# ---- sdram_bus_arbiter_flat ----
==> sdram_bus_arbiter_flat/registers.png <==
Scale bar: 20 um. Other sequential cells in the stronger grey, the rest of the logic in the fainter grey.
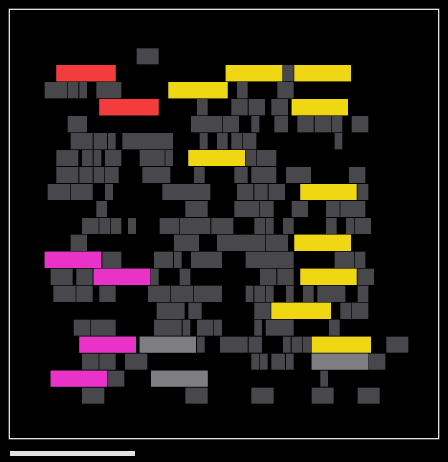

**config.mk**
```make
export PLATFORM = sky130hd
export DESIGN_NAME = sdram_bus_arbiter_flat
export DESIGN_NICKNAME = d
export VERILOG_FILES = /design/src/rtl/sdram_bus_arbiter_if.sv /design/src/rtl/sdram_bus_arbiter.sv /design/src/flat_wrapper.sv
export SDC_FILE = /design/constraint.sdc
export NUM_CORES = 1
export LEC_CHECK = 0
export CAP_MARGIN = 20
export CELL_PAD_IN_SITES_DETAIL_PLACEMENT = 0
export CELL_PAD_IN_SITES_GLOBAL_PLACEMENT = 1
export CORE_MARGIN = 4
export CORE_UTILIZATION = 35
export DETAILED_ROUTE_END_ITERATION = 7
export GPL_TIMING_DRIVEN = 0
export PLACE_DENSITY_LB_ADDON = 0.1
export SYNTH_ARGS = -nofsm -noshare
export SYNTH_HDL_FRONTEND = slang
export SYNTH_SLANG_ARGS = --single-unit
```
**constraint.sdc**
```tcl
create_clock -name clock -period 2.1 [get_ports clock]
set_input_delay 0.315 -clock clock [delete_from_list [all_inputs] [get_ports clock]]
set_output_delay 0.315 -clock clock [all_outputs]
set_load 0.005 [all_outputs]
```
**src/rtl/sdram_bus_arbiter_if.sv**
```systemverilog
`default_nettype none
// ============================================================================
//  Module      : sdram_bus_arbiter_if
//  Description : Bundle of the arbitration handshake between four bus masters
//                and the SDRAM bus arbiter.
//                  request            4  per-master bus request (bit i = master i)
//                  grant              4  one-hot bus grant, zero when bus is free
//                  beginTransactionIn 1  OR of all masters' beginTransaction
//                  endTransactionIn   1  OR of all masters' and slave's endTransaction
//                  busErrorOut        1  one-cycle bus error on watchdog expiry
//                  endTransactionOut  1  one-cycle forced end on watchdog expiry
//                  activeMaster       2  index of the last or current granted master
//                Modport master is the arbiter's view (it drives the grant side).
//                Modport slave is the requesters' view.
//  Revision    : 1.0 - initial release
// ============================================================================
interface sdram_bus_arbiter_if;
   logic [3:0] request;
   logic [3:0] grant;
   logic       beginTransactionIn;
   logic       endTransactionIn;
   logic       busErrorOut;
   logic       endTransactionOut;
   logic [1:0] activeMaster;

   modport master (
      input  request, beginTransactionIn, endTransactionIn,
      output grant, busErrorOut, endTransactionOut, activeMaster
   );

   modport slave (
      output request, beginTransactionIn, endTransactionIn,
      input  grant, busErrorOut, endTransactionOut, activeMaster
   );
endinterface
`default_nettype wire

```
**src/rtl/sdram_bus_arbiter.sv**
```systemverilog
`default_nettype none
// ============================================================================
//  Module      : sdram_bus_arbiter
//  Description : Round-robin arbiter for four masters sharing one SDRAM bus,
//                with a begin watchdog (silent release) and a transaction
//                watchdog (bus error plus forced end-of-transaction).
//  Ports       : clock  - system clock, rising edge
//                reset  - asynchronous, active-high reset
//                bus    - sdram_bus_arbiter_if.master (request/grant handshake,
//                         begin/end strobes, error pulses, activeMaster)
//  Revision    : 1.0 - initial release
// ============================================================================
module sdram_bus_arbiter #(
   parameter int beginTimeout       = 16,
   parameter int transactionTimeout = 1024
) (
   input  wire                  clock,
   input  wire                  reset,
   sdram_bus_arbiter_if.master  bus
);

   localparam int CW = (transactionTimeout > 2) ? $clog2(transactionTimeout) : 1;
   localparam logic [CW-1:0] BEGIN_LAST = CW'(beginTimeout - 1);
   localparam logic [CW-1:0] TXN_LAST   = CW'(transactionTimeout - 1);

   typedef enum logic [1:0] {
      IDLE    = 2'd0,
      GRANTED = 2'd1,
      ACTIVE  = 2'd2,
      RELEASE = 2'd3
   } state_t;

   state_t        state;
   logic [CW-1:0] count;
   logic [CW-1:0] count_next;
   logic [1:0]    pick;
   logic [1:0]    cand;
   logic          pick_valid;

   // Saturating increment: the counter never wraps back into range.
   assign count_next = (count == '1) ? count : count + CW'(1);

   // Round-robin search starting at activeMaster+1. Walking the offsets from
   // farthest to nearest lets the nearest requester overwrite the choice;
   // offset 4 wraps to the last owner itself, which thus has lowest priority.
   always_comb begin
      pick       = bus.activeMaster;
      pick_valid = 1'b0;
      cand       = bus.activeMaster;
      for (int k = 4; k >= 1; k--) begin
         cand = bus.activeMaster + 2'(k);
         if (bus.request[cand]) begin
            pick       = cand;
            pick_valid = 1'b1;
         end
      end
   end

   always_ff @(posedge clock or posedge reset) begin
      if (reset) begin
         state                 <= IDLE;
         count                 <= '0;
         bus.grant             <= 4'b0000;
         bus.busErrorOut       <= 1'b0;
         bus.endTransactionOut <= 1'b0;
         bus.activeMaster      <= 2'd3;
      end else begin
         // Error strobes are single-cycle by construction.
         bus.busErrorOut       <= 1'b0;
         bus.endTransactionOut <= 1'b0;
         case (state)
            IDLE: begin
               if (pick_valid) begin
                  bus.grant        <= 4'b0001 << pick;
                  bus.activeMaster <= pick;
                  count            <= '0;
                  state            <= GRANTED;
               end
            end
            GRANTED: begin
               // A begin strobe wins over a request drop in the same cycle.
               if (bus.beginTransactionIn) begin
                  count <= '0;
                  state <= ACTIVE;
               end else if (!bus.request[bus.activeMaster] || count == BEGIN_LAST) begin
                  bus.grant <= 4'b0000;
                  count     <= '0;
                  state     <= RELEASE;
               end else begin
                  count <= count_next;
               end
            end
            ACTIVE: begin
               // A normal end in the expiry cycle suppresses the error pulses.
               if (bus.endTransactionIn) begin
                  bus.grant <= 4'b0000;
                  count     <= '0;
                  state     <= RELEASE;
               end else if (count == TXN_LAST) begin
                  bus.grant             <= 4'b0000;
                  bus.busErrorOut       <= 1'b1;
                  bus.endTransactionOut <= 1'b1;
                  count                 <= '0;
                  state                 <= RELEASE;
               end else begin
                  count <= count_next;
               end
            end
            RELEASE: begin
               // One idle bus-turnaround cycle before arbitration resumes.
               count <= '0;
               state <= IDLE;
            end
            default: begin
               bus.grant <= 4'b0000;
               count     <= '0;
               state     <= IDLE;
            end
         endcase
      end
   end

endmodule
`default_nettype wire

```
**src/flat_wrapper.sv**
```systemverilog
// flat-port wrapper written by rule: the top's interface ports become plain ports
module sdram_bus_arbiter_flat 
#(
   parameter int beginTimeout       = 16,
   parameter int transactionTimeout = 1024
)
  (clock, reset, bus_request, bus_beginTransactionIn, bus_endTransactionIn, bus_grant, bus_busErrorOut, bus_endTransactionOut, bus_activeMaster);
  sdram_bus_arbiter_if bus_i ();
  input  wire clock;
  input  wire reset;
  input wire logic [$bits(bus_i.request)-1:0] bus_request;
  input wire logic [$bits(bus_i.beginTransactionIn)-1:0] bus_beginTransactionIn;
  input wire logic [$bits(bus_i.endTransactionIn)-1:0] bus_endTransactionIn;
  output wire logic [$bits(bus_i.grant)-1:0] bus_grant;
  output wire logic [$bits(bus_i.busErrorOut)-1:0] bus_busErrorOut;
  output wire logic [$bits(bus_i.endTransactionOut)-1:0] bus_endTransactionOut;
  output wire logic [$bits(bus_i.activeMaster)-1:0] bus_activeMaster;
  assign bus_i.request = bus_request;
  assign bus_i.beginTransactionIn = bus_beginTransactionIn;
  assign bus_i.endTransactionIn = bus_endTransactionIn;
  assign bus_grant = bus_i.grant;
  assign bus_busErrorOut = bus_i.busErrorOut;
  assign bus_endTransactionOut = bus_i.endTransactionOut;
  assign bus_activeMaster = bus_i.activeMaster;
  sdram_bus_arbiter #(.beginTimeout(beginTimeout), .transactionTimeout(transactionTimeout)) u_core (.clock(clock), .reset(reset), .bus(bus_i));
endmodule
```
# ---- tap_top ----
[src/rtl/tap_top.sv]
// IEEE 1149.1 TAP controller: 16-state FSM, 4-bit IR, IDCODE and BYPASS data registers.
// Shift, capture and state updates happen on tck rise; the IR latch and tdo update on tck fall.
module tap_top #(
    parameter logic [31:0] IDCODE_VALUE = 32'h149511C3
) (
    input  logic tck_pad_i,
    input  logic trst_pad_i,
    input  logic tms_pad_i,
    input  logic tdi_pad_i,
    output logic tdo_pad_o
);

    // state    | meaning
    // TLR      | test-logic-reset, IR latched to IDCODE
    // RTI      | run-test/idle
    // SEL_xR   | select DR / IR column
    // CAP_xR   | capture into the DR / IR shift register
    // SH_xR    | shift one bit per tck, LSB out on tdo
    // EX1/EX2  | exit states around the pause
    // PAUSE_xR | hold shift register contents
    // UPD_xR   | update; IR latched on the falling edge of UPD_IR
    typedef enum logic [3:0] {
        TLR      = 4'd0,
        RTI      = 4'd1,
        SEL_DR   = 4'd2,
        CAP_DR   = 4'd3,
        SH_DR    = 4'd4,
        EX1_DR   = 4'd5,
        PAUSE_DR = 4'd6,
        EX2_DR   = 4'd7,
        UPD_DR   = 4'd8,
        SEL_IR   = 4'd9,
        CAP_IR   = 4'd10,
        SH_IR    = 4'd11,
        EX1_IR   = 4'd12,
        PAUSE_IR = 4'd13,
        EX2_IR   = 4'd14,
        UPD_IR   = 4'd15
    } tap_state_t;

    localparam logic [3:0] IR_IDCODE  = 4'b0010;
    localparam logic [3:0] IR_CAPTURE = 4'b0101;

    tap_state_t  r_state;
    logic [3:0]  r_ir_sr;
    logic [3:0]  r_latched_ir;
    logic        r_bypass;
    logic [31:0] r_idcode_sr;
    logic        r_tdo;
    logic        w_sel_idcode;

    // Every code other than IDCODE routes through the bypass register.
    assign w_sel_idcode = (r_latched_ir == IR_IDCODE);
    assign tdo_pad_o    = r_tdo;

    always_ff @(posedge tck_pad_i or negedge trst_pad_i) begin
        if (!trst_pad_i) begin
            r_state <= TLR;
        end else begin
            case (r_state)
                TLR:      r_state <= tms_pad_i ? TLR      : RTI;
                RTI:      r_state <= tms_pad_i ? SEL_DR   : RTI;
                SEL_DR:   r_state <= tms_pad_i ? SEL_IR   : CAP_DR;
                CAP_DR:   r_state <= tms_pad_i ? EX1_DR   : SH_DR;
                SH_DR:    r_state <= tms_pad_i ? EX1_DR   : SH_DR;
                EX1_DR:   r_state <= tms_pad_i ? UPD_DR   : PAUSE_DR;
                PAUSE_DR: r_state <= tms_pad_i ? EX2_DR   : PAUSE_DR;
                EX2_DR:   r_state <= tms_pad_i ? UPD_DR   : SH_DR;
                UPD_DR:   r_state <= tms_pad_i ? SEL_DR   : RTI;
                SEL_IR:   r_state <= tms_pad_i ? TLR      : CAP_IR;
                CAP_IR:   r_state <= tms_pad_i ? EX1_IR   : SH_IR;
                SH_IR:    r_state <= tms_pad_i ? EX1_IR   : SH_IR;
                EX1_IR:   r_state <= tms_pad_i ? UPD_IR   : PAUSE_IR;
                PAUSE_IR: r_state <= tms_pad_i ? EX2_IR   : PAUSE_IR;
                EX2_IR:   r_state <= tms_pad_i ? UPD_IR   : SH_IR;
                UPD_IR:   r_state <= tms_pad_i ? SEL_DR   : RTI;
                default:  r_state <= TLR;
            endcase
        end
    end

    always_ff @(posedge tck_pad_i or negedge trst_pad_i) begin
        if (!trst_pad_i) begin
            r_ir_sr     <= 4'b0000;
            r_bypass    <= 1'b0;
            r_idcode_sr <= IDCODE_VALUE;
        end else begin
            case (r_state)
                CAP_IR: r_ir_sr <= IR_CAPTURE;
                SH_IR:  r_ir_sr <= {tdi_pad_i, r_ir_sr[3:1]};
                CAP_DR: begin
                    if (w_sel_idcode) r_idcode_sr <= IDCODE_VALUE;
                    else              r_bypass    <= 1'b0;
                end
                SH_DR: begin
                    if (w_sel_idcode) r_idcode_sr <= {tdi_pad_i, r_idcode_sr[31:1]};
                    else              r_bypass    <= tdi_pad_i;
                end
                default: ;
            endcase
        end
    end

    always_ff @(negedge tck_pad_i or negedge trst_pad_i) begin
        if (!trst_pad_i) begin
            r_latched_ir <= IR_IDCODE;
            r_tdo        <= 1'b0;
        end else begin
            if (r_state == TLR)         r_latched_ir <= IR_IDCODE;
            else if (r_state == UPD_IR) r_latched_ir <= r_ir_sr;
            case (r_state)
                SH_IR:   r_tdo <= r_ir_sr[0];
                SH_DR:   r_tdo <= w_sel_idcode ? r_idcode_sr[0] : r_bypass;
                default: r_tdo <= 1'b0;
            endcase
        end
    end

endmodule

[config.mk]
export PLATFORM = sky130hd
export DESIGN_NAME = tap_top
export DESIGN_NICKNAME = d
export VERILOG_FILES = /design/src/rtl/tap_top.sv
export SDC_FILE = /design/constraint.sdc
export NUM_CORES = 1
export LEC_CHECK = 0
export CAP_MARGIN = 10
export CELL_PAD_IN_SITES_DETAIL_PLACEMENT = 2
export CELL_PAD_IN_SITES_GLOBAL_PLACEMENT = 2
export CORE_ASPECT_RATIO = 0.9
export CORE_MARGIN = 2
export CORE_UTILIZATION = 40
export CTS_CLUSTER_SIZE = 24
export DETAILED_ROUTE_END_ITERATION = 16
export PLACE_DENSITY_LB_ADDON = 0.1
export SLEW_MARGIN = 20
export SYNTH_ARGS = -nofsm -noshare
export SYNTH_HDL_FRONTEND = slang
export SYNTH_SLANG_ARGS = --single-unit
[constraint.sdc]
create_clock -name tck_pad_i -period 1.8 [get_ports tck_pad_i]
set_input_delay 0.45 -clock tck_pad_i [delete_from_list [all_inputs] [get_ports tck_pad_i]]
set_output_delay 0.45 -clock tck_pad_i [all_outputs]
set_load 0.005 [all_outputs]
# ---- mmio_io_responder ----
$ cat src/rtl/mmio_io_responder.sv
// Memory-mapped I/O responder for UART tx/rx and performance counters in the 0x8xxx_xxxx region.
// Loads return on rdata one cycle after req_re, matching the synchronous data memory.
module mmio_io_responder #(
    parameter int          RX_FIFO_DEPTH = 8,
    parameter logic [3:0]  IO_REGION     = 4'h8
) (
    input  logic        clk,
    input  logic        rst_n,
    input  logic [31:0] req_addr,
    input  logic [31:0] req_wdata,
    input  logic [3:0]  req_wbe,
    input  logic        req_re,
    output logic [31:0] rdata,
    input  logic        instr_retired,
    input  logic [7:0]  uart_rx_data,
    input  logic        uart_rx_valid,
    output logic        uart_rx_ready,
    output logic [7:0]  uart_tx_data,
    output logic        uart_tx_valid,
    input  logic        uart_tx_ready
);
    localparam int AW = $clog2(RX_FIFO_DEPTH);
    localparam logic [AW:0] FULL_CNT = (AW+1)'(RX_FIFO_DEPTH);

    localparam logic [7:0] OFF_CTRL  = 8'h00;
    localparam logic [7:0] OFF_RXD   = 8'h04;
    localparam logic [7:0] OFF_TXD   = 8'h08;
    localparam logic [7:0] OFF_CYC   = 8'h10;
    localparam logic [7:0] OFF_INS   = 8'h14;
    localparam logic [7:0] OFF_CLR   = 8'h18;

    logic [7:0]    fifo_mem [RX_FIFO_DEPTH];
    logic [AW-1:0] wr_ptr;
    logic [AW-1:0] rd_ptr;
    logic [AW:0]   count;
    logic          tx_overrun;
    logic [31:0]   cyc_cnt;
    logic [31:0]   ins_cnt;

    logic        sel;
    logic [7:0]  off;
    logic        wr_en;
    logic        rd_en;
    logic        empty;
    logic        push;
    logic        pop;
    logic        tx_wr;
    logic        ctrl_rd;
    logic        cnt_clr;
    logic [31:0] rd_val;
    logic        unused_bits;

    assign sel     = (req_addr[31:28] == IO_REGION);
    assign off     = req_addr[7:0];
    assign wr_en   = sel && (req_wbe != 4'h0);
    assign rd_en   = sel && req_re;
    assign empty   = (count == '0);
    assign uart_rx_ready = (count != FULL_CNT);
    assign push    = uart_rx_valid && uart_rx_ready;
    assign pop     = rd_en && (off == OFF_RXD) && !empty;
    assign tx_wr   = wr_en && (off == OFF_TXD);
    assign ctrl_rd = rd_en && (off == OFF_CTRL);
    assign cnt_clr = wr_en && (off == OFF_CLR);
    assign unused_bits = ^{req_addr[27:8], req_wdata[31:8]};

    // Unselected loads and unmapped offsets read as zero.
    always_comb begin
        rd_val = 32'h0;
        if (sel) begin
            case (off)
                OFF_CTRL: rd_val = {29'h0, tx_overrun, !empty, !uart_tx_valid};
                OFF_RXD:  rd_val = empty ? 32'h0 : {24'h0, fifo_mem[rd_ptr]};
                OFF_CYC:  rd_val = cyc_cnt;
                OFF_INS:  rd_val = ins_cnt;
                default:  rd_val = 32'h0;
            endcase
        end
    end

    always_ff @(posedge clk or negedge rst_n) begin
        if (!rst_n) begin
            rdata <= 32'h0;
        end else if (req_re) begin
            rdata <= rd_val;
        end
    end

    always_ff @(posedge clk) begin
        if (push) begin
            fifo_mem[wr_ptr] <= uart_rx_data;
        end
    end

    always_ff @(posedge clk or negedge rst_n) begin
        if (!rst_n) begin
            wr_ptr <= '0;
            rd_ptr <= '0;
            count  <= '0;
        end else begin
            if (push) wr_ptr <= wr_ptr + AW'(1);
            if (pop)  rd_ptr <= rd_ptr + AW'(1);
            case ({push, pop})
                2'b10:   count <= count + (AW+1)'(1);
                2'b01:   count <= count - (AW+1)'(1);
                default: count <= count;
            endcase
        end
    end

    // A fresh overrun in the same cycle as a control read stays flagged.
    always_ff @(posedge clk or negedge rst_n) begin
        if (!rst_n) begin
            uart_tx_valid <= 1'b0;
            uart_tx_data  <= 8'h0;
            tx_overrun    <= 1'b0;
        end else begin
            if (uart_tx_valid && uart_tx_ready) uart_tx_valid <= 1'b0;
            if (ctrl_rd) tx_overrun <= 1'b0;
            if (tx_wr) begin
                if (!uart_tx_valid) begin
                    uart_tx_data  <= req_wdata[7:0];
                    uart_tx_valid <= 1'b1;
                end else begin
                    tx_overrun <= 1'b1;
                end
            end
        end
    end

    always_ff @(posedge clk or negedge rst_n) begin
        if (!rst_n) begin
            cyc_cnt <= 32'h0;
            ins_cnt <= 32'h0;
        end else if (cnt_clr) begin
            cyc_cnt <= 32'h0;
            ins_cnt <= 32'h0;
        end else begin
            cyc_cnt <= cyc_cnt + 32'h1;
            if (instr_retired) ins_cnt <= ins_cnt + 32'h1;
        end
    end
endmodule
$ cat config.mk
export PLATFORM = sky130hd
export DESIGN_NAME = mmio_io_responder
export DESIGN_NICKNAME = d
export VERILOG_FILES = /design/src/rtl/mmio_io_responder.sv
export SDC_FILE = /design/constraint.sdc
export NUM_CORES = 1
export LEC_CHECK = 0
export CORE_ASPECT_RATIO = 2
export CORE_MARGIN = 5
export CORE_UTILIZATION = 35
export CTS_CLUSTER_SIZE = 40
export DETAILED_ROUTE_END_ITERATION = 16
export DONT_BUFFER_PORTS = 1
export PLACE_DENSITY = 0.48
export SETUP_SLACK_MARGIN = 0.5
export SYNTH_ARGS = -nofsm -noshare
export SYNTH_HDL_FRONTEND = slang
export SYNTH_SLANG_ARGS = --single-unit
$ cat constraint.sdc
create_clock -name clk -period 2.5 [get_ports clk]
set_input_delay 0.375 -clock clk [delete_from_list [all_inputs] [get_ports clk]]
set_output_delay 0.375 -clock clk [all_outputs]
set_load 0.05 [all_outputs]
# ---- event_frame_tx_flat ----
--- src/rtl/event_pkg.sv ---
// Shared definitions for the event frame transmitter: event codes, timestamp
// width, frame layout and the transmit FSM state type.
package event_pkg;

   localparam logic [1:0] EV_NONE = 2'b00;

   localparam int CODE_W  = 2;
   localparam int TS_W    = 12;
   localparam int TS_LO_W = 7;
   localparam int ENTRY_W = CODE_W + TS_W;

   localparam int   FRAME_MARK_POS = 7;
   localparam logic MARK_BYTE0     = 1'b1;
   localparam logic MARK_BYTE1     = 1'b0;

   typedef enum logic [1:0] {
      IDLE  = 2'b00,
      BYTE0 = 2'b01,
      BYTE1 = 2'b10
   } tx_state_e;

   typedef struct packed {
      logic [CODE_W-1:0] code;
      logic [TS_W-1:0]   ts;
   } event_entry_t;

   // Byte0 carries the marker, the class and the timestamp high bits.
   function automatic logic [7:0] frame_byte0(input event_entry_t e);
      return {MARK_BYTE0, e.code, e.ts[TS_W-1:TS_LO_W]};
   endfunction

   function automatic logic [7:0] frame_byte1(input logic [TS_LO_W-1:0] ts_lo);
      return {MARK_BYTE1, ts_lo};
   endfunction

endpackage

--- src/rtl/event_frame_tx_if.sv ---
// Byte-wide valid/ready stream toward the off-chip link.
interface event_frame_tx_if;
   logic [7:0] tx_data;
   logic       tx_valid;
   logic       tx_ready;

   modport master (output tx_data, output tx_valid, input tx_ready);
   modport slave  (input tx_data, input tx_valid, output tx_ready);
endinterface

--- src/rtl/event_fifo.sv ---
// Synchronous event FIFO; a push into a full FIFO is accepted only when a pop
// frees a slot in the same cycle.
module event_fifo
   import event_pkg::*;
#(
   parameter int DEPTH = 4,
   parameter int WIDTH = ENTRY_W
) (
   input  logic                   clk,
   input  logic                   rst,
   input  logic                   push_i,
   input  logic                   pop_i,
   input  logic [WIDTH-1:0]       din_i,
   output logic [WIDTH-1:0]       dout_o,
   output logic                   full_o,
   output logic                   empty_o,
   output logic [$clog2(DEPTH):0] level_o
);

   localparam int AW = $clog2(DEPTH);
   localparam int LW = AW + 1;

   logic [WIDTH-1:0] mem_q [DEPTH];
   logic [AW-1:0]    wr_ptr_q, wr_ptr_d;
   logic [AW-1:0]    rd_ptr_q, rd_ptr_d;
   logic [LW-1:0]    level_q, level_d;
   logic             push_ok_s;
   logic             pop_ok_s;

   assign full_o    = (level_q == LW'(DEPTH));
   assign empty_o   = (level_q == {LW{1'b0}});
   assign pop_ok_s  = pop_i && !empty_o;
   assign push_ok_s = push_i && (!full_o || pop_ok_s);
   assign dout_o    = mem_q[rd_ptr_q];
   assign level_o   = level_q;

   // Pointer and occupancy next-state.
   always_comb begin
      wr_ptr_d = wr_ptr_q;
      rd_ptr_d = rd_ptr_q;
      level_d  = level_q;
      if (push_ok_s) begin
         wr_ptr_d = wr_ptr_q + AW'(1);
      end else begin
         wr_ptr_d = wr_ptr_q;
      end
      if (pop_ok_s) begin
         rd_ptr_d = rd_ptr_q + AW'(1);
      end else begin
         rd_ptr_d = rd_ptr_q;
      end
      case ({push_ok_s, pop_ok_s})
         2'b10:   level_d = level_q + LW'(1);
         2'b01:   level_d = level_q - LW'(1);
         default: level_d = level_q;
      endcase
   end

   // Pointer and occupancy registers.
   always_ff @(posedge clk or posedge rst) begin
      if (rst) begin
         wr_ptr_q <= {AW{1'b0}};
         rd_ptr_q <= {AW{1'b0}};
         level_q  <= {LW{1'b0}};
      end else begin
         wr_ptr_q <= wr_ptr_d;
         rd_ptr_q <= rd_ptr_d;
         level_q  <= level_d;
      end
   end

   // Storage array; contents are don't-care while the FIFO is empty.
   always_ff @(posedge clk) begin
      if (push_ok_s) begin
         mem_q[wr_ptr_q] <= din_i;
      end
   end

endmodule

--- src/rtl/event_frame_tx.sv ---
// Timestamps new classified events, queues them and serialises each one as a
// marker-synchronised 2-byte frame on a valid/ready byte stream.
module event_frame_tx
   import event_pkg::*;
#(
   parameter int DEPTH  = 4,
   parameter int DROP_W = 8
) (
   input  logic                    clk,
   input  logic                    rst,
   input  logic [CODE_W-1:0]       event_in,
   input  logic                    tick_en,
   input  logic                    ovf_clr,
   event_frame_tx_if.master        tx,
   output logic                    overflow,
   output logic [DROP_W-1:0]       drop_count,
   output logic [$clog2(DEPTH):0]  fifo_level
);

   logic [TS_W-1:0]    ts_q, ts_d;
   logic [CODE_W-1:0]  prev_code_q;
   tx_state_e          state_q, state_d;
   logic [7:0]         tx_data_q, tx_data_d;
   logic               tx_valid_q, tx_valid_d;
   logic [TS_LO_W-1:0] ts_lo_q, ts_lo_d;
   logic               overflow_q, overflow_d;
   logic [DROP_W-1:0]  drop_count_q, drop_count_d;

   logic               push_s, pop_s, drop_s, full_s, empty_s;
   event_entry_t       entry_s, head_s;
   logic [ENTRY_W-1:0] fifo_dout_s;

   assign push_s  = (event_in != EV_NONE) && (event_in != prev_code_q);
   assign entry_s = '{code: event_in, ts: ts_q};
   assign head_s  = fifo_dout_s;
   assign drop_s  = push_s && full_s && !pop_s;
   assign ts_d    = tick_en ? (ts_q + TS_W'(1)) : ts_q;

   event_fifo #(
      .DEPTH (DEPTH),
      .WIDTH (ENTRY_W)
   ) u_fifo (
      .clk     (clk),
      .rst     (rst),
      .push_i  (push_s),
      .pop_i   (pop_s),
      .din_i   (entry_s),
      .dout_o  (fifo_dout_s),
      .full_o  (full_s),
      .empty_o (empty_s),
      .level_o (fifo_level)
   );

   // Timestamp counter and previous-code register for edge capture.
   always_ff @(posedge clk or posedge rst) begin
      if (rst) begin
         ts_q        <= {TS_W{1'b0}};
         prev_code_q <= EV_NONE;
      end else begin
         ts_q        <= ts_d;
         prev_code_q <= event_in;
      end
   end

   // Frame FSM; a pop loads byte0 directly so frames stream without a bubble.
   always_comb begin
      state_d    = state_q;
      tx_data_d  = tx_data_q;
      tx_valid_d = tx_valid_q;
      ts_lo_d    = ts_lo_q;
      pop_s      = 1'b0;
      case (state_q)
         IDLE: begin
            if (!empty_s) begin
               pop_s      = 1'b1;
               tx_data_d  = frame_byte0(head_s);
               ts_lo_d    = head_s.ts[TS_LO_W-1:0];
               tx_valid_d = 1'b1;
               state_d    = BYTE0;
            end else begin
               tx_valid_d = 1'b0;
            end
         end
         BYTE0: begin
            if (tx.tx_ready) begin
               tx_data_d = frame_byte1(ts_lo_q);
               state_d   = BYTE1;
            end else begin
               state_d = BYTE0;
            end
         end
         BYTE1: begin
            if (tx.tx_ready && !empty_s) begin
               pop_s     = 1'b1;
               tx_data_d = frame_byte0(head_s);
               ts_lo_d   = head_s.ts[TS_LO_W-1:0];
               state_d   = BYTE0;
            end else if (tx.tx_ready) begin
               tx_valid_d = 1'b0;
               state_d    = IDLE;
            end else begin
               state_d = BYTE1;
            end
         end
         default: begin
            tx_valid_d = 1'b0;
            state_d    = IDLE;
         end
      endcase
   end

   // FSM state and registered stream outputs.
   always_ff @(posedge clk or posedge rst) begin
      if (rst) begin
         state_q    <= IDLE;
         tx_data_q  <= 8'h00;
         tx_valid_q <= 1'b0;
         ts_lo_q    <= {TS_LO_W{1'b0}};
      end else begin
         state_q    <= state_d;
         tx_data_q  <= tx_data_d;
         tx_valid_q <= tx_valid_d;
         ts_lo_q    <= ts_lo_d;
      end
   end

   // A drop in the same cycle as a clear restarts the count at one.
   always_comb begin
      overflow_d   = overflow_q;
      drop_count_d = drop_count_q;
      if (drop_s) begin
         overflow_d = 1'b1;
         if (ovf_clr) begin
            drop_count_d = DROP_W'(1);
         end else if (drop_count_q == {DROP_W{1'b1}}) begin
            drop_count_d = drop_count_q;
         end else begin
            drop_count_d = drop_count_q + DROP_W'(1);
         end
      end else if (ovf_clr) begin
         overflow_d   = 1'b0;
         drop_count_d = {DROP_W{1'b0}};
      end else begin
         overflow_d   = overflow_q;
         drop_count_d = drop_count_q;
      end
   end

   // Overflow flag and dropped-event counter.
   always_ff @(posedge clk or posedge rst) begin
      if (rst) begin
         overflow_q   <= 1'b0;
         drop_count_q <= {DROP_W{1'b0}};
      end else begin
         overflow_q   <= overflow_d;
         drop_count_q <= drop_count_d;
      end
   end

   assign tx.tx_data  = tx_data_q;
   assign tx.tx_valid = tx_valid_q;
   assign overflow    = overflow_q;
   assign drop_count  = drop_count_q;

endmodule

--- src/flat_wrapper.sv ---
// flat-port wrapper written by rule: the top's interface ports become plain ports
module event_frame_tx_flat import event_pkg::*;
#(
   parameter int DEPTH  = 4,
   parameter int DROP_W = 8
)
  (clk, rst, event_in, tick_en, ovf_clr, overflow, drop_count, fifo_level, tx_tx_data, tx_tx_valid, tx_tx_ready);
  event_frame_tx_if tx_i ();
  input  logic clk;
  input  logic rst;
  input  logic [CODE_W-1:0] event_in;
  input  logic tick_en;
  input  logic ovf_clr;
  output logic overflow;
  output logic [DROP_W-1:0] drop_count;
  output logic [$clog2(DEPTH):0] fifo_level;
  output wire logic [$bits(tx_i.tx_data)-1:0] tx_tx_data;
  output wire logic [$bits(tx_i.tx_valid)-1:0] tx_tx_valid;
  input wire logic [$bits(tx_i.tx_ready)-1:0] tx_tx_ready;
  assign tx_tx_data = tx_i.tx_data;
  assign tx_tx_valid = tx_i.tx_valid;
  assign tx_i.tx_ready = tx_tx_ready;
  event_frame_tx #(.DEPTH(DEPTH), .DROP_W(DROP_W)) u_core (.clk(clk), .rst(rst), .event_in(event_in), .tick_en(tick_en), .ovf_clr(ovf_clr), .tx(tx_i), .overflow(overflow), .drop_count(drop_count), .fifo_level(fifo_level));
endmodule
--- config.mk ---
export PLATFORM = sky130hd
export DESIGN_NAME = event_frame_tx_flat
export DESIGN_NICKNAME = d
export VERILOG_FILES = /design/src/rtl/event_pkg.sv /design/src/rtl/event_frame_tx_if.sv /design/src/rtl/event_fifo.sv /design/src/rtl/event_frame_tx.sv /design/src/flat_wrapper.sv
export SDC_FILE = /design/constraint.sdc
export NUM_CORES = 1
export LEC_CHECK = 0
export CAP_MARGIN = 0
export CORE_ASPECT_RATIO = 1.4
export CORE_MARGIN = 1
export CORE_UTILIZATION = 58
export CTS_CLUSTER_DIAMETER = 40
export DETAILED_ROUTE_END_ITERATION = 12
export PLACE_DENSITY = 0.78
export REMOVE_ABC_BUFFERS = 1
export SLEW_MARGIN = 10
export SYNTH_ARGS = -nofsm -noshare
export SYNTH_HDL_FRONTEND = slang
export SYNTH_SLANG_ARGS = --single-unit
--- constraint.sdc ---
create_clock -name clk -period 2.6 [get_ports clk]
set_clock_uncertainty 0.1 [all_clocks]
set_input_delay 0.78 -clock clk [delete_from_list [all_inputs] [get_ports clk]]
set_output_delay 0.78 -clock clk [all_outputs]
set_load 0.05 [all_outputs]
==> event_frame_tx_flat/registers.png <==
Scale bar: 20 um. Other sequential cells in the stronger grey, the rest of the logic in the fainter grey.
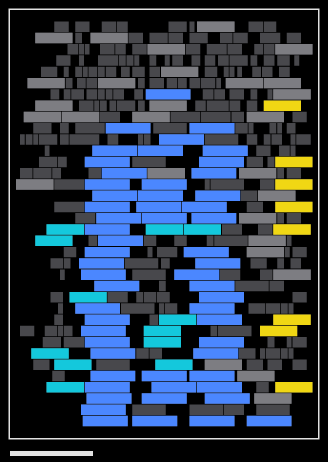
`u_core.tx.tx_data`: marked yellow, placed flops 8. `u_core.u_fifo.mem_q`: marked blue, placed flops 56. `u_core.ts_q`: marked cyan, placed flops 12.
register fraction of the total cell area: 57.8%
power dissipated in sequential cells: 2620 uW
Register Area: 2880 sq um
final core utilization: 70.9%

==> impl_table.tex, event_frame_tx_flat <==
% Yosys + OpenROAD metrics
\begin{tabular}{lr}
\hline
Metric & Value \\
\hline
\multicolumn{2}{l}{\textbf{Synth}} \\
\quad Count of mapped cells out of synthesis & 272 \\
\quad Netlist area before placement & 4250 sq um \\
\quad Yosys Instances & 272 \\
\quad Mapped Avg Cell Area & 15.6 sq um \\
\multicolumn{2}{l}{\textbf{Global route}} \\
\quad Met2 Use GR & 34.2\% \\
\multicolumn{2}{l}{\textbf{Worst setup path}} \\
\quad Reg2reg setup slack & 370 ps \\
\quad Terminus of the critical flop-to-flop path & u\_core.u\_fifo.level\_o[2]\$\_DFFE\_PP0P\_ \\
\quad Worst Path Buf+Inv & 1 \\
\quad Worst path depth & 1 \\
\quad Cell-by-cell trace of the critical path & clkdlybuf4s50\_1 \\
\multicolumn{2}{l}{\textbf{Power and ir drop}} \\
\quad Leakage power & 0.00196 uW \\
\quad Final total power & 5540 uW \\
\multicolumn{2}{l}{\textbf{STA}} \\
\quad Total of endpoints with negative setup slack in the final report & 0 \\
\quad Worst rel slew slack & 44.5\% \\
\multicolumn{2}{l}{\textbf{Run status}} \\
\quad Outcome & finished clean \\
\multicolumn{2}{l}{\textbf{Run}} \\
\quad Tool warnings & 28 \\
\hline
\end{tabular}
==> event_frame_tx_flat: cell usage in the layout, fill, tap and decap left out, types with 5 or more instances in the layout <==
cell type,Yosys,layout
sky130_fd_sc_hd__edfxtp_1,56,56
sky130_fd_sc_hd__mux4_2,14,14
sky130_fd_sc_hd__a21oi_1,6,6
sky130_fd_sc_hd__inv_1,13,12
sky130_fd_sc_hd__buf_12,0,5
sky130_fd_sc_hd__dfrtp_1,48,48
sky130_fd_sc_hd__nand3_1,6,6
sky130_fd_sc_hd__nor2_1,6,6
sky130_fd_sc_hd__o21ai_0,12,12
sky130_fd_sc_hd__xnor2_1,13,13
sky130_fd_sc_hd__buf_4,1,13
sky130_fd_sc_hd__nand2_1,15,15
sky130_fd_sc_hd__ha_1,7,6
sky130_fd_sc_hd__clkdlybuf4s50_1,0,23
sky130_fd_sc_hd__mux2i_1,8,8
sky130_fd_sc_hd__mux2_2,8,8
sky130_fd_sc_hd__clkbuf_8,0,10
==> event_frame_tx_flat: power breakdown <==
part           switching [uW]  internal (uW)
clock network             515            373
registers                 336           2290
logic                    1080            944
total                    1930           3600
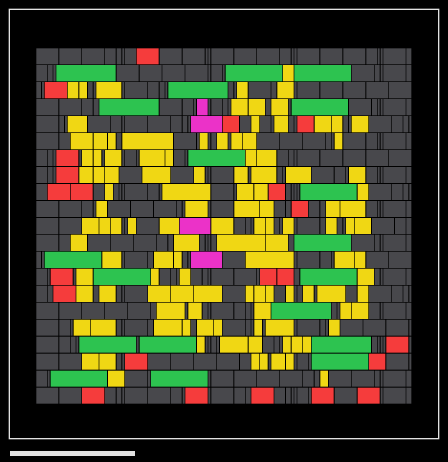
(sdram_bus_arbiter_flat/cell_classes.png)
Scale bar: 20 um. Fill, decap, tap and diode cells in grey.
flip-flops: marked green, cells 19, share of their area 31%. all other logic: marked yellow, cells 117, share of their area 54%. other buffers and delay cells: marked red, cells 22, share of their area 13%. clock drivers and dummy loads: marked magenta, cells 4, share of their area 2.9%.

Notes on sdram_bus_arbiter_flat/registers.png above:
`u_core.bus.activeMaster`: marked red, placed flops 2. `u_core.bus.grant`: marked magenta, placed flops 4. `u_core.count`: marked yellow, placed flops 10.
Another 3 sequential cells are not coloured.

==> impl_table.tex, sdram_bus_arbiter_flat <==
% Yosys + OpenROAD metrics
\begin{tabular}{lr}
\hline
Metric & Value \\
\hline
\multicolumn{2}{l}{\textbf{Run}} \\
\quad Reported max-cap violation count & 0 \\
\multicolumn{2}{l}{\textbf{Synth}} \\
\quad Top cell type's share of synthesized area & 33.1\% \\
\quad Leading area contributor after synthesis & sky130\_fd\_sc\_hd\_\_dfrtp\_1 \\
\quad Synthesized chip area reported by yosys & 1290 sq um \\
\quad Top area cells in the synthesized netlist & sky130\_fd\_sc\_hd\_\_dfrtp\_1 (33\%), sky130\_fd\_sc\_hd\_\_o31ai\_1 (8.8\%), sky130\_fd\_sc\_hd\_\_ha\_1 (5.8\%), sky130\_fd\_sc\_hd\_\_dfstp\_2 (4.1\%), sky130\_fd\_sc\_hd\_\_a21oi\_1 (3.5\%) \\
\multicolumn{2}{l}{\textbf{Worst setup path}} \\
\quad FF-to-FF Start & u\_core.count[9]\$\_DFFE\_PP0P\_ \\
\multicolumn{2}{l}{\textbf{STA}} \\
\quad Worst Tran Pin Value & 742 ps \\
\quad Clock Skews & 7.66 ps \\
\multicolumn{2}{l}{\textbf{Run status}} \\
\quad Outcome & finished clean \\
\multicolumn{2}{l}{\textbf{Global route}} \\
\quad GRT overflow & 0 \\
\multicolumn{2}{l}{\textbf{Clocking}} \\
\quad H-Tree Depth & 1 \\
\multicolumn{2}{l}{\textbf{Power and ir drop}} \\
\quad Power per Cell Area & 1020 nW/um\^{}2 \\
\quad Switching component of the power & 684 uW \\
\multicolumn{2}{l}{\textbf{Finish}} \\
\quad Largest cell class & logic gates \\
\quad Final core utilization & 47.5\% \\
\hline
\end{tabular}
==> sdram_bus_arbiter_flat: final timing paths <==
| path | slack [ps] | to |
|---|---|---|
| setup / recovery | 10 | u_core.bus.grant[0]$_DFFE_PP0P_ |
| hold / removal | 470 | u_core.bus.busErrorOut$_DFF_PP0_ |
| setup reg to reg | 10 | u_core.bus.grant[0]$_DFFE_PP0P_ |
| hold reg to reg | 520 | u_core.bus.grant[1]$_DFFE_PP0P_ |
| max in group asynchronous | 1100 | u_core.count[4]$_DFFE_PP0P_ |
| min in group clock | 520 | u_core.bus.grant[1]$_DFFE_PP0P_ |
==> sdram_bus_arbiter_flat: cells by family (layout without fill, tap and decap cells) <==
logic type	Yosys count	in the layout	share of synthesized area [%]
simple gates	48	49	21.3
compound gates	46	46	25.9
flops	19	19	37.2
buf+inv	15	37	4.77
fa+ha+maj	6	6	5.84
mux	5	5	5.06
==> sdram_bus_arbiter_flat: sequential cells by signal, indices dropped and copies added (netlist names) <==
register / cells
u_core.state: 2
u_core.bus.busErrorOut: 1
u_core.bus.activeMaster: 2
u_core.count: 10
u_core.bus.grant: 4
==> mmio_io_responder/met4.png <==
Scale bar: 20 um.
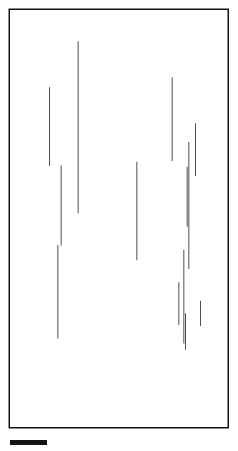
The longest straight run is 93.8 um. 9 nets have wire on it. The wires run mostly vertical.

==> mmio_io_responder/cell_classes.png <==
Scale bar: 20 um. Fill, decap, tap and diode cells in grey.
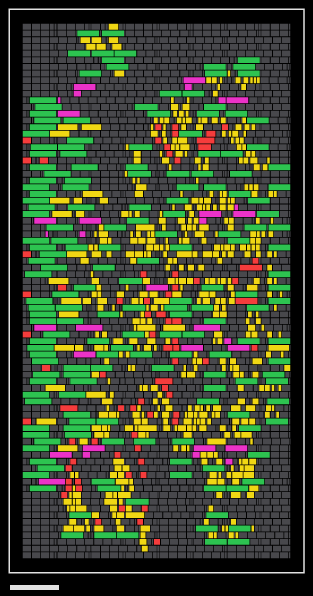
clock drivers and dummy loads: marked magenta, cells 32, share of their area 6.2%. flip-flops: marked green, cells 180, share of their area 50%. other buffers and delay cells: marked red, cells 73, share of their area 6.8%. all other logic: marked yellow, cells 486, share of their area 37%.

==> impl_table.tex, mmio_io_responder <==
% Yosys + OpenROAD metrics
\begin{tabular}{lr}
\hline
Metric & Value \\
\hline
\multicolumn{2}{l}{\textbf{Synth}} \\
\quad Count of mapped cells out of synthesis & 705 \\
\quad Top cell types by occurrence after synthesis & sky130\_fd\_sc\_hd\_\_dfrtp\_1 (116), sky130\_fd\_sc\_hd\_\_edfxtp\_1 (64), sky130\_fd\_sc\_hd\_\_nor2\_1 (37) \\
\quad Synthesized chip area reported by yosys & 8350 sq um \\
\multicolumn{2}{l}{\textbf{STA}} \\
\quad Number of hold violations in the final report & 116 \\
\quad Hold\_ws & -383 ps \\
\multicolumn{2}{l}{\textbf{Die}} \\
\quad \# rows & 80 \\
\multicolumn{2}{l}{\textbf{Finish}} \\
\quad Non-filler cells in the finished layout & 1058 \\
\quad FF+latch count & 180 \\
\quad Filler cell count & 2227 \\
\multicolumn{2}{l}{\textbf{Power and ir drop}} \\
\quad Power dissipated in sequential cells & 3720 uW \\
\quad Worst IR Drop VDD & 0.000678 V \\
\quad Leakage power & 0.00377 uW \\
\quad Share of total power in the clock network & 37.0\% \\
\multicolumn{2}{l}{\textbf{Run status}} \\
\quad Outcome & finished with violations \\
\quad Violated checks & hold timing \\
\multicolumn{2}{l}{\textbf{Global route}} \\
\quad Wire length of the first global-routing pass & 34.5 mm \\
\quad Pin count of the biggest net entering global routing & 117 \\
\multicolumn{2}{l}{\textbf{Worst setup path}} \\
\quad CP delay by family, top & flip-flops \\
\hline
\end{tabular}
## mmio_io_responder: metal layers
layer	GRT usage, %	part of all wire (%)	wire length (um)
met5	0	0	0
met3	4.14	3.9	859
met4	6.53	2.5	568
met2	31.9	59	13200
met1	16.2	34	7640
## mmio_io_responder: kinds of logic (layout without fill, tap and decap cells)
kind of cell / after synthesis / count (layout) / synth area share [%]
buffers and inverters: 73 / 139 / 3.42
AND/OR/NAND/NOR: 229 / 229 / 15.5
adder cells (fa/ha/maj): 7 / 7 / 1.05
flip-flops: 180 / 180 / 57.8
AND-OR/OR-AND: 134 / 134 / 10.5
multiplexers: 50 / 50 / 8.43
XOR/XNOR: 32 / 32 / 3.36
## mmio_io_responder: registers in the layout (all words and copies together), names as in the netlist
register	flops
wr_ptr	3
uart_tx_data	8
ins_cnt	32
rdata	32
count	4
rd_ptr	3
fifo_mem	64
tx_overrun	1
cyc_cnt	32
uart_tx_valid	1
## mmio_io_responder: repair_timing
action                                  CTS  global route
pin swaps                                 4            14
buffers inserted                         11            15
gates cloned                              1             2
endpoints found under the hold margin   181           116
resized                                  17            46
endpoints found under the setup margin   28            28
==> tap_top/gate_families.png <==
Scale bar: 20 um.
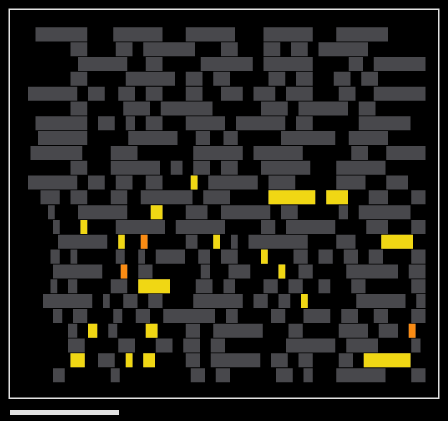
inverters: marked orange, cells 3. NOR gates: marked yellow, cells 18.

==> impl_table.tex, tap_top <==
% Yosys + OpenROAD metrics
\begin{tabular}{lr}
\hline
Metric & Value \\
\hline
\multicolumn{2}{l}{\textbf{Run status}} \\
\quad Outcome & finished with violations \\
\quad Violated checks & setup timing \\
\multicolumn{2}{l}{\textbf{Finish}} \\
\quad Largest cell class & flip-flops and latches \\
\quad Number of buffers other than clock buffers in the final layout & 44 \\
\quad Register Area & 1170 sq um \\
\quad Share of final layout cell area taken by clock buffers and inverters & 4.45\% \\
\multicolumn{2}{l}{\textbf{Drt}} \\
\quad \# DRC & 0 \\
\quad Post-route ant nets & 0 \\
\quad Top routing layer in use & met4 \\
\multicolumn{2}{l}{\textbf{Global route}} \\
\quad Antenna violations before repair & 0 \\
\quad Routing usage on met1 & 34.9\% \\
\multicolumn{2}{l}{\textbf{Worst setup path}} \\
\quad Worst path depth & 4 \\
\quad Cell-by-cell trace of the critical path & or4b\_4 > nor2\_4 > buf\_12 > a22o\_1 \\
\quad Max stage delay on crit path & 560 ps \\
\quad Required time of the critical path & 2030 ps \\
\multicolumn{2}{l}{\textbf{Die}} \\
\quad \# rows & 24 \\
\quad Die area & 5590 sq um \\
\multicolumn{2}{l}{\textbf{STA}} \\
\quad Post-route setup TNS & -26220 ps \\
\quad Total of endpoints with negative setup slack in the final report & 39 \\
\quad Worst Tran Pin Value & 478 ps \\
\quad Number of hold violations in the final report & 0 \\
\quad Worst Setup Slack, final & -798 ps \\
\multicolumn{2}{l}{\textbf{Power and ir drop}} \\
\quad Top power group & combinational logic \\
\multicolumn{2}{l}{\textbf{Synth}} \\
\quad Mux cell area share after synthesis & 0.500\% \\
\hline
\end{tabular}
## tap_top: cell usage in the layout, fill, tap and decap left out, types with 3 or more instances in the layout
master,Yosys,final
sky130_fd_sc_hd__nor2_1,9,8
sky130_fd_sc_hd__buf_4,1,30
sky130_fd_sc_hd__a21oi_1,6,3
sky130_fd_sc_hd__inv_1,4,4
sky130_fd_sc_hd__o22ai_1,3,3
sky130_fd_sc_hd__o21ai_0,8,7
sky130_fd_sc_hd__dfstp_2,13,13
sky130_fd_sc_hd__o22a_1,12,12
sky130_fd_sc_hd__buf_12,0,3
sky130_fd_sc_hd__nand2_1,7,6
sky130_fd_sc_hd__buf_6,3,4
sky130_fd_sc_hd__dfrtn_1,4,4
sky130_fd_sc_hd__a21oi_2,0,3
sky130_fd_sc_hd__a22o_1,20,20
sky130_fd_sc_hd__dfrtp_1,29,28
sky130_fd_sc_hd__clkbuf_8,0,5
## tap_top: registers in the layout, indices dropped and copies added, names as in the netlist
name,flops
r_idcode_sr,32
r_ir_sr,4
r_latched_ir,4
r_state,4
r_bypass,1
tdo_pad_o,1

# ---- mem_port_arbiter ----
==> mem_port_arbiter/met4.png <==
Scale bar: 20 um.
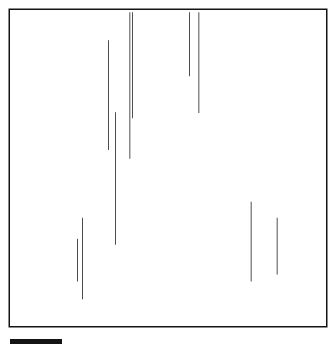

### src/rtl/mem_port_arbiter.sv
// -----------------------------------------------------------------------------
// mem_port_arbiter
//
// Shares one single-ported unified memory between the instruction fetch stage
// and the MEM stage of the pipeline. Data accesses always win over fetches.
// Each access is held on the memory port until mem_ack, or until the wait
// counter runs out, which raises mem_err. A flush during a fetch marks the
// returning word as stale so it is dropped. At least one idle cycle follows
// every access.
//
// Ports
//   clk, rst_n          rising-edge clock, asynchronous active-low reset
//   if_req, if_addr     fetch request and byte address (PC)
//   flush               redirect; the in-flight fetch result is discarded
//   dm_read, dm_write   MEM stage load / store request (store wins if both)
//   dm_addr, dm_wdata   data byte address and store data
//   dm_funct3           access size/sign, passed through as mem_size
//   mem_ack, mem_rdata  memory completion and read data
//   mem_req, mem_we     memory request and write enable (registered)
//   mem_addr, mem_wdata memory address and write data (registered)
//   mem_size            access size, 3'b010 for fetches (registered)
//   if_rdata, if_valid  fetched word and its one-cycle valid pulse
//   dm_rdata, dm_done   load data and one-cycle data completion pulse
//   mem_err             one-cycle pulse when an access times out
//   stall_if, stall_mem combinational pipeline stalls
// -----------------------------------------------------------------------------
module mem_port_arbiter (
    input  logic        clk,
    input  logic        rst_n,
    input  logic        if_req,
    input  logic [31:0] if_addr,
    input  logic        flush,
    input  logic        dm_read,
    input  logic        dm_write,
    input  logic [31:0] dm_addr,
    input  logic [31:0] dm_wdata,
    input  logic [2:0]  dm_funct3,
    input  logic        mem_ack,
    input  logic [31:0] mem_rdata,
    output logic        mem_req,
    output logic        mem_we,
    output logic [31:0] mem_addr,
    output logic [31:0] mem_wdata,
    output logic [2:0]  mem_size,
    output logic [31:0] if_rdata,
    output logic        if_valid,
    output logic [31:0] dm_rdata,
    output logic        dm_done,
    output logic        mem_err,
    output logic        stall_if,
    output logic        stall_mem
);

    typedef enum logic [1:0] {
        IDLE  = 2'b00,
        DATA  = 2'b01,
        FETCH = 2'b10
    } state_t;

    localparam logic [2:0] FETCH_SIZE = 3'b010;
    localparam logic [3:0] WAIT_MAX   = 4'd15;
    // A miss in the cycle that sees this count brings the counter to 15.
    localparam logic [3:0] WAIT_LAST  = 4'd14;

    state_t      state_r;
    state_t      state_nxt_s;
    logic [3:0]  wait_cnt_r;
    logic [3:0]  wait_cnt_nxt_s;
    logic        discard_r;
    logic        discard_nxt_s;

    logic        mem_req_r,   mem_req_nxt_s;
    logic        mem_we_r,    mem_we_nxt_s;
    logic [31:0] mem_addr_r,  mem_addr_nxt_s;
    logic [31:0] mem_wdata_r, mem_wdata_nxt_s;
    logic [2:0]  mem_size_r,  mem_size_nxt_s;
    logic [31:0] if_rdata_r,  if_rdata_nxt_s;
    logic        if_valid_r,  if_valid_nxt_s;
    logic [31:0] dm_rdata_r,  dm_rdata_nxt_s;
    logic        dm_done_r,   dm_done_nxt_s;
    logic        mem_err_r,   mem_err_nxt_s;

    logic        data_pending_s;
    logic        timeout_s;

    // A data request is outstanding until its done pulse has been seen.
    assign data_pending_s = (dm_read | dm_write) & ~dm_done_r;
    assign timeout_s      = (wait_cnt_r == WAIT_LAST);

    assign stall_mem = data_pending_s;
    assign stall_if  = (if_req & ~if_valid_r) | data_pending_s;

    assign mem_req   = mem_req_r;
    assign mem_we    = mem_we_r;
    assign mem_addr  = mem_addr_r;
    assign mem_wdata = mem_wdata_r;
    assign mem_size  = mem_size_r;
    assign if_rdata  = if_rdata_r;
    assign if_valid  = if_valid_r;
    assign dm_rdata  = dm_rdata_r;
    assign dm_done   = dm_done_r;
    assign mem_err   = mem_err_r;

    // Next-state, wait counter, discard flag and next registered outputs.
    always_comb begin
        state_nxt_s     = state_r;
        wait_cnt_nxt_s  = wait_cnt_r;
        discard_nxt_s   = discard_r;
        mem_req_nxt_s   = mem_req_r;
        mem_we_nxt_s    = mem_we_r;
        mem_addr_nxt_s  = mem_addr_r;
        mem_wdata_nxt_s = mem_wdata_r;
        mem_size_nxt_s  = mem_size_r;
        if_rdata_nxt_s  = if_rdata_r;
        dm_rdata_nxt_s  = dm_rdata_r;
        if_valid_nxt_s  = 1'b0;
        dm_done_nxt_s   = 1'b0;
        mem_err_nxt_s   = 1'b0;

        case (state_r)
            IDLE: begin
                // mem_ack is deliberately not looked at here.
                if (data_pending_s) begin
                    state_nxt_s     = DATA;
                    wait_cnt_nxt_s  = 4'd0;
                    discard_nxt_s   = 1'b0;
                    mem_req_nxt_s   = 1'b1;
                    mem_we_nxt_s    = dm_write;
                    mem_addr_nxt_s  = dm_addr;
                    mem_wdata_nxt_s = dm_wdata;
                    mem_size_nxt_s  = dm_funct3;
                end else if (if_req && !if_valid_r && !flush) begin
                    state_nxt_s     = FETCH;
                    wait_cnt_nxt_s  = 4'd0;
                    discard_nxt_s   = 1'b0;
                    mem_req_nxt_s   = 1'b1;
                    mem_we_nxt_s    = 1'b0;
                    mem_addr_nxt_s  = if_addr;
                    mem_size_nxt_s  = FETCH_SIZE;
                end else begin
                    state_nxt_s     = IDLE;
                end
            end

            DATA: begin
                if (mem_ack) begin
                    state_nxt_s   = IDLE;
                    mem_req_nxt_s = 1'b0;
                    dm_done_nxt_s = 1'b1;
                    if (!mem_we_r) begin
                        dm_rdata_nxt_s = mem_rdata;
                    end else begin
                        dm_rdata_nxt_s = dm_rdata_r;
                    end
                end else if (timeout_s) begin
                    state_nxt_s    = IDLE;
                    mem_req_nxt_s  = 1'b0;
                    wait_cnt_nxt_s = WAIT_MAX;
                    mem_err_nxt_s  = 1'b1;
                    dm_done_nxt_s  = 1'b1;
                    dm_rdata_nxt_s = 32'h0000_0000;
                end else begin
                    wait_cnt_nxt_s = wait_cnt_r + 4'd1;
                end
            end

            FETCH: begin
                // Sticky: any flush seen after the grant, including at the
                // ack edge itself, makes the returning word stale.
                discard_nxt_s = discard_r | flush;
                if (mem_ack) begin
                    state_nxt_s   = IDLE;
                    mem_req_nxt_s = 1'b0;
                    if (discard_r || flush) begin
                        if_valid_nxt_s = 1'b0;
                    end else begin
                        if_valid_nxt_s = 1'b1;
                        if_rdata_nxt_s = mem_rdata;
                    end
                end else if (timeout_s) begin
                    state_nxt_s    = IDLE;
                    mem_req_nxt_s  = 1'b0;
                    wait_cnt_nxt_s = WAIT_MAX;
                    mem_err_nxt_s  = 1'b1;
                end else begin
                    wait_cnt_nxt_s = wait_cnt_r + 4'd1;
                end
            end

            default: begin
                state_nxt_s    = IDLE;
                wait_cnt_nxt_s = 4'd0;
                discard_nxt_s  = 1'b0;
                mem_req_nxt_s  = 1'b0;
            end
        endcase
    end

    // FSM state, wait counter and discard flag.
    always_ff @(posedge clk or negedge rst_n) begin
        if (!rst_n) begin
            state_r    <= IDLE;
            wait_cnt_r <= 4'd0;
            discard_r  <= 1'b0;
        end else begin
            state_r    <= state_nxt_s;
            wait_cnt_r <= wait_cnt_nxt_s;
            discard_r  <= discard_nxt_s;
        end
    end

    // Registered memory-port and pipeline-facing outputs.
    always_ff @(posedge clk or negedge rst_n) begin
        if (!rst_n) begin
            mem_req_r   <= 1'b0;
            mem_we_r    <= 1'b0;
            mem_addr_r  <= 32'h0000_0000;
            mem_wdata_r <= 32'h0000_0000;
            mem_size_r  <= 3'b000;
            if_rdata_r  <= 32'h0000_0000;
            if_valid_r  <= 1'b0;
            dm_rdata_r  <= 32'h0000_0000;
            dm_done_r   <= 1'b0;
            mem_err_r   <= 1'b0;
        end else begin
            mem_req_r   <= mem_req_nxt_s;
            mem_we_r    <= mem_we_nxt_s;
            mem_addr_r  <= mem_addr_nxt_s;
            mem_wdata_r <= mem_wdata_nxt_s;
            mem_size_r  <= mem_size_nxt_s;
            if_rdata_r  <= if_rdata_nxt_s;
            if_valid_r  <= if_valid_nxt_s;
            dm_rdata_r  <= dm_rdata_nxt_s;
            dm_done_r   <= dm_done_nxt_s;
            mem_err_r   <= mem_err_nxt_s;
        end
    end

endmodule
### config.mk
export PLATFORM = sky130hd
export DESIGN_NAME = mem_port_arbiter
export DESIGN_NICKNAME = d
export VERILOG_FILES = /design/src/rtl/mem_port_arbiter.sv
export SDC_FILE = /design/constraint.sdc
export NUM_CORES = 1
export LEC_CHECK = 0
export ABC_AREA = 1
export CORE_MARGIN = 3
export CORE_UTILIZATION = 46
export DETAILED_ROUTE_END_ITERATION = 8
export PLACE_DENSITY_LB_ADDON = 0.15
export SLEW_MARGIN = 20
export SYNTH_ARGS = -nofsm -noshare
export SYNTH_HDL_FRONTEND = slang
export SYNTH_SLANG_ARGS = --single-unit
### constraint.sdc
create_clock -name clk -period 3.4 [get_ports clk]
set_input_delay 0.85 -clock clk [delete_from_list [all_inputs] [get_ports clk]]
set_output_delay 0.85 -clock clk [all_outputs]
set_load 0.05 [all_outputs]
# ---- conv_result_streamer ----
==> config.mk <==
export PLATFORM = sky130hd
export DESIGN_NAME = conv_result_streamer
export DESIGN_NICKNAME = d
export VERILOG_FILES = /design/src/rtl/conv_result_streamer.sv
export SDC_FILE = /design/constraint.sdc
export NUM_CORES = 1
export LEC_CHECK = 0
export CAP_MARGIN = 20
export CORE_AREA = 2 2 461 463
export CTS_BUF_LIST = sky130_fd_sc_hd__clkbuf_16
export DETAILED_ROUTE_END_ITERATION = 10
export DIE_AREA = 0 0 463 465
export GPL_ROUTABILITY_DRIVEN = 1
export MAX_ROUTING_LAYER = met4
export PLACE_DENSITY_LB_ADDON = 0.3
export REMOVE_ABC_BUFFERS = 1
export SYNTH_ARGS = -nofsm -noshare
export SYNTH_HDL_FRONTEND = slang
export SYNTH_SLANG_ARGS = --single-unit
==> constraint.sdc <==
create_clock -name clk -period 41.5 [get_ports clk]
set_input_delay 6.225 -clock clk [delete_from_list [all_inputs] [get_ports clk]]
set_output_delay 6.225 -clock clk [all_outputs]
set_load 0.005 [all_outputs]
==> src/rtl/conv_result_streamer.sv <==
`default_nettype none
// ============================================================================
//  Module   : conv_result_streamer
//  Purpose  : Captures a flattened OUT_ROWS x OUT_COLS convolution result in
//             one cycle and streams it out word by word, in raster order, over
//             a valid/ready handshake.
//  Revision : 1.0  initial release
// ----------------------------------------------------------------------------
//  Ports
//    clk        in   system clock, rising edge
//    rst_n      in   asynchronous active-low reset
//    start      in   capture-and-stream request (sampled only in IDLE)
//    conv_flat  in   element (r,c) at [(r*OUT_COLS+c)*DATA_W +: DATA_W]
//    m_data     out  current result word
//    m_valid    out  m_data holds a valid word
//    m_ready    in   downstream accepts the word
//    m_last     out  current word is element (OUT_ROWS-1, OUT_COLS-1)
//    m_row      out  row index of current word
//    m_col      out  column index of current word
//    busy       out  high from capture until the final handshake
//    done       out  one-cycle pulse after the final handshake
//  Build option
//    STREAMER_RELU_EN : when defined, words with the sign bit set are output
//                       as zero; handshake timing is unaffected.
// ============================================================================
module conv_result_streamer #(
    parameter  int DATA_W   = 32,
    parameter  int OUT_ROWS = 6,
    parameter  int OUT_COLS = 6,
    localparam int ROW_W    = (OUT_ROWS > 1) ? $clog2(OUT_ROWS) : 1,
    localparam int COL_W    = (OUT_COLS > 1) ? $clog2(OUT_COLS) : 1
) (
    input  logic                                clk,
    input  logic                                rst_n,
    input  logic                                start,
    input  logic [DATA_W*OUT_ROWS*OUT_COLS-1:0] conv_flat,
    output logic [DATA_W-1:0]                   m_data,
    output logic                                m_valid,
    input  logic                                m_ready,
    output logic                                m_last,
    output logic [ROW_W-1:0]                    m_row,
    output logic [COL_W-1:0]                    m_col,
    output logic                                busy,
    output logic                                done
);

    localparam int N_ELEM = OUT_ROWS * OUT_COLS;
    localparam int IDX_W  = (N_ELEM > 1) ? $clog2(N_ELEM) : 1;

    localparam logic [1:0] S_IDLE   = 2'd0;
    localparam logic [1:0] S_STREAM = 2'd1;
    localparam logic [1:0] S_DONE   = 2'd2;

    logic [1:0]        r_state;
    logic [ROW_W-1:0]  r_row;
    logic [COL_W-1:0]  r_col;
    logic [IDX_W-1:0]  r_idx;
    logic [DATA_W-1:0] r_mem [N_ELEM];

    logic              w_stream;
    logic              w_xfer;
    logic              w_row_end;
    logic              w_col_end;
    logic              w_last;
    logic [DATA_W-1:0] w_word;

    assign w_stream  = (r_state == S_STREAM);
    assign w_xfer    = w_stream && m_ready;
    assign w_row_end = (r_row == ROW_W'(OUT_ROWS - 1));
    assign w_col_end = (r_col == COL_W'(OUT_COLS - 1));
    assign w_last    = w_row_end && w_col_end;

    // Linear index runs alongside row/col so the buffer read needs no
    // multiplier; it is cleared and advanced on exactly the same events.
    assign w_word = r_mem[r_idx];

    // Snapshot of the whole result; later changes on conv_flat are invisible
    // to the stream. Contents are only observed while streaming, so no reset.
    always_ff @(posedge clk) begin
        if ((r_state == S_IDLE) && start) begin
            for (int i = 0; i < N_ELEM; i++) begin
                r_mem[i] <= conv_flat[i*DATA_W +: DATA_W];
            end
        end
    end

    always_ff @(posedge clk or negedge rst_n) begin
        if (!rst_n) begin
            r_state <= S_IDLE;
            r_row   <= '0;
            r_col   <= '0;
            r_idx   <= '0;
        end else begin
            case (r_state)
                S_IDLE: begin
                    if (start) begin
                        r_state <= S_STREAM;
                        r_row   <= '0;
                        r_col   <= '0;
                        r_idx   <= '0;
                    end
                end
                S_STREAM: begin
                    if (w_xfer) begin
                        if (w_last) begin
                            r_state <= S_DONE;
                        end else begin
                            r_idx <= r_idx + IDX_W'(1);
                            if (w_col_end) begin
                                r_col <= '0;
                                r_row <= r_row + ROW_W'(1);
                            end else begin
                                r_col <= r_col + COL_W'(1);
                            end
                        end
                    end
                end
                S_DONE: begin
                    r_state <= S_IDLE;
                end
                default: begin
                    r_state <= S_IDLE;
                end
            endcase
        end
    end

    // Outputs decode from registered state only, so reset drives them to
    // zero immediately and they hold steady through any stall.
    assign m_valid = w_stream;
    assign busy    = w_stream;
    assign done    = (r_state == S_DONE);
    assign m_last  = w_stream && w_last;
    assign m_row   = r_row;
    assign m_col   = r_col;

`ifdef STREAMER_RELU_EN
    assign m_data = (w_stream && !w_word[DATA_W-1]) ? w_word : '0;
`else
    assign m_data = w_stream ? w_word : '0;
`endif

endmodule
`default_nettype wire

# ---- sig_debounce_filter ----
===== config.mk =====
export PLATFORM = sky130hd
export DESIGN_NAME = sig_debounce_filter
export DESIGN_NICKNAME = d
export VERILOG_FILES = /design/src/rtl/sig_debounce_filter_pkg.sv /design/src/rtl/sig_sync_chain.sv /design/src/rtl/sig_debounce_filter.sv
export SDC_FILE = /design/constraint.sdc
export NUM_CORES = 1
export LEC_CHECK = 0
export CORE_AREA = 4 4 69 71
export CTS_CLUSTER_DIAMETER = 150
export CTS_CLUSTER_SIZE = 40
export DETAILED_ROUTE_END_ITERATION = 6
export DIE_AREA = 0 0 73 75
export PLACE_DENSITY = 0.55
export SYNTH_ARGS = -nofsm -noshare
export SYNTH_HDL_FRONTEND = slang
export SYNTH_SLANG_ARGS = --single-unit

===== constraint.sdc =====
create_clock -name iClk -period 1.7 [get_ports iClk]
set_input_delay 0.255 -clock iClk [delete_from_list [all_inputs] [get_ports iClk]]
set_output_delay 0.255 -clock iClk [all_outputs]
set_load 0.005 [all_outputs]

===== src/rtl/sig_debounce_filter_pkg.sv =====
// Shared types and constants for the debounce filter and related input-conditioning blocks.
package sig_debounce_filter_pkg;

    // Filter FSM states; code 2'd3 is unused and recovers to ST_INIT.
    typedef enum logic [1:0] {
        ST_INIT    = 2'd0,
        ST_STABLE  = 2'd1,
        ST_QUALIFY = 2'd2
    } state_t;

    localparam int unsigned GLITCH_CNT_W = 8;
    localparam logic [GLITCH_CNT_W-1:0] GLITCH_SAT = 8'hFF;

endpackage


===== src/rtl/sig_sync_chain.sv =====
// Multi-flop synchronizer bringing an asynchronous pin into the iClk domain.
// Ports:
//   iClk      clock
//   iRst_n    synchronous active-low reset, loads RESET_VALUE into every stage
//   async_in  raw asynchronous input
//   sync_out  synchronized level (last stage of the chain)
module sig_sync_chain #(
    parameter int unsigned SYNC_STAGES = 2,
    parameter logic        RESET_VALUE = 1'b0
) (
    input  logic iClk,
    input  logic iRst_n,
    input  logic async_in,
    output logic sync_out
);

    if (SYNC_STAGES < 2 || SYNC_STAGES > 4) begin : g_bad_stages
        $error("sig_sync_chain: SYNC_STAGES must be in 2..4");
    end

    logic [SYNC_STAGES-1:0] chain_q;

    // Shift register: stage 0 captures the pin, the last stage feeds the consumer.
    always_ff @(posedge iClk) begin
        if (!iRst_n) begin
            chain_q <= {SYNC_STAGES{RESET_VALUE}};
        end else begin
            chain_q <= {chain_q[SYNC_STAGES-2:0], async_in};
        end
    end

    assign sync_out = chain_q[SYNC_STAGES-1];

endmodule


===== src/rtl/sig_debounce_filter.sv =====
// Synchronizes and debounces a board-level status pin, presenting a clean
// level for the downstream edge detector.
// Ports:
//   iClk           clock
//   iRst_n         synchronous active-low reset
//   iClear         synchronous re-qualify request (keeps output_sig)
//   input_sig      raw asynchronous pin
//   output_sig     debounced level
//   output_valid   high once a level has been qualified
//   output_change  one-cycle pulse on each accepted toggle of output_sig
//   glitch_cnt     saturating count of rejected transitions
module sig_debounce_filter
    import sig_debounce_filter_pkg::*;
#(
    parameter int unsigned SYNC_STAGES  = 2,
    parameter int unsigned DEBOUNCE_CNT = 16,
    parameter logic        RESET_VALUE  = 1'b0
) (
    input  logic                    iClk,
    input  logic                    iRst_n,
    input  logic                    iClear,
    input  logic                    input_sig,
    output logic                    output_sig,
    output logic                    output_valid,
    output logic                    output_change,
    output logic [GLITCH_CNT_W-1:0] glitch_cnt
);

    localparam int unsigned CNT_W = $clog2(DEBOUNCE_CNT);
    localparam logic [CNT_W-1:0] CNT_LAST = CNT_W'(DEBOUNCE_CNT - 1);
    localparam logic [CNT_W-1:0] CNT_ONE  = CNT_W'(1);

    if (DEBOUNCE_CNT < 2) begin : g_bad_cnt
        $error("sig_debounce_filter: DEBOUNCE_CNT must be >= 2");
    end

    logic sync_s;

    sig_sync_chain #(
        .SYNC_STAGES (SYNC_STAGES),
        .RESET_VALUE (RESET_VALUE)
    ) u_sync (
        .iClk     (iClk),
        .iRst_n   (iRst_n),
        .async_in (input_sig),
        .sync_out (sync_s)
    );

    state_t                  state_q, state_d;
    logic [CNT_W-1:0]        cnt_q, cnt_d;
    logic                    cand_q, cand_d;
    logic                    out_d, valid_d, change_d;
    logic [GLITCH_CNT_W-1:0] glitch_d;

    // State and output registers.
    always_ff @(posedge iClk) begin
        if (!iRst_n) begin
            state_q       <= ST_INIT;
            cnt_q         <= '0;
            cand_q        <= RESET_VALUE;
            output_sig    <= RESET_VALUE;
            output_valid  <= 1'b0;
            output_change <= 1'b0;
            glitch_cnt    <= '0;
        end else begin
            state_q       <= state_d;
            cnt_q         <= cnt_d;
            cand_q        <= cand_d;
            output_sig    <= out_d;
            output_valid  <= valid_d;
            output_change <= change_d;
            glitch_cnt    <= glitch_d;
        end
    end

    // Next-state and output logic; iClear overrides any FSM activity.
    always_comb begin
        state_d  = state_q;
        cnt_d    = cnt_q;
        cand_d   = cand_q;
        out_d    = output_sig;
        valid_d  = output_valid;
        change_d = 1'b0;
        glitch_d = glitch_cnt;

        if (iClear) begin
            state_d  = ST_INIT;
            cnt_d    = '0;
            cand_d   = output_sig;
            valid_d  = 1'b0;
            glitch_d = '0;
        end else begin
            case (state_q)
                ST_INIT: begin
                    valid_d = 1'b0;
                    if (sync_s != cand_q) begin
                        // New candidate level; this sample is the first of the run.
                        cand_d = sync_s;
                        cnt_d  = CNT_ONE;
                    end else if (cnt_q == CNT_LAST) begin
                        // Initial lock is silent: no output_change pulse.
                        out_d   = cand_q;
                        valid_d = 1'b1;
                        cnt_d   = '0;
                        state_d = ST_STABLE;
                    end else begin
                        cnt_d = cnt_q + CNT_ONE;
                    end
                end
                ST_STABLE: begin
                    if (sync_s != output_sig) begin
                        cnt_d   = CNT_ONE;
                        state_d = ST_QUALIFY;
                    end
                end
                ST_QUALIFY: begin
                    if (sync_s == output_sig) begin
                        if (glitch_cnt != GLITCH_SAT) begin
                            glitch_d = glitch_cnt + GLITCH_CNT_W'(1);
                        end
                        cnt_d   = '0;
                        state_d = ST_STABLE;
                    end else if (cnt_q == CNT_LAST) begin
                        out_d    = sync_s;
                        change_d = 1'b1;
                        cnt_d    = '0;
                        state_d  = ST_STABLE;
                    end else begin
                        cnt_d = cnt_q + CNT_ONE;
                    end
                end
                default: begin
                    state_d = ST_INIT;
                    cnt_d   = '0;
                    valid_d = 1'b0;
                end
            endcase
        end
    end

endmodule

# ---- pipeline_hazard_ctrl ----
File: config.mk
export PLATFORM = sky130hd
export DESIGN_NAME = pipeline_hazard_ctrl
export DESIGN_NICKNAME = d
export VERILOG_FILES = /design/src/rtl/pipeline_hazard_ctrl.sv
export SDC_FILE = /design/constraint.sdc
export NUM_CORES = 1
export LEC_CHECK = 0
export CAP_MARGIN = 25
export CELL_PAD_IN_SITES_DETAIL_PLACEMENT = 2
export CELL_PAD_IN_SITES_GLOBAL_PLACEMENT = 2
export CORE_ASPECT_RATIO = 0.7
export CORE_MARGIN = 5
export CORE_UTILIZATION = 26
export DETAILED_ROUTE_END_ITERATION = 16
export PLACE_DENSITY = 0.79
export SLEW_MARGIN = 10
export SYNTH_ARGS = -nofsm -noshare
export SYNTH_HDL_FRONTEND = slang
export SYNTH_SLANG_ARGS = --single-unit
File: constraint.sdc
create_clock -name i_clk -period 3.8 [get_ports i_clk]
set_clock_uncertainty 0.15 [all_clocks]
set_input_delay 0.38 -clock i_clk [delete_from_list [all_inputs] [get_ports i_clk]]
set_output_delay 0.38 -clock i_clk [all_outputs]
set_load 0.005 [all_outputs]
File: src/rtl/pipeline_hazard_ctrl.sv
// pipeline_hazard_ctrl: stall/flush/bubble sequencer for load-use, redirect, memory freeze and multi-cycle MUL/DIV
module pipeline_hazard_ctrl #(
  parameter int MUL_LATENCY = 3,
  parameter int DIV_LATENCY = 32,
  parameter int CNT_W = 32
) (
  input  logic             i_clk,
  input  logic             i_reset_n,
  input  logic [4:0]       i_id_rs1_addr,
  input  logic [4:0]       i_id_rs2_addr,
  input  logic             i_id_rs1_used,
  input  logic             i_id_rs2_used,
  input  logic             i_ex_valid,
  input  logic [4:0]       i_ex_rd_addr,
  input  logic             i_ex_mem_read,
  input  logic             i_ex_mc_start,
  input  logic             i_ex_mc_is_div,
  input  logic             i_pc_load,
  input  logic             i_dmem_busy,
  output logic             o_pc_stall,
  output logic             o_if_id_stall,
  output logic             o_if_id_flush,
  output logic             o_id_ex_hold,
  output logic             o_id_ex_flush,
  output logic             o_ex_mem_hold,
  output logic             o_ex_mem_bubble,
  output logic             o_mc_done,
  output logic             o_busy,
  output logic [CNT_W-1:0] o_stall_count
);
  localparam int MC_W = DIV_LATENCY > 2 ? $clog2(DIV_LATENCY) : 1;
  localparam logic [0:0] RUN = 1'b0;
  localparam logic [0:0] MC_BUSY = 1'b1;
  localparam logic [MC_W-1:0] MUL_LOAD = MC_W'(MUL_LATENCY - 2);
  localparam logic [MC_W-1:0] DIV_LOAD = MC_W'(DIV_LATENCY - 2);
  logic [0:0] state, state_nx;
  logic [MC_W-1:0] mc_cnt, mc_cnt_nx;
  logic [CNT_W-1:0] stall_cnt;
  logic lu;
  assign lu = i_ex_valid & i_ex_mem_read & (i_ex_rd_addr != 5'd0) &
              ((i_id_rs1_used & (i_id_rs1_addr == i_ex_rd_addr)) |
               (i_id_rs2_used & (i_id_rs2_addr == i_ex_rd_addr)));
  always_comb begin
    o_pc_stall = 1'b0;
    o_if_id_stall = 1'b0;
    o_if_id_flush = 1'b0;
    o_id_ex_hold = 1'b0;
    o_id_ex_flush = 1'b0;
    o_ex_mem_hold = 1'b0;
    o_ex_mem_bubble = 1'b0;
    o_mc_done = 1'b0;
    state_nx = state;
    mc_cnt_nx = mc_cnt;
    if (i_reset_n && state == RUN) begin
      if (i_dmem_busy) begin
        {o_pc_stall, o_if_id_stall, o_id_ex_hold, o_ex_mem_hold} = 4'b1111;
      end else if (i_pc_load) begin
        {o_if_id_flush, o_id_ex_flush} = 2'b11;
      end else if (i_ex_mc_start) begin
        {o_pc_stall, o_if_id_stall, o_id_ex_hold, o_ex_mem_bubble} = 4'b1111;
        mc_cnt_nx = i_ex_mc_is_div ? DIV_LOAD : MUL_LOAD;
        state_nx = MC_BUSY;
      end else if (lu) begin
        {o_pc_stall, o_if_id_stall, o_id_ex_flush} = 3'b111;
      end
    end else if (i_reset_n) begin
      // memory stalls overlap the busy countdown; only the done cycle waits for MEM
      if (mc_cnt != '0) begin
        {o_pc_stall, o_if_id_stall, o_id_ex_hold} = 3'b111;
        o_ex_mem_hold = i_dmem_busy;
        o_ex_mem_bubble = ~i_dmem_busy;
        mc_cnt_nx = mc_cnt - 1'b1;
      end else if (!i_dmem_busy) begin
        o_mc_done = 1'b1;
        state_nx = RUN;
      end else begin
        {o_pc_stall, o_if_id_stall, o_id_ex_hold, o_ex_mem_hold} = 4'b1111;
      end
    end
  end
  always_ff @(posedge i_clk) begin
    if (!i_reset_n) begin
      state <= RUN;
      mc_cnt <= '0;
      stall_cnt <= '0;
    end else begin
      state <= state_nx;
      mc_cnt <= mc_cnt_nx;
      stall_cnt <= stall_cnt + CNT_W'(o_pc_stall);
    end
  end
  assign o_busy = i_reset_n & (state == MC_BUSY);
  assign o_stall_count = i_reset_n ? stall_cnt : '0;
endmodule
==> pipeline_hazard_ctrl/cell_classes.png <==
Scale bar: 20 um. Fill, decap, tap and diode cells in grey.
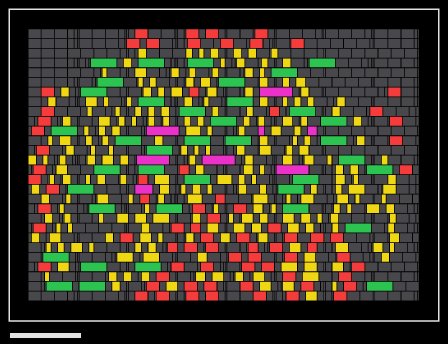
other buffers and delay cells: marked red, cells 75, share of their area 24%. clock drivers and dummy loads: marked magenta, cells 8, share of their area 5.0%. flip-flops: marked green, cells 38, share of their area 25%. all other logic: marked yellow, cells 222, share of their area 46%.
post-route standard cell area excluding fillers: 3160 sq um
core footprint: 8340 sq um
final core utilization: 37.9%
# rows: 28

==> pipeline_hazard_ctrl/gate_families.png <==
Scale bar: 20 um.
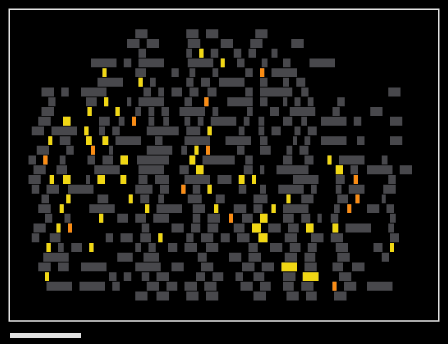
inverters: marked orange, cells 13. NOR gates: marked yellow, cells 47.
non-filler cells in the finished layout: 448
share of cell area taken by multi-input logic gates: 42.4%
dominant logic cell type in the layout: sky130_fd_sc_hd__clkdlybuf4s50_1

==> impl_table.tex, pipeline_hazard_ctrl <==
% Yosys + OpenROAD metrics
\begin{tabular}{lr}
\hline
Metric & Value \\
\hline
\multicolumn{2}{l}{\textbf{Drt}} \\
\quad Number of vias per cell & 4.94 \\
\quad Met2 wirelength from detailed routing & 3.87 mm \\
\quad Routed metal-1 wirelength & 3.57 mm \\
\multicolumn{2}{l}{\textbf{Synth}} \\
\quad Synth flops & 38 \\
\quad Top cell types by occurrence after synthesis & sky130\_fd\_sc\_hd\_\_dfxtp\_1 (38), sky130\_fd\_sc\_hd\_\_nor2\_1 (29), sky130\_fd\_sc\_hd\_\_and2\_1 (28) \\
\multicolumn{2}{l}{\textbf{Run}} \\
\quad Reported max-cap violation count & 0 \\
\multicolumn{2}{l}{\textbf{Power and ir drop}} \\
\quad Worst IR Drop VDD & 0.000169 V \\
\quad Top power group & the clock network \\
\quad Leakage power & 0.00108 uW \\
\quad Share of total power in the clock network & 42.0\% \\
\quad Power per Cell Area & 324 nW/um\^{}2 \\
\quad Gate power share & 16.2\% \\
\multicolumn{2}{l}{\textbf{Worst setup path}} \\
\quad Most used cell along the critical path & sky130\_fd\_sc\_hd\_\_ha\_1 \\
\multicolumn{2}{l}{\textbf{Global route}} \\
\quad Grt peak-use layer & met2 \\
\multicolumn{2}{l}{\textbf{Clocking}} \\
\quad Post CTS Setup Buffer Count & 0 \\
\multicolumn{2}{l}{\textbf{Run status}} \\
\quad Outcome & finished clean \\
\multicolumn{2}{l}{\textbf{STA}} \\
\quad Share of the cycle needed by the critical path after routing & 94.5\% \\
\hline
\end{tabular}
pipeline_hazard_ctrl: metrics by stage:
step	hold slack, ps	area, sq um	std cells	TNS [ps]
5_1_grt	371	3160	448	0
2_1_floorplan	306	2200	274	0
6_report	348	3160	448	0
3_5_place_dp	340	2990	439	-1970
3_3_place_gp	337	2990	439	-22.7
4_1_cts	349	3140	447	0
pipeline_hazard_ctrl: logic make-up (layout without fill, tap and decap cells):
group / count (synthesis) / after routing / share of synthesized area [%]
AND/OR/NAND/NOR: 130 / 130 / 33.6
AND-OR/OR-AND: 46 / 46 / 12.5
flip-flops: 38 / 38 / 34.6
buffers and inverters: 27 / 96 / 4.96
XOR/XNOR: 23 / 23 / 9.17
multiplexers: 7 / 7 / 3.42
adder cells (fa/ha/maj): 3 / 3 / 1.71
pipeline_hazard_ctrl: final cells by class:
| class | count | share of cell area (%) |
|---|---|---|
| multi-input cells | 209 | 42.4 |
| repair buffers | 75 | 23.0 |
| clock inverters | 2 | 0.396 |
| inverters | 13 | 1.55 |
| flip-flops and latches | 38 | 24.1 |
| clock buffers | 6 | 4.40 |
| well taps | 105 | 4.16 |
==> sig_debounce_filter/metal_stack.png <==
Scale bar: 20 um.
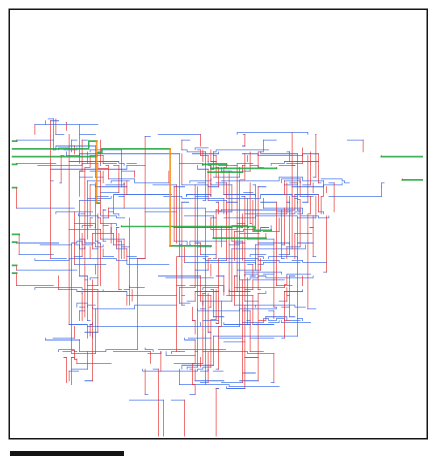
met3: marked green, wire length 126 um. met4: marked orange, wire length 27.9 um. met1: marked blue, wire length 1360 um. met2: marked red, wire length 1380 um.

==> impl_table.tex, sig_debounce_filter <==
% Yosys + OpenROAD metrics
\begin{tabular}{lr}
\hline
Metric & Value \\
\hline
\multicolumn{2}{l}{\textbf{Worst setup path}} \\
\quad CP delay by family, top & simple AND/OR/NAND/NOR gates \\
\quad FF-to-FF Start & state\_q[1]\$\_SDFFE\_PP0P\_ \\
\multicolumn{2}{l}{\textbf{Synth}} \\
\quad Netlist area before placement & 1210 sq um \\
\quad Number of enable-type register cells in the synthesized netlist & 0 \\
\multicolumn{2}{l}{\textbf{Clocking}} \\
\quad Buffer cell driving the clock tree root & sky130\_fd\_sc\_hd\_\_clkbuf\_8 \\
\quad TritonCTS sink count & 20 \\
\quad CTS buffer count & 3 \\
\quad Later-pin clock latency in the skew report & 260 ps \\
\multicolumn{2}{l}{\textbf{Power and ir drop}} \\
\quad Gate power share & 5.7\% \\
\multicolumn{2}{l}{\textbf{STA}} \\
\quad Worst Tran Pin Value & 497 ps \\
\quad Hold\_ws & 451 ps \\
\multicolumn{2}{l}{\textbf{Drt}} \\
\quad Post-route ant nets & 0 \\
\multicolumn{2}{l}{\textbf{Finish}} \\
\quad Non-filler cells in the finished layout & 216 \\
\multicolumn{2}{l}{\textbf{Run status}} \\
\quad Outcome & finished clean \\
\multicolumn{2}{l}{\textbf{Placement}} \\
\quad Placed Instance Area & 1460 sq um \\
\hline
\end{tabular}
## sig_debounce_filter: logic make-up after synthesis
logic type	after synthesis	synth area share, %
flops	20	33.1
compound gates	38	21.7
mux	5	4.24
fa+ha+maj	6	6.21
buf+inv	14	5.69
simple gates	54	23.0
xor+xnor	4	6.01
## sig_debounce_filter: metal layers
layer / vias up / wire [um] / global-route usage (%)
li1: 555 / - / -
met1: 511 / 1360 / 15.6
met2: 22 / 1380 / 21.0
met3: 4 / 125 / 3.47
met4: 0 / 27 / 3.07
met5: - / 0 / 0
## sig_debounce_filter: per-stage QoR
step           power, uW  setup TNS [ps]
2_1_floorplan        522               0
3_3_place_gp         547               0
3_5_place_dp         548               0
4_1_cts             1030               0
5_1_grt             1070           -26.2
6_report            1020               0
## sig_debounce_filter: area by class of cell
cell class / count / area, sq um
Clock buffer: 3 / 41.3
Clock inverter: 1 / 30.0
Fill cell: 414 / 2670
Inverter: 7 / 26.3
Multi-Input combinational cell: 107 / 764
Sequential cell: 20 / 403
Tap cell: 52 / 65.1
Timing Repair Buffer: 26 / 230
==> mem_port_arbiter/metal_stack.png <==
Scale bar: 20 um.
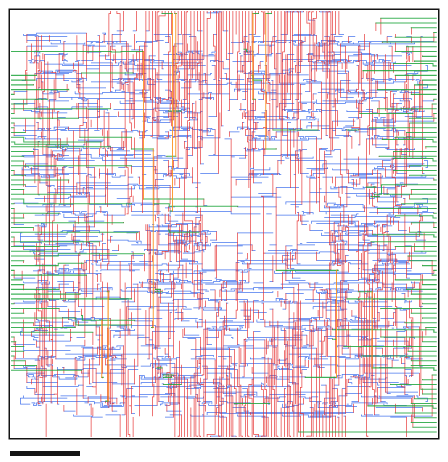
met1: marked blue, wire length 7220 um. met3: marked green, wire length 1900 um. met4: marked orange, wire length 354 um. met2: marked red, wire length 8760 um.

## Picture notes: mem_port_arbiter/met4.png
The wires run mostly vertical. 8 nets have wire on it. The layer holds 1.9% of the routed length. The longest straight run is 56.4 um.
routed vias: 5656
Routed Wire Length: 18.2 mm

==> impl_table.tex, mem_port_arbiter <==
% Yosys + OpenROAD metrics
\begin{tabular}{lr}
\hline
Metric & Value \\
\hline
\multicolumn{2}{l}{\textbf{Synth}} \\
\quad Top cell types by occurrence after synthesis & sky130\_fd\_sc\_hd\_\_nand2\_1 (486), sky130\_fd\_sc\_hd\_\_dfrtp\_1 (143), sky130\_fd\_sc\_hd\_\_o21ai\_2 (32) \\
\quad Count of mapped cells out of synthesis & 747 \\
\multicolumn{2}{l}{\textbf{Die}} \\
\quad I/O pin cnt & 276 \\
\quad Die area & 15000 sq um \\
\multicolumn{2}{l}{\textbf{Run}} \\
\quad Tool warnings & 29 \\
\multicolumn{2}{l}{\textbf{Run status}} \\
\quad Outcome & finished clean \\
\multicolumn{2}{l}{\textbf{Global route}} \\
\quad Wire length of the first global-routing pass & 28.1 mm \\
\quad Antenna violations before repair & 0 \\
\multicolumn{2}{l}{\textbf{Worst setup path}} \\
\quad Critical Path Sink Type & output pin \\
\quad Setup Crit Path Kind & input pin to output pin \\
\quad Required time of the critical path & 2550 ps \\
\multicolumn{2}{l}{\textbf{STA}} \\
\quad Worst Tran Pin Value & 1020 ps \\
\multicolumn{2}{l}{\textbf{Clocking}} \\
\quad Post-cts hold-fix buffer tally & 0 \\
\quad Clock slew seen by the registers of the worst setup and hold paths & 60 ps \\
\quad Buffer depth of the longest clock path & 2 \\
\multicolumn{2}{l}{\textbf{Finish}} \\
\quad Post-route standard cell area excluding fillers & 9700 sq um \\
\quad Dominant logic cell type in the layout & sky130\_fd\_sc\_hd\_\_nand2\_1 \\
\multicolumn{2}{l}{\textbf{Placement}} \\
\quad \# placed instances & 1170 \\
\hline
\end{tabular}
mem_port_arbiter: final cells by class:
| class | count | area [sq um] | area share (%) |
|---|---|---|---|
| repair buffers | 287 | 2850 | 29.4 |
| well taps | 172 | 215 | 2.22 |
| clock buffers | 22 | 474 | 4.89 |
| flip-flops and latches | 143 | 3580 | 36.9 |
| inverters | 17 | 63.8 | 0.658 |
| multi-input cells | 551 | 2350 | 24.3 |
| clock inverters | 10 | 159 | 1.64 |
mem_port_arbiter: power groups by stage:
stage	Clock (uW)	Sequential, uW	Combinational [uW]
after detailed placement	0	2760	5530
after CTS	2010	2760	5550
after global routing	2100	2840	5820
after global placement	0	2750	5470
final	1980	2760	5500
after floorplan	0	5090	1300
mem_port_arbiter: routing by layer:
metal	vias up	GRT usage, %	wire length (um)
li1	2818	-	-
met1	2605	28.3	7220
met2	211	40.3	8760
met3	22	10.4	1900
met4	0	8.75	353
met5	-	0	0
mem_port_arbiter: flip-flops by register name, summed over array words and instances, names as in the netlist:
register / flops
wait_cnt_r: 4
dm_done: 1
mem_addr: 32
if_valid: 1
mem_req: 1
mem_err: 1
state_r: 2
dm_rdata: 32
discard_r: 1
mem_size: 3
mem_wdata: 32
if_rdata: 32
mem_we: 1
==> conv_result_streamer/met4.png <==
Scale bar: 100 um.
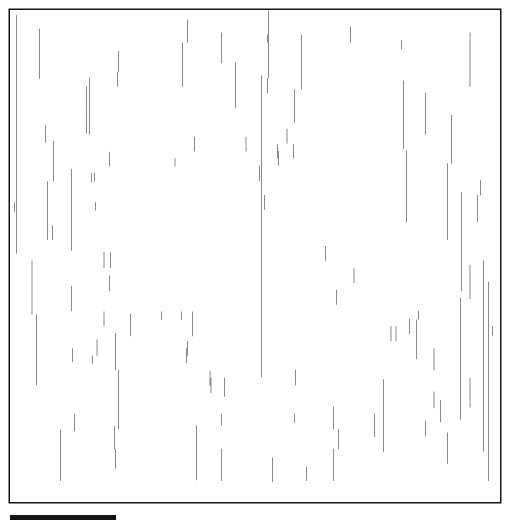
The layer carries 3510 um of wire. The wires run mostly vertical.

==> impl_table.tex, conv_result_streamer <==
% Yosys + OpenROAD metrics
\begin{tabular}{lr}
\hline
Metric & Value \\
\hline
\multicolumn{2}{l}{\textbf{Finish}} \\
\quad Share of post-route cells with drive strength above 1 & 17.7\% \\
\quad Comb. cell area & 9300 sq um \\
\quad Filler cell count & 20700 \\
\quad Final net count & 4453 \\
\quad Count of multi-input gates & 740 \\
\multicolumn{2}{l}{\textbf{STA}} \\
\quad Number of hold violations in the final report & 0 \\
\quad Post-layout minimum cycle time & 12050 ps \\
\multicolumn{2}{l}{\textbf{Synth}} \\
\quad Mux cell area share after synthesis & 15.8\% \\
\quad Synthesized chip area reported by yosys & 44900 sq um \\
\quad Synth Warn \# & 0 \\
\quad Number of enable-type register cells in the synthesized netlist & 1152 \\
\multicolumn{2}{l}{\textbf{Drt}} \\
\quad Number of vias per cell & 4.23 \\
\quad Initial DRC count & 2487 \\
\multicolumn{2}{l}{\textbf{Global route}} \\
\quad Grt peak-use layer & met2 \\
\multicolumn{2}{l}{\textbf{Worst setup path}} \\
\quad Required time of the critical path & 35270 ps \\
\quad CP delay by family, top & buffers and inverters \\
\quad Crit path max-delay cell type & sky130\_fd\_sc\_hd\_\_dfrtp\_4 \\
\multicolumn{2}{l}{\textbf{Worst hold path}} \\
\quad Min-delay src & m\_col[2]\$\_DFFE\_PN0P\_ \\
\multicolumn{2}{l}{\textbf{Clocking}} \\
\quad Post-cts hold-fix buffer tally & 0 \\
\multicolumn{2}{l}{\textbf{Run status}} \\
\quad Outcome & finished clean \\
\hline
\end{tabular}
## conv_result_streamer: cell usage after synthesis (all sizes together) (7+ instances only)
cell type  instances  area [sq um]
a21oi             22           110
a221oi            20           175
a222oi            31           310
buf               72           459
clkbuf            52           195
dfrtp             14           350
edfxtp          1152         34600
inv                7          26.3
mux2             167          1880
mux2i             90           901
mux4             192          4320
nand2             61           229
o2111a            32           360
o2111ai           19           166
o211ai            43           323
o21ai              9          45.0
o221a             12           135
## conv_result_streamer: power breakdown
group / internal [uW] / switching (uW)
clock: 720 / 516
combinational: 525 / 597
sequential: 1400 / 56.6
## conv_result_streamer: worst max path at each step
stage / endpoint / cells past startpoint
5_1_grt: m_data[10] / 8
3_3_place_gp: r_mem[21][31]$_DFFE_PP_ / 8
2_1_floorplan: m_row[2]$_DFFE_PN0P_ / 5
6_report: m_data[10] / 8
4_1_cts: m_data[27] / 8
3_5_place_dp: r_mem[23][31]$_DFFE_PP_ / 8
## conv_result_streamer: state kept, by name (all words and copies together) (netlist names)
name / count
m_col: 3
r_idx: 6
m_row: 3
r_mem: 1152
r_state: 2

==> layout pictures side by side <==
Cell placement.
(a)
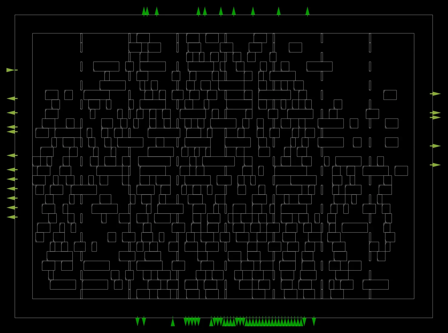
(b)
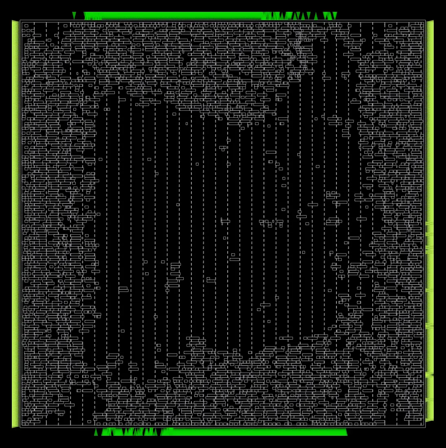
(c)
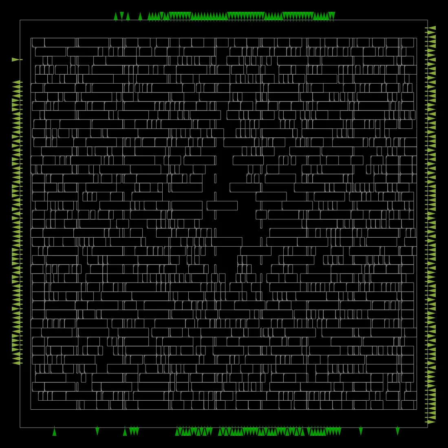
- most cells: (b)
For pipeline_hazard_ctrl, see (a).
For conv_result_streamer, see (b).
For mem_port_arbiter, see (c).


# ---- shift_seq ----
`config.mk`:
```
export PLATFORM = sky130hd
export DESIGN_NAME = shift_seq
export DESIGN_NICKNAME = d
export VERILOG_FILES = /design/src/rtl/shift_seq.sv
export SDC_FILE = /design/constraint.sdc
export NUM_CORES = 1
export LEC_CHECK = 0
export ABC_CLOCK_PERIOD_IN_PS = 1650
export CORE_ASPECT_RATIO = 0.8
export CORE_UTILIZATION = 45
export DETAILED_ROUTE_END_ITERATION = 7
export PLACE_DENSITY = 0.75
export SLEW_MARGIN = 20
export SYNTH_ARGS = -nofsm -noshare
export SYNTH_HDL_FRONTEND = slang
export SYNTH_SLANG_ARGS = --single-unit
```
`constraint.sdc`:
```
create_clock -name clk -period 1.65 [get_ports clk]
set_input_delay 0.165 -clock clk [delete_from_list [all_inputs] [get_ports clk]]
set_output_delay 0.165 -clock clk [all_outputs]
set_load 0.01 [all_outputs]
```
`src/rtl/shift_seq.sv`:
```
// shift_seq: sequential bit-serial shifter (one bit per cycle); rotate enabled by SHIFT_SEQ_ROTATE_EN
module shift_seq #(
    parameter int N = 8,
    localparam int SW = $clog2(N)
) (
    input  logic          clk,
    input  logic          rst_n,
    input  logic          start,
    input  logic [N-1:0]  din,
    input  logic [SW-1:0] amt,
    input  logic          dir,
    input  logic [1:0]    mode,
    output logic [N-1:0]  dout,
    output logic          busy,
    output logic          done
);
    typedef enum logic [1:0] {IDLE, SHIFT, DONE} state_t;

    state_t        state_q, state_d;
    logic [N-1:0]  dout_q, dout_d;
    logic [SW-1:0] cnt_q, cnt_d;
    logic          dir_q, dir_d;
    logic [1:0]    mode_q, mode_d;
    logic          busy_q, busy_d;
    logic          done_q, done_d;
    logic          rot, arith;
    logic [N-1:0]  shr, shl;

`ifdef SHIFT_SEQ_ROTATE_EN
    assign rot = mode_q == 2'b10;
`else
    assign rot = 1'b0;
`endif
    assign arith = mode_q == 2'b01;
    assign shr = {arith ? dout_q[N-1] : rot ? dout_q[0] : 1'b0, dout_q[N-1:1]};
    assign shl = {dout_q[N-2:0], rot ? dout_q[N-1] : 1'b0};

    // next-state, datapath and registered-output decode
    always_comb begin
        state_d = state_q;
        dout_d  = dout_q;
        cnt_d   = cnt_q;
        dir_d   = dir_q;
        mode_d  = mode_q;
        case (state_q)
            IDLE: if (start) begin
                dout_d  = din;
                cnt_d   = amt;
                dir_d   = dir;
                mode_d  = mode;
                state_d = amt == '0 ? DONE : SHIFT;
            end
            SHIFT: begin
                dout_d  = dir_q ? shl : shr;
                cnt_d   = cnt_q - 1'b1;
                state_d = cnt_q == SW'(1) ? DONE : SHIFT;
            end
            default: state_d = IDLE;
        endcase
        busy_d = state_d == SHIFT;
        done_d = state_d == DONE;
    end

    // state and output registers, asynchronously cleared
    always_ff @(posedge clk or negedge rst_n) begin
        if (!rst_n) begin
            state_q <= IDLE;
            dout_q  <= '0;
            cnt_q   <= '0;
            dir_q   <= 1'b0;
            mode_q  <= 2'b00;
            busy_q  <= 1'b0;
            done_q  <= 1'b0;
        end else begin
            state_q <= state_d;
            dout_q  <= dout_d;
            cnt_q   <= cnt_d;
            dir_q   <= dir_d;
            mode_q  <= mode_d;
            busy_q  <= busy_d;
            done_q  <= done_d;
        end
    end

    assign dout = dout_q;
    assign busy = busy_q;
    assign done = done_q;
endmodule
```
# ---- rtc_time_core_flat ----
--- src/rtl/rtc_time_core_if.sv ---
// Bus between the time-of-day core and its controller/display side.
// Control, set, alarm and display-mode inputs plus time and strobe outputs.
interface rtc_time_core_if;
    logic       run;
    logic       load;
    logic [5:0] set_hour;
    logic [5:0] set_min;
    logic [5:0] set_sec;
    logic       alarm_en;
    logic [5:0] alarm_hour;
    logic [5:0] alarm_min;
    logic       mode12;
    logic [5:0] sec;
    logic [5:0] min;
    logic [5:0] hour;
    logic [5:0] disp_hour;
    logic       pm;
    logic       sec_tick;
    logic       day_tick;
    logic       alarm;
    logic       load_err;

    modport master (
        output run, load, set_hour, set_min, set_sec,
        output alarm_en, alarm_hour, alarm_min, mode12,
        input  sec, min, hour, disp_hour, pm,
        input  sec_tick, day_tick, alarm, load_err
    );

    modport slave (
        input  run, load, set_hour, set_min, set_sec,
        input  alarm_en, alarm_hour, alarm_min, mode12,
        output sec, min, hour, disp_hour, pm,
        output sec_tick, day_tick, alarm, load_err
    );
endinterface

--- src/rtl/rtc_time_core.sv ---
// hh:mm:ss time-of-day counter with seconds prescaler, validated load,
// alarm match, day-rollover strobe and 12/24-hour display conversion.
module rtc_time_core #(
    parameter int CLK_DIV = 50_000_000,
    parameter int HOURS   = 24
) (
    input logic          clock,
    input logic          reset,
    rtc_time_core_if.slave bus
);
    localparam int              PW       = (CLK_DIV > 1) ? $clog2(CLK_DIV) : 1;
    localparam logic [PW-1:0]   PRE_MAX  = PW'(CLK_DIV - 1);
    localparam logic [5:0]      HOUR_MAX = 6'(HOURS - 1);
    localparam logic [6:0]      HOUR_LIM = 7'(HOURS);

    logic [PW-1:0] pre_q, pre_d;
    logic [5:0]    sec_q, sec_d;
    logic [5:0]    min_q, min_d;
    logic [5:0]    hour_q, hour_d;
    logic          sec_tick_q, sec_tick_d;
    logic          day_tick_q, day_tick_d;
    logic          alarm_q, alarm_d;
    logic          load_err_q, load_err_d;

    logic          tick;
    logic          load_ok;
    logic [5:0]    nsec, nmin, nhour;
    logic          wrap_day;
    logic [5:0]    disp;

    assign tick    = bus.run && (pre_q == PRE_MAX);
    assign load_ok = (bus.set_sec <= 6'd59) && (bus.set_min <= 6'd59) &&
                     ({1'b0, bus.set_hour} < HOUR_LIM);

    // Time one second ahead of the current registers, with carries.
    always_comb begin
        nsec     = sec_q + 6'd1;
        nmin     = min_q;
        nhour    = hour_q;
        wrap_day = 1'b0;
        if (sec_q == 6'd59) begin
            nsec = 6'd0;
            if (min_q == 6'd59) begin
                nmin = 6'd0;
                if (hour_q == HOUR_MAX) begin
                    nhour    = 6'd0;
                    wrap_day = 1'b1;
                end else begin
                    nhour = hour_q + 6'd1;
                end
            end else begin
                nmin = min_q + 6'd1;
            end
        end
    end

    // Next state: load beats a coincident tick, otherwise prescale and advance.
    always_comb begin
        pre_d      = pre_q;
        sec_d      = sec_q;
        min_d      = min_q;
        hour_d     = hour_q;
        sec_tick_d = 1'b0;
        day_tick_d = 1'b0;
        alarm_d    = 1'b0;
        load_err_d = 1'b0;
        if (bus.load) begin
            if (load_ok) begin
                sec_d  = bus.set_sec;
                min_d  = bus.set_min;
                hour_d = bus.set_hour;
                pre_d  = '0;
            end else begin
                load_err_d = 1'b1;
            end
        end else if (bus.run) begin
            if (tick) begin
                pre_d      = '0;
                sec_d      = nsec;
                min_d      = nmin;
                hour_d     = nhour;
                sec_tick_d = 1'b1;
                day_tick_d = wrap_day;
                alarm_d    = bus.alarm_en && (nsec == 6'd0) &&
                             (nmin == bus.alarm_min) &&
                             (nhour == bus.alarm_hour);
            end else begin
                pre_d = pre_q + PW'(1);
            end
        end
    end

    // State and strobe registers, cleared asynchronously.
    always_ff @(posedge clock or posedge reset) begin
        if (reset) begin
            pre_q      <= '0;
            sec_q      <= 6'd0;
            min_q      <= 6'd0;
            hour_q     <= 6'd0;
            sec_tick_q <= 1'b0;
            day_tick_q <= 1'b0;
            alarm_q    <= 1'b0;
            load_err_q <= 1'b0;
        end else begin
            pre_q      <= pre_d;
            sec_q      <= sec_d;
            min_q      <= min_d;
            hour_q     <= hour_d;
            sec_tick_q <= sec_tick_d;
            day_tick_q <= day_tick_d;
            alarm_q    <= alarm_d;
            load_err_q <= load_err_d;
        end
    end

    // Display hour: 12-hour form maps 0 to 12 and 13.. down by 12.
    always_comb begin
        disp = hour_q;
        if (bus.mode12) begin
            if (hour_q == 6'd0) begin
                disp = 6'd12;
            end else if (hour_q > 6'd12) begin
                disp = hour_q - 6'd12;
            end
        end
    end

    assign bus.sec       = sec_q;
    assign bus.min       = min_q;
    assign bus.hour      = hour_q;
    assign bus.disp_hour = disp;
    assign bus.pm        = (hour_q >= 6'd12);
    assign bus.sec_tick  = sec_tick_q;
    assign bus.day_tick  = day_tick_q;
    assign bus.alarm     = alarm_q;
    assign bus.load_err  = load_err_q;
endmodule

--- src/flat_wrapper.sv ---
// flat-port wrapper written by rule: the top's interface ports become plain ports
module rtc_time_core_flat 
#(
    parameter int CLK_DIV = 50_000_000,
    parameter int HOURS   = 24
)
  (clock, reset, bus_run, bus_load, bus_set_hour, bus_set_min, bus_set_sec, bus_alarm_en, bus_alarm_hour, bus_alarm_min, bus_mode12, bus_sec, bus_min, bus_hour, bus_disp_hour, bus_pm, bus_sec_tick, bus_day_tick, bus_alarm, bus_load_err);
  rtc_time_core_if bus_i ();
  input logic clock;
  input logic reset;
  input wire logic [$bits(bus_i.run)-1:0] bus_run;
  input wire logic [$bits(bus_i.load)-1:0] bus_load;
  input wire logic [$bits(bus_i.set_hour)-1:0] bus_set_hour;
  input wire logic [$bits(bus_i.set_min)-1:0] bus_set_min;
  input wire logic [$bits(bus_i.set_sec)-1:0] bus_set_sec;
  input wire logic [$bits(bus_i.alarm_en)-1:0] bus_alarm_en;
  input wire logic [$bits(bus_i.alarm_hour)-1:0] bus_alarm_hour;
  input wire logic [$bits(bus_i.alarm_min)-1:0] bus_alarm_min;
  input wire logic [$bits(bus_i.mode12)-1:0] bus_mode12;
  output wire logic [$bits(bus_i.sec)-1:0] bus_sec;
  output wire logic [$bits(bus_i.min)-1:0] bus_min;
  output wire logic [$bits(bus_i.hour)-1:0] bus_hour;
  output wire logic [$bits(bus_i.disp_hour)-1:0] bus_disp_hour;
  output wire logic [$bits(bus_i.pm)-1:0] bus_pm;
  output wire logic [$bits(bus_i.sec_tick)-1:0] bus_sec_tick;
  output wire logic [$bits(bus_i.day_tick)-1:0] bus_day_tick;
  output wire logic [$bits(bus_i.alarm)-1:0] bus_alarm;
  output wire logic [$bits(bus_i.load_err)-1:0] bus_load_err;
  assign bus_i.run = bus_run;
  assign bus_i.load = bus_load;
  assign bus_i.set_hour = bus_set_hour;
  assign bus_i.set_min = bus_set_min;
  assign bus_i.set_sec = bus_set_sec;
  assign bus_i.alarm_en = bus_alarm_en;
  assign bus_i.alarm_hour = bus_alarm_hour;
  assign bus_i.alarm_min = bus_alarm_min;
  assign bus_i.mode12 = bus_mode12;
  assign bus_sec = bus_i.sec;
  assign bus_min = bus_i.min;
  assign bus_hour = bus_i.hour;
  assign bus_disp_hour = bus_i.disp_hour;
  assign bus_pm = bus_i.pm;
  assign bus_sec_tick = bus_i.sec_tick;
  assign bus_day_tick = bus_i.day_tick;
  assign bus_alarm = bus_i.alarm;
  assign bus_load_err = bus_i.load_err;
  rtc_time_core #(.CLK_DIV(CLK_DIV), .HOURS(HOURS)) u_core (.clock(clock), .reset(reset), .bus(bus_i));
endmodule
--- config.mk ---
export PLATFORM = sky130hd
export DESIGN_NAME = rtc_time_core_flat
export DESIGN_NICKNAME = d
export VERILOG_FILES = /design/src/rtl/rtc_time_core_if.sv /design/src/rtl/rtc_time_core.sv /design/src/flat_wrapper.sv
export SDC_FILE = /design/constraint.sdc
export NUM_CORES = 1
export LEC_CHECK = 0
export ABC_AREA = 1
export CORE_ASPECT_RATIO = 1.5
export CORE_MARGIN = 2
export CORE_UTILIZATION = 40
export CTS_CLUSTER_DIAMETER = 120
export DETAILED_ROUTE_END_ITERATION = 7
export PLACE_DENSITY = 0.62
export REMOVE_ABC_BUFFERS = 1
export SKIP_LAST_GASP = 1
export SLEW_MARGIN = 15
export SYNTH_ARGS = -nofsm -noshare
export SYNTH_HDL_FRONTEND = slang
export SYNTH_SLANG_ARGS = --single-unit
export TNS_END_PERCENT = 10
--- constraint.sdc ---
create_clock -name clock -period 2.3 [get_ports clock]
set_clock_uncertainty 0.2 [all_clocks]
set_input_delay 0.575 -clock clock [delete_from_list [all_inputs] [get_ports clock]]
set_output_delay 0.575 -clock clock [all_outputs]
set_load 0.01 [all_outputs]
# ---- dcache_ctrl ----
## config.mk

```make
export PLATFORM = sky130hd
export DESIGN_NAME = dcache_ctrl
export DESIGN_NICKNAME = d
export VERILOG_FILES = /design/src/rtl/dcache_ctrl.sv
export SDC_FILE = /design/constraint.sdc
export NUM_CORES = 2
export LEC_CHECK = 0
export ABC_AREA = 1
export CORE_ASPECT_RATIO = 1.75
export CORE_UTILIZATION = 55
export CTS_CLUSTER_DIAMETER = 150
export DETAILED_ROUTE_END_ITERATION = 10
export PLACE_DENSITY = 0.76
export SYNTH_ARGS = -nofsm -noshare
export SYNTH_HDL_FRONTEND = slang
export SYNTH_SLANG_ARGS = --single-unit
```

## constraint.sdc

```tcl
create_clock -name clk_i -period 3.7 [get_ports clk_i]
set_input_delay 0.37 -clock clk_i [delete_from_list [all_inputs] [get_ports clk_i]]
set_output_delay 0.37 -clock clk_i [all_outputs]
set_load 0.02 [all_outputs]
```

## src/rtl/dcache_ctrl.sv

```systemverilog
// rtl/dcache_ctrl.sv - direct-mapped write-back data cache controller with stall-on-miss FSM
module dcache_ctrl #(
    parameter int NUM_LINES = 16
) (
    input  logic         clk_i,
    input  logic         rst_i,
    input  logic         cpu_req_i,
    input  logic         cpu_we_i,
    input  logic [31:0]  cpu_addr_i,
    input  logic [31:0]  cpu_wdata_i,
    output logic [31:0]  cpu_rdata_o,
    output logic         stall_o,
    output logic         mem_req_o,
    output logic         mem_we_o,
    output logic [31:0]  mem_addr_o,
    output logic [127:0] mem_wdata_o,
    input  logic         mem_ack_i,
    input  logic [127:0] mem_rdata_i
);
    localparam int IW = $clog2(NUM_LINES);
    localparam int TW = 28 - IW;

    typedef enum logic [1:0] {
        S_IDLE      = 2'd0,
        S_WRITEBACK = 2'd1,
        S_REFILL    = 2'd2
    } state_e;

    state_e                 state_q, state_d;
    logic [NUM_LINES-1:0]   valid_q;
    logic [NUM_LINES-1:0]   dirty_q;
    logic [TW-1:0]          tag_q  [NUM_LINES];
    logic [127:0]           data_q [NUM_LINES];

    logic [1:0]    word_sel;
    logic [IW-1:0] idx;
    logic [TW-1:0] addr_tag;
    logic [127:0]  line;
    logic          hit;
    logic          store_hit;
    logic          refill_done;
    logic          unused_addr_bits;

    assign word_sel         = cpu_addr_i[3:2];
    assign idx              = cpu_addr_i[4 +: IW];
    assign addr_tag         = cpu_addr_i[31 -: TW];
    assign unused_addr_bits = ^cpu_addr_i[1:0];
    assign line             = data_q[idx];
    assign hit              = cpu_req_i && valid_q[idx] && (tag_q[idx] == addr_tag);
    assign store_hit        = (state_q == S_IDLE) && hit && cpu_we_i;
    assign refill_done      = (state_q == S_REFILL) && mem_ack_i;

    // Next-state and outputs; the CPU holds its request steady while stalled, so
    // the victim/refill address can be formed directly from the live CPU address.
    always_comb begin
        state_d     = state_q;
        stall_o     = 1'b0;
        mem_req_o   = 1'b0;
        mem_we_o    = 1'b0;
        mem_addr_o  = '0;
        mem_wdata_o = '0;
        cpu_rdata_o = '0;
        case (state_q)
            S_IDLE: begin
                if (cpu_req_i) begin
                    if (hit) begin
                        cpu_rdata_o = line[{word_sel, 5'b0} +: 32];
                    end else begin
                        stall_o = 1'b1;
                        state_d = (valid_q[idx] && dirty_q[idx]) ? S_WRITEBACK : S_REFILL;
                    end
                end
            end
            S_WRITEBACK: begin
                stall_o     = 1'b1;
                mem_req_o   = 1'b1;
                mem_we_o    = 1'b1;
                mem_addr_o  = {tag_q[idx], idx, 4'b0};
                mem_wdata_o = line;
                if (mem_ack_i) state_d = S_REFILL;
            end
            S_REFILL: begin
                stall_o    = 1'b1;
                mem_req_o  = 1'b1;
                mem_addr_o = {addr_tag, idx, 4'b0};
                if (mem_ack_i) state_d = S_IDLE;
            end
            default: state_d = S_IDLE;
        endcase
        // Reset is asynchronous, so outputs must go quiet in the same cycle it asserts.
        if (!rst_i) begin
            state_d     = S_IDLE;
            stall_o     = 1'b0;
            mem_req_o   = 1'b0;
            mem_we_o    = 1'b0;
            mem_addr_o  = '0;
            mem_wdata_o = '0;
            cpu_rdata_o = '0;
        end
    end

    // FSM state register
    always_ff @(posedge clk_i or negedge rst_i) begin
        if (!rst_i) state_q <= S_IDLE;
        else        state_q <= state_d;
    end

    // Line status bits: stores mark dirty, a completed refill makes the line clean and valid
    always_ff @(posedge clk_i or negedge rst_i) begin
        if (!rst_i) begin
            valid_q <= '0;
            dirty_q <= '0;
        end else if (store_hit) begin
            dirty_q[idx] <= 1'b1;
        end else if (refill_done) begin
            valid_q[idx] <= 1'b1;
            dirty_q[idx] <= 1'b0;
        end
    end

    // Tag and data arrays carry no reset; valid bits qualify them
    always_ff @(posedge clk_i) begin
        if (store_hit) begin
            data_q[idx][{word_sel, 5'b0} +: 32] <= cpu_wdata_i;
        end else if (refill_done) begin
            data_q[idx] <= mem_rdata_i;
            tag_q[idx]  <= addr_tag;
        end
    end
endmodule
```

==> dcache_ctrl/cell_classes.png <==
Scale bar: 100 um. Fill, decap, tap and diode cells in grey.
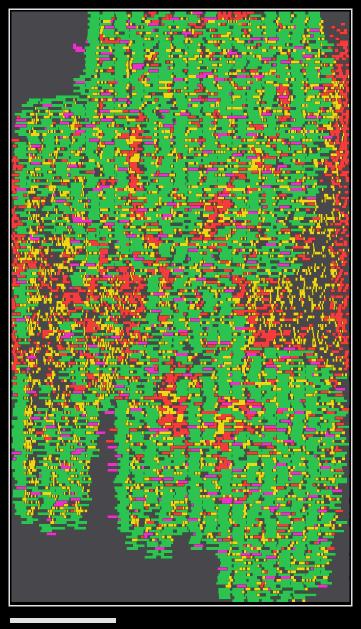
all other logic: marked yellow, cells 4236, share of their area 19%. clock drivers and dummy loads: marked magenta, cells 375, share of their area 5.3%. flip-flops: marked green, cells 2466, share of their area 61%. other buffers and delay cells: marked red, cells 1479, share of their area 14%.

==> impl_table.tex, dcache_ctrl <==
% Yosys + OpenROAD metrics
\begin{tabular}{lr}
\hline
Metric & Value \\
\hline
\multicolumn{2}{l}{\textbf{Finish}} \\
\quad Largest cell class & flip-flops and latches \\
\quad NonClk Buf Share & 13.7\% \\
\quad Number of inverters outside the clock class in the layout & 192 \\
\multicolumn{2}{l}{\textbf{Synth}} \\
\quad Top cell type's share of synthesized area & 74.9\% \\
\quad Number of enable-type register cells in the synthesized netlist & 2432 \\
\multicolumn{2}{l}{\textbf{Run status}} \\
\quad Violated checks & setup timing \\
\quad Outcome & finished with violations \\
\multicolumn{2}{l}{\textbf{STA}} \\
\quad Worst Setup Slack, final & -155 ps \\
\quad Total of endpoints with negative setup slack in the final report & 30 \\
\multicolumn{2}{l}{\textbf{Power and ir drop}} \\
\quad Design internal power & 46700 uW \\
\quad Gate power share & 15.2\% \\
\multicolumn{2}{l}{\textbf{Worst setup path}} \\
\quad Crit path max-delay cell type & sky130\_fd\_sc\_hd\_\_nor4\_2 \\
\quad Category of the worst setup path launch point & input pin \\
\quad Worst Reg-to-Reg Cells & 19 \\
\quad CP delay by family, top & buffers and inverters \\
\multicolumn{2}{l}{\textbf{Die}} \\
\quad \# rows & 204 \\
\multicolumn{2}{l}{\textbf{Placement}} \\
\quad Half-perimeter wire length after placement & 246 mm \\
\multicolumn{2}{l}{\textbf{Clocking}} \\
\quad Clock slew seen by the registers of the worst setup and hold paths & 70 ps \\
\hline
\end{tabular}
-- dcache_ctrl: power by group through the flow --
stage	clock, uW	sequential, uW	combinational (uW)
global placement	0	32800	8870
detailed placement	0	32800	9020
global route	22100	32200	9750
finish	21100	32200	9560
CTS	21100	32200	9170
floorplan	0	32800	3370
-- dcache_ctrl: kinds of logic after synthesis --
group,after synthesis,synth area share (%)
AOI/OAI and AO/OA,1675,11.3
adders and majority gates,9,0.116
buffers and inverters,679,2.82
DFF,2466,75.8
other,1,0.00385
and+or+nand+nor,2356,9.96
-- dcache_ctrl: per-stage QoR --
stage	utilization, %	setup slack (ps)	hold WS [ps]	setup TNS, ps	total power, uW
2_1_floorplan	-	-584	74.4	-285980	36200
3_3_place_gp	65.7	-877	430	-1672010	41700
3_5_place_dp	65.7	-925	438	-1739530	41900
4_1_cts	69.8	-166	191	-1980	62500
5_1_grt	70.1	-249	253	-5140	64100
6_report	70.1	-155	218	-2120	62900
-- dcache_ctrl: what timing repair did --
action	CTS	global route
endpoints found under the setup margin	118	123
cloned	2	3
resized	238	93
pin swaps	9	17
endpoints found under the hold margin	34	0
hold buffers	1	0
setup buffers	7	6
==> shift_seq/gate_families.png <==
Scale bar: 20 um.
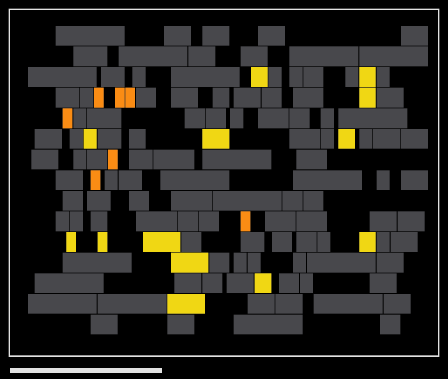
inverters: marked orange, cells 7. NOR gates: marked yellow, cells 13.
non-filler cells in the finished layout: 154
dominant logic cell type in the layout: sky130_fd_sc_hd__clkdlybuf4s50_1
share of cell area taken by multi-input logic gates: 38.7%

==> shift_seq/registers.png <==
Scale bar: 20 um. Other sequential cells in the stronger grey, the rest of the logic in the fainter grey.
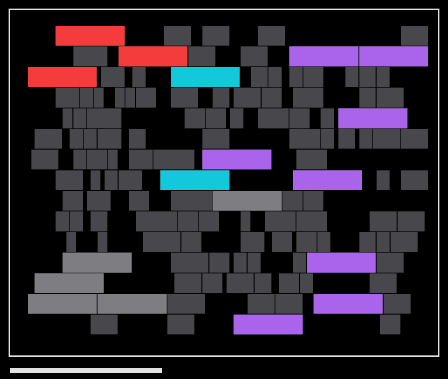
`cnt_q`: marked red, placed flops 3. `dout`: marked purple, placed flops 8. `mode_q`: marked cyan, placed flops 2.
Another 5 sequential cells are not coloured.

==> impl_table.tex, shift_seq <==
% Yosys + OpenROAD metrics
\begin{tabular}{lr}
\hline
Metric & Value \\
\hline
\multicolumn{2}{l}{\textbf{Finish}} \\
\quad Clock tree buffer count of the final layout & 3 \\
\quad Number of buffers other than clock buffers in the final layout & 32 \\
\quad Largest register FFs & 8 \\
\multicolumn{2}{l}{\textbf{Global route}} \\
\quad Pin count of the biggest net entering global routing & 19 \\
\quad Wire length of the first global-routing pass & 3.83 mm \\
\multicolumn{2}{l}{\textbf{Drt}} \\
\quad Routed vias & 843 \\
\quad Routed metal-1 wirelength & 1.05 mm \\
\quad Number of iterations in the first detailed-routing pass & 4 \\
\multicolumn{2}{l}{\textbf{Worst setup path}} \\
\quad Crit path launch & dout[1]\$\_DFFE\_PN0P\_ \\
\quad Worst Reg-to-Reg Cells & 5 \\
\quad Setup Crit Path Kind & register to output pin \\
\multicolumn{2}{l}{\textbf{Synth}} \\
\quad Yosys Instances & 102 \\
\quad Combinational family with the most area after synthesis & AND-OR/OR-AND gates \\
\multicolumn{2}{l}{\textbf{Run status}} \\
\quad Outcome & finished clean \\
\multicolumn{2}{l}{\textbf{Worst hold path}} \\
\quad Hold/Removal Path Class & input pin to async pin \\
\multicolumn{2}{l}{\textbf{Clocking}} \\
\quad Clock slew seen by the registers of the worst setup and hold paths & 100 ps \\
\multicolumn{2}{l}{\textbf{Die}} \\
\quad \# rows & 15 \\
\quad I/O pin cnt & 27 \\
\hline
\end{tabular}
-- shift_seq: synth_stat cells, types with 2 or more instances --
cell type	n	area share [%]
sky130_fd_sc_hd__mux2_2	6	6.3
sky130_fd_sc_hd__a21oi_1	11	5.2
sky130_fd_sc_hd__nor2b_4	3	3.9
sky130_fd_sc_hd__a22oi_1	7	4.9
sky130_fd_sc_hd__o21ai_0	12	5.6
sky130_fd_sc_hd__ha_1	2	2.3
sky130_fd_sc_hd__nor2b_1	6	3.5
sky130_fd_sc_hd__a32oi_1	2	1.6
sky130_fd_sc_hd__buf_2	2	0.94
sky130_fd_sc_hd__buf_6	4	4.2
sky130_fd_sc_hd__mux2_4	3	4.2
sky130_fd_sc_hd__nor2_1	2	0.70
sky130_fd_sc_hd__and2b_1	2	1.4
sky130_fd_sc_hd__and2_1	2	1.2
sky130_fd_sc_hd__dfrtp_1	18	42
sky130_fd_sc_hd__a2bb2oi_1	2	1.6
sky130_fd_sc_hd__inv_1	7	2.5
-- shift_seq: where the power goes --
part           internal (uW)  switching [uW]
Sequential               654             239
Combinational            732             539
Clock                   85.0             135
==> rtc_time_core_flat/metal_stack.png <==
Scale bar: 20 um.
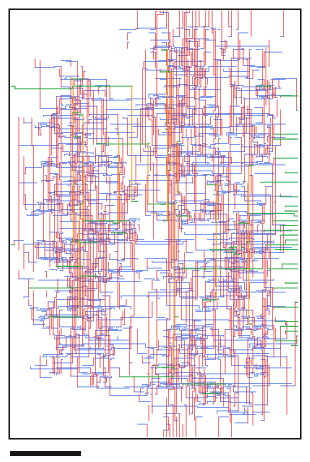
met2: marked red, wire length 5690 um. met4: marked orange, wire length 390 um. met3: marked green, wire length 396 um. met1: marked blue, wire length 4350 um.
routed length per placed instance: 14.3 um
All-Layer GR Usage: 22.8%
routed vias: 3968
Routed Wire Length: 10.8 mm

==> impl_table.tex, rtc_time_core_flat <==
% Yosys + OpenROAD metrics
\begin{tabular}{lr}
\hline
Metric & Value \\
\hline
\multicolumn{2}{l}{\textbf{Finish}} \\
\quad FF+latch count & 48 \\
\quad Non-filler cells in the finished layout & 757 \\
\quad Final net count & 691 \\
\quad Share of cell area taken by multi-input logic gates & 42.3\% \\
\quad Largest cell class & logic gates \\
\multicolumn{2}{l}{\textbf{STA}} \\
\quad Share of the cycle needed by the critical path after routing & 102\% \\
\quad Worst Setup Slack, final & -49.3 ps \\
\quad Total of endpoints with negative setup slack in the final report & 4 \\
\multicolumn{2}{l}{\textbf{Run status}} \\
\quad Outcome & finished with violations \\
\quad Violated checks & setup timing \\
\multicolumn{2}{l}{\textbf{Synth}} \\
\quad Number of enable-type register cells in the synthesized netlist & 0 \\
\quad Synth Flop Type & sky130\_fd\_sc\_hd\_\_dfrtp\_1 \\
\quad Synthesized chip area reported by yosys & 3660 sq um \\
\multicolumn{2}{l}{\textbf{Power and ir drop}} \\
\quad Sw frac & 32.9\% \\
\quad Sequential group share of total power & 33.4\% \\
\quad Combinational logic power & 1140 uW \\
\multicolumn{2}{l}{\textbf{Global route}} \\
\quad Wire length of the first global-routing pass & 17.6 mm \\
\multicolumn{2}{l}{\textbf{Worst hold path}} \\
\quad Capture endpoint of the worst hold path & u\_core.pre\_q[1]\$\_DFFE\_PP0P\_ \\
\multicolumn{2}{l}{\textbf{Placement}} \\
\quad Placed Instance Area & 4760 sq um \\
\quad Number of input and output port buffers inserted & 64 \\
\hline
\end{tabular}
## rtc_time_core_flat: sequential cells by signal (all words and copies together) (netlist names)
name / flops
u_core.bus.day_tick: 1
u_core.bus.alarm: 1
u_core.bus.min: 6
u_core.bus.sec: 6
u_core.bus.hour: 6
u_core.bus.sec_tick: 1
u_core.pre_q: 26
u_core.bus.load_err: 1
## rtc_time_core_flat: critical path: stages (launching register included)
cell,delay (ps)
sky130_fd_sc_hd__dfrtp_1,390
sky130_fd_sc_hd__ha_2,200
sky130_fd_sc_hd__inv_1,70
sky130_fd_sc_hd__o21ai_1,60
sky130_fd_sc_hd__nand2_1,100
sky130_fd_sc_hd__inv_2,50
sky130_fd_sc_hd__buf_4,130
sky130_fd_sc_hd__o211ai_1,140
sky130_fd_sc_hd__buf_2,150
## rtc_time_core_flat: metal layers
layer	GRT usage (%)	wire (um)	vias to the layer above
met1	25.7	4350	1866
met2	41.3	5690	98
met3	2.98	396	29
met4	10.1	390	0
li1	-	-	1975
met5	0	0	-

==> notes/layouts.md <==
Pictures saved along the way, in no particular order.

Cell placement.
panel A
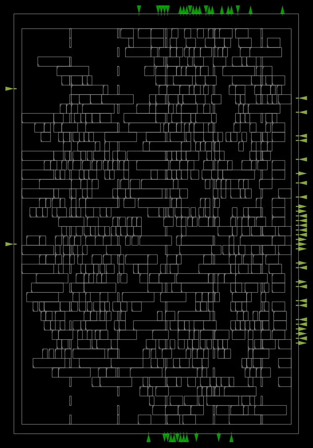
panel B
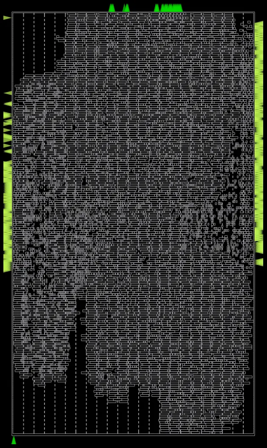
panel C
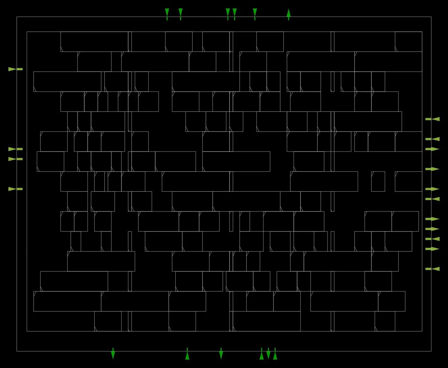
panel C -> shift_seq
panel B -> dcache_ctrl
panel A -> rtc_time_core_flat



==> gallery <==
Where the registers sit.
Scale bar: 20 um. Other sequential cells in the stronger grey, the rest of the logic in the fainter grey.
Plate I
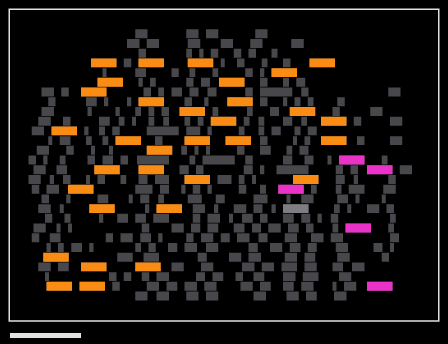
Plate II
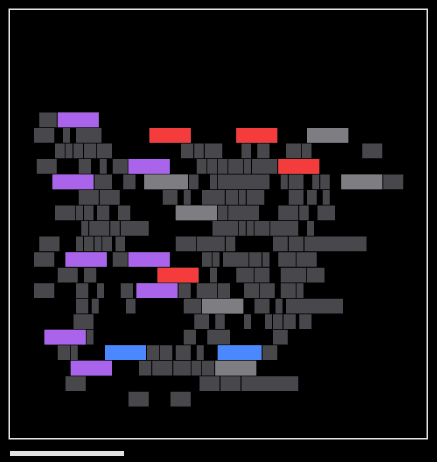
Plate III
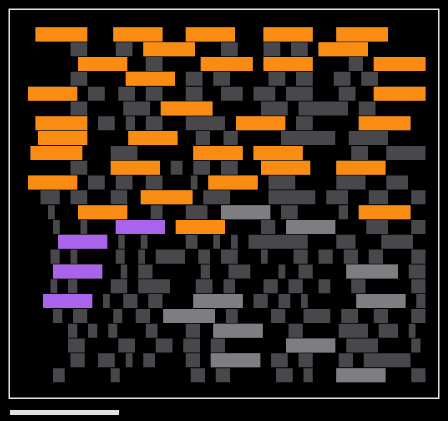
Plate I comes from pipeline_hazard_ctrl.
Plate III comes from tap_top.
Plate II comes from sig_debounce_filter.
The one with the fewest cells is Plate II.
The one with the fewest sequential cells is Plate II.


==> notes/layouts.md <==
Pictures saved along the way, in no particular order.

Cell classes on the final placement.
image #1
Scale bar: 20 um. Fill, decap, tap and diode cells in grey.
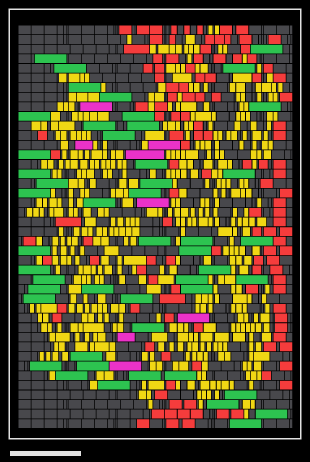
image #2
Scale bar: 100 um. Fill, decap, tap and diode cells in grey.
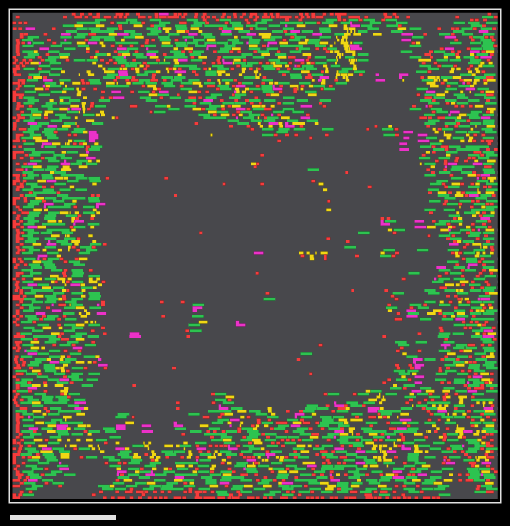
image #3
Scale bar: 20 um. Fill, decap, tap and diode cells in grey.
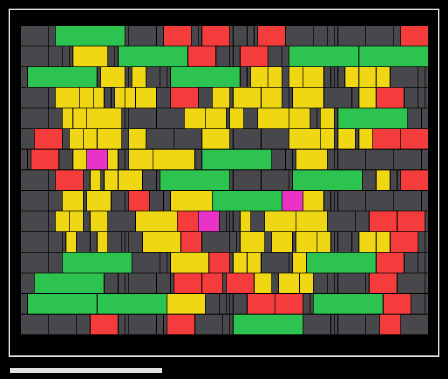
image #4
Scale bar: 20 um. Fill, decap, tap and diode cells in grey.
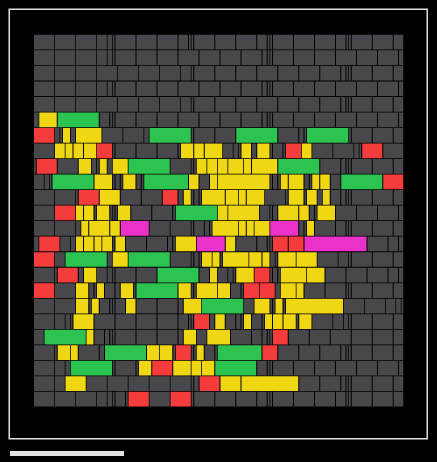
image #5
Scale bar: 20 um. Fill, decap, tap and diode cells in grey.
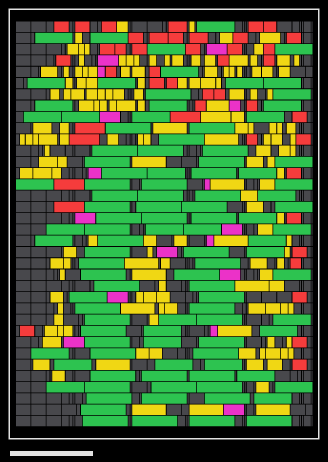
image #6
Scale bar: 20 um. Fill, decap, tap and diode cells in grey.
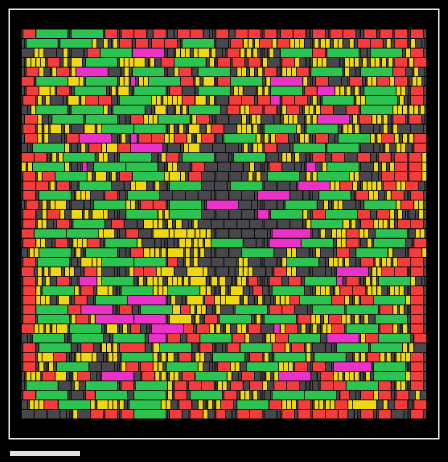
The one with the lowest utilization is image #2.
conv_result_streamer: image #2
shift_seq: image #3
mem_port_arbiter: image #6
event_frame_tx_flat: image #5
sig_debounce_filter: image #4
rtc_time_core_flat: image #1

Power figures rest on the tool's default switching activity, not on a simulated workload.
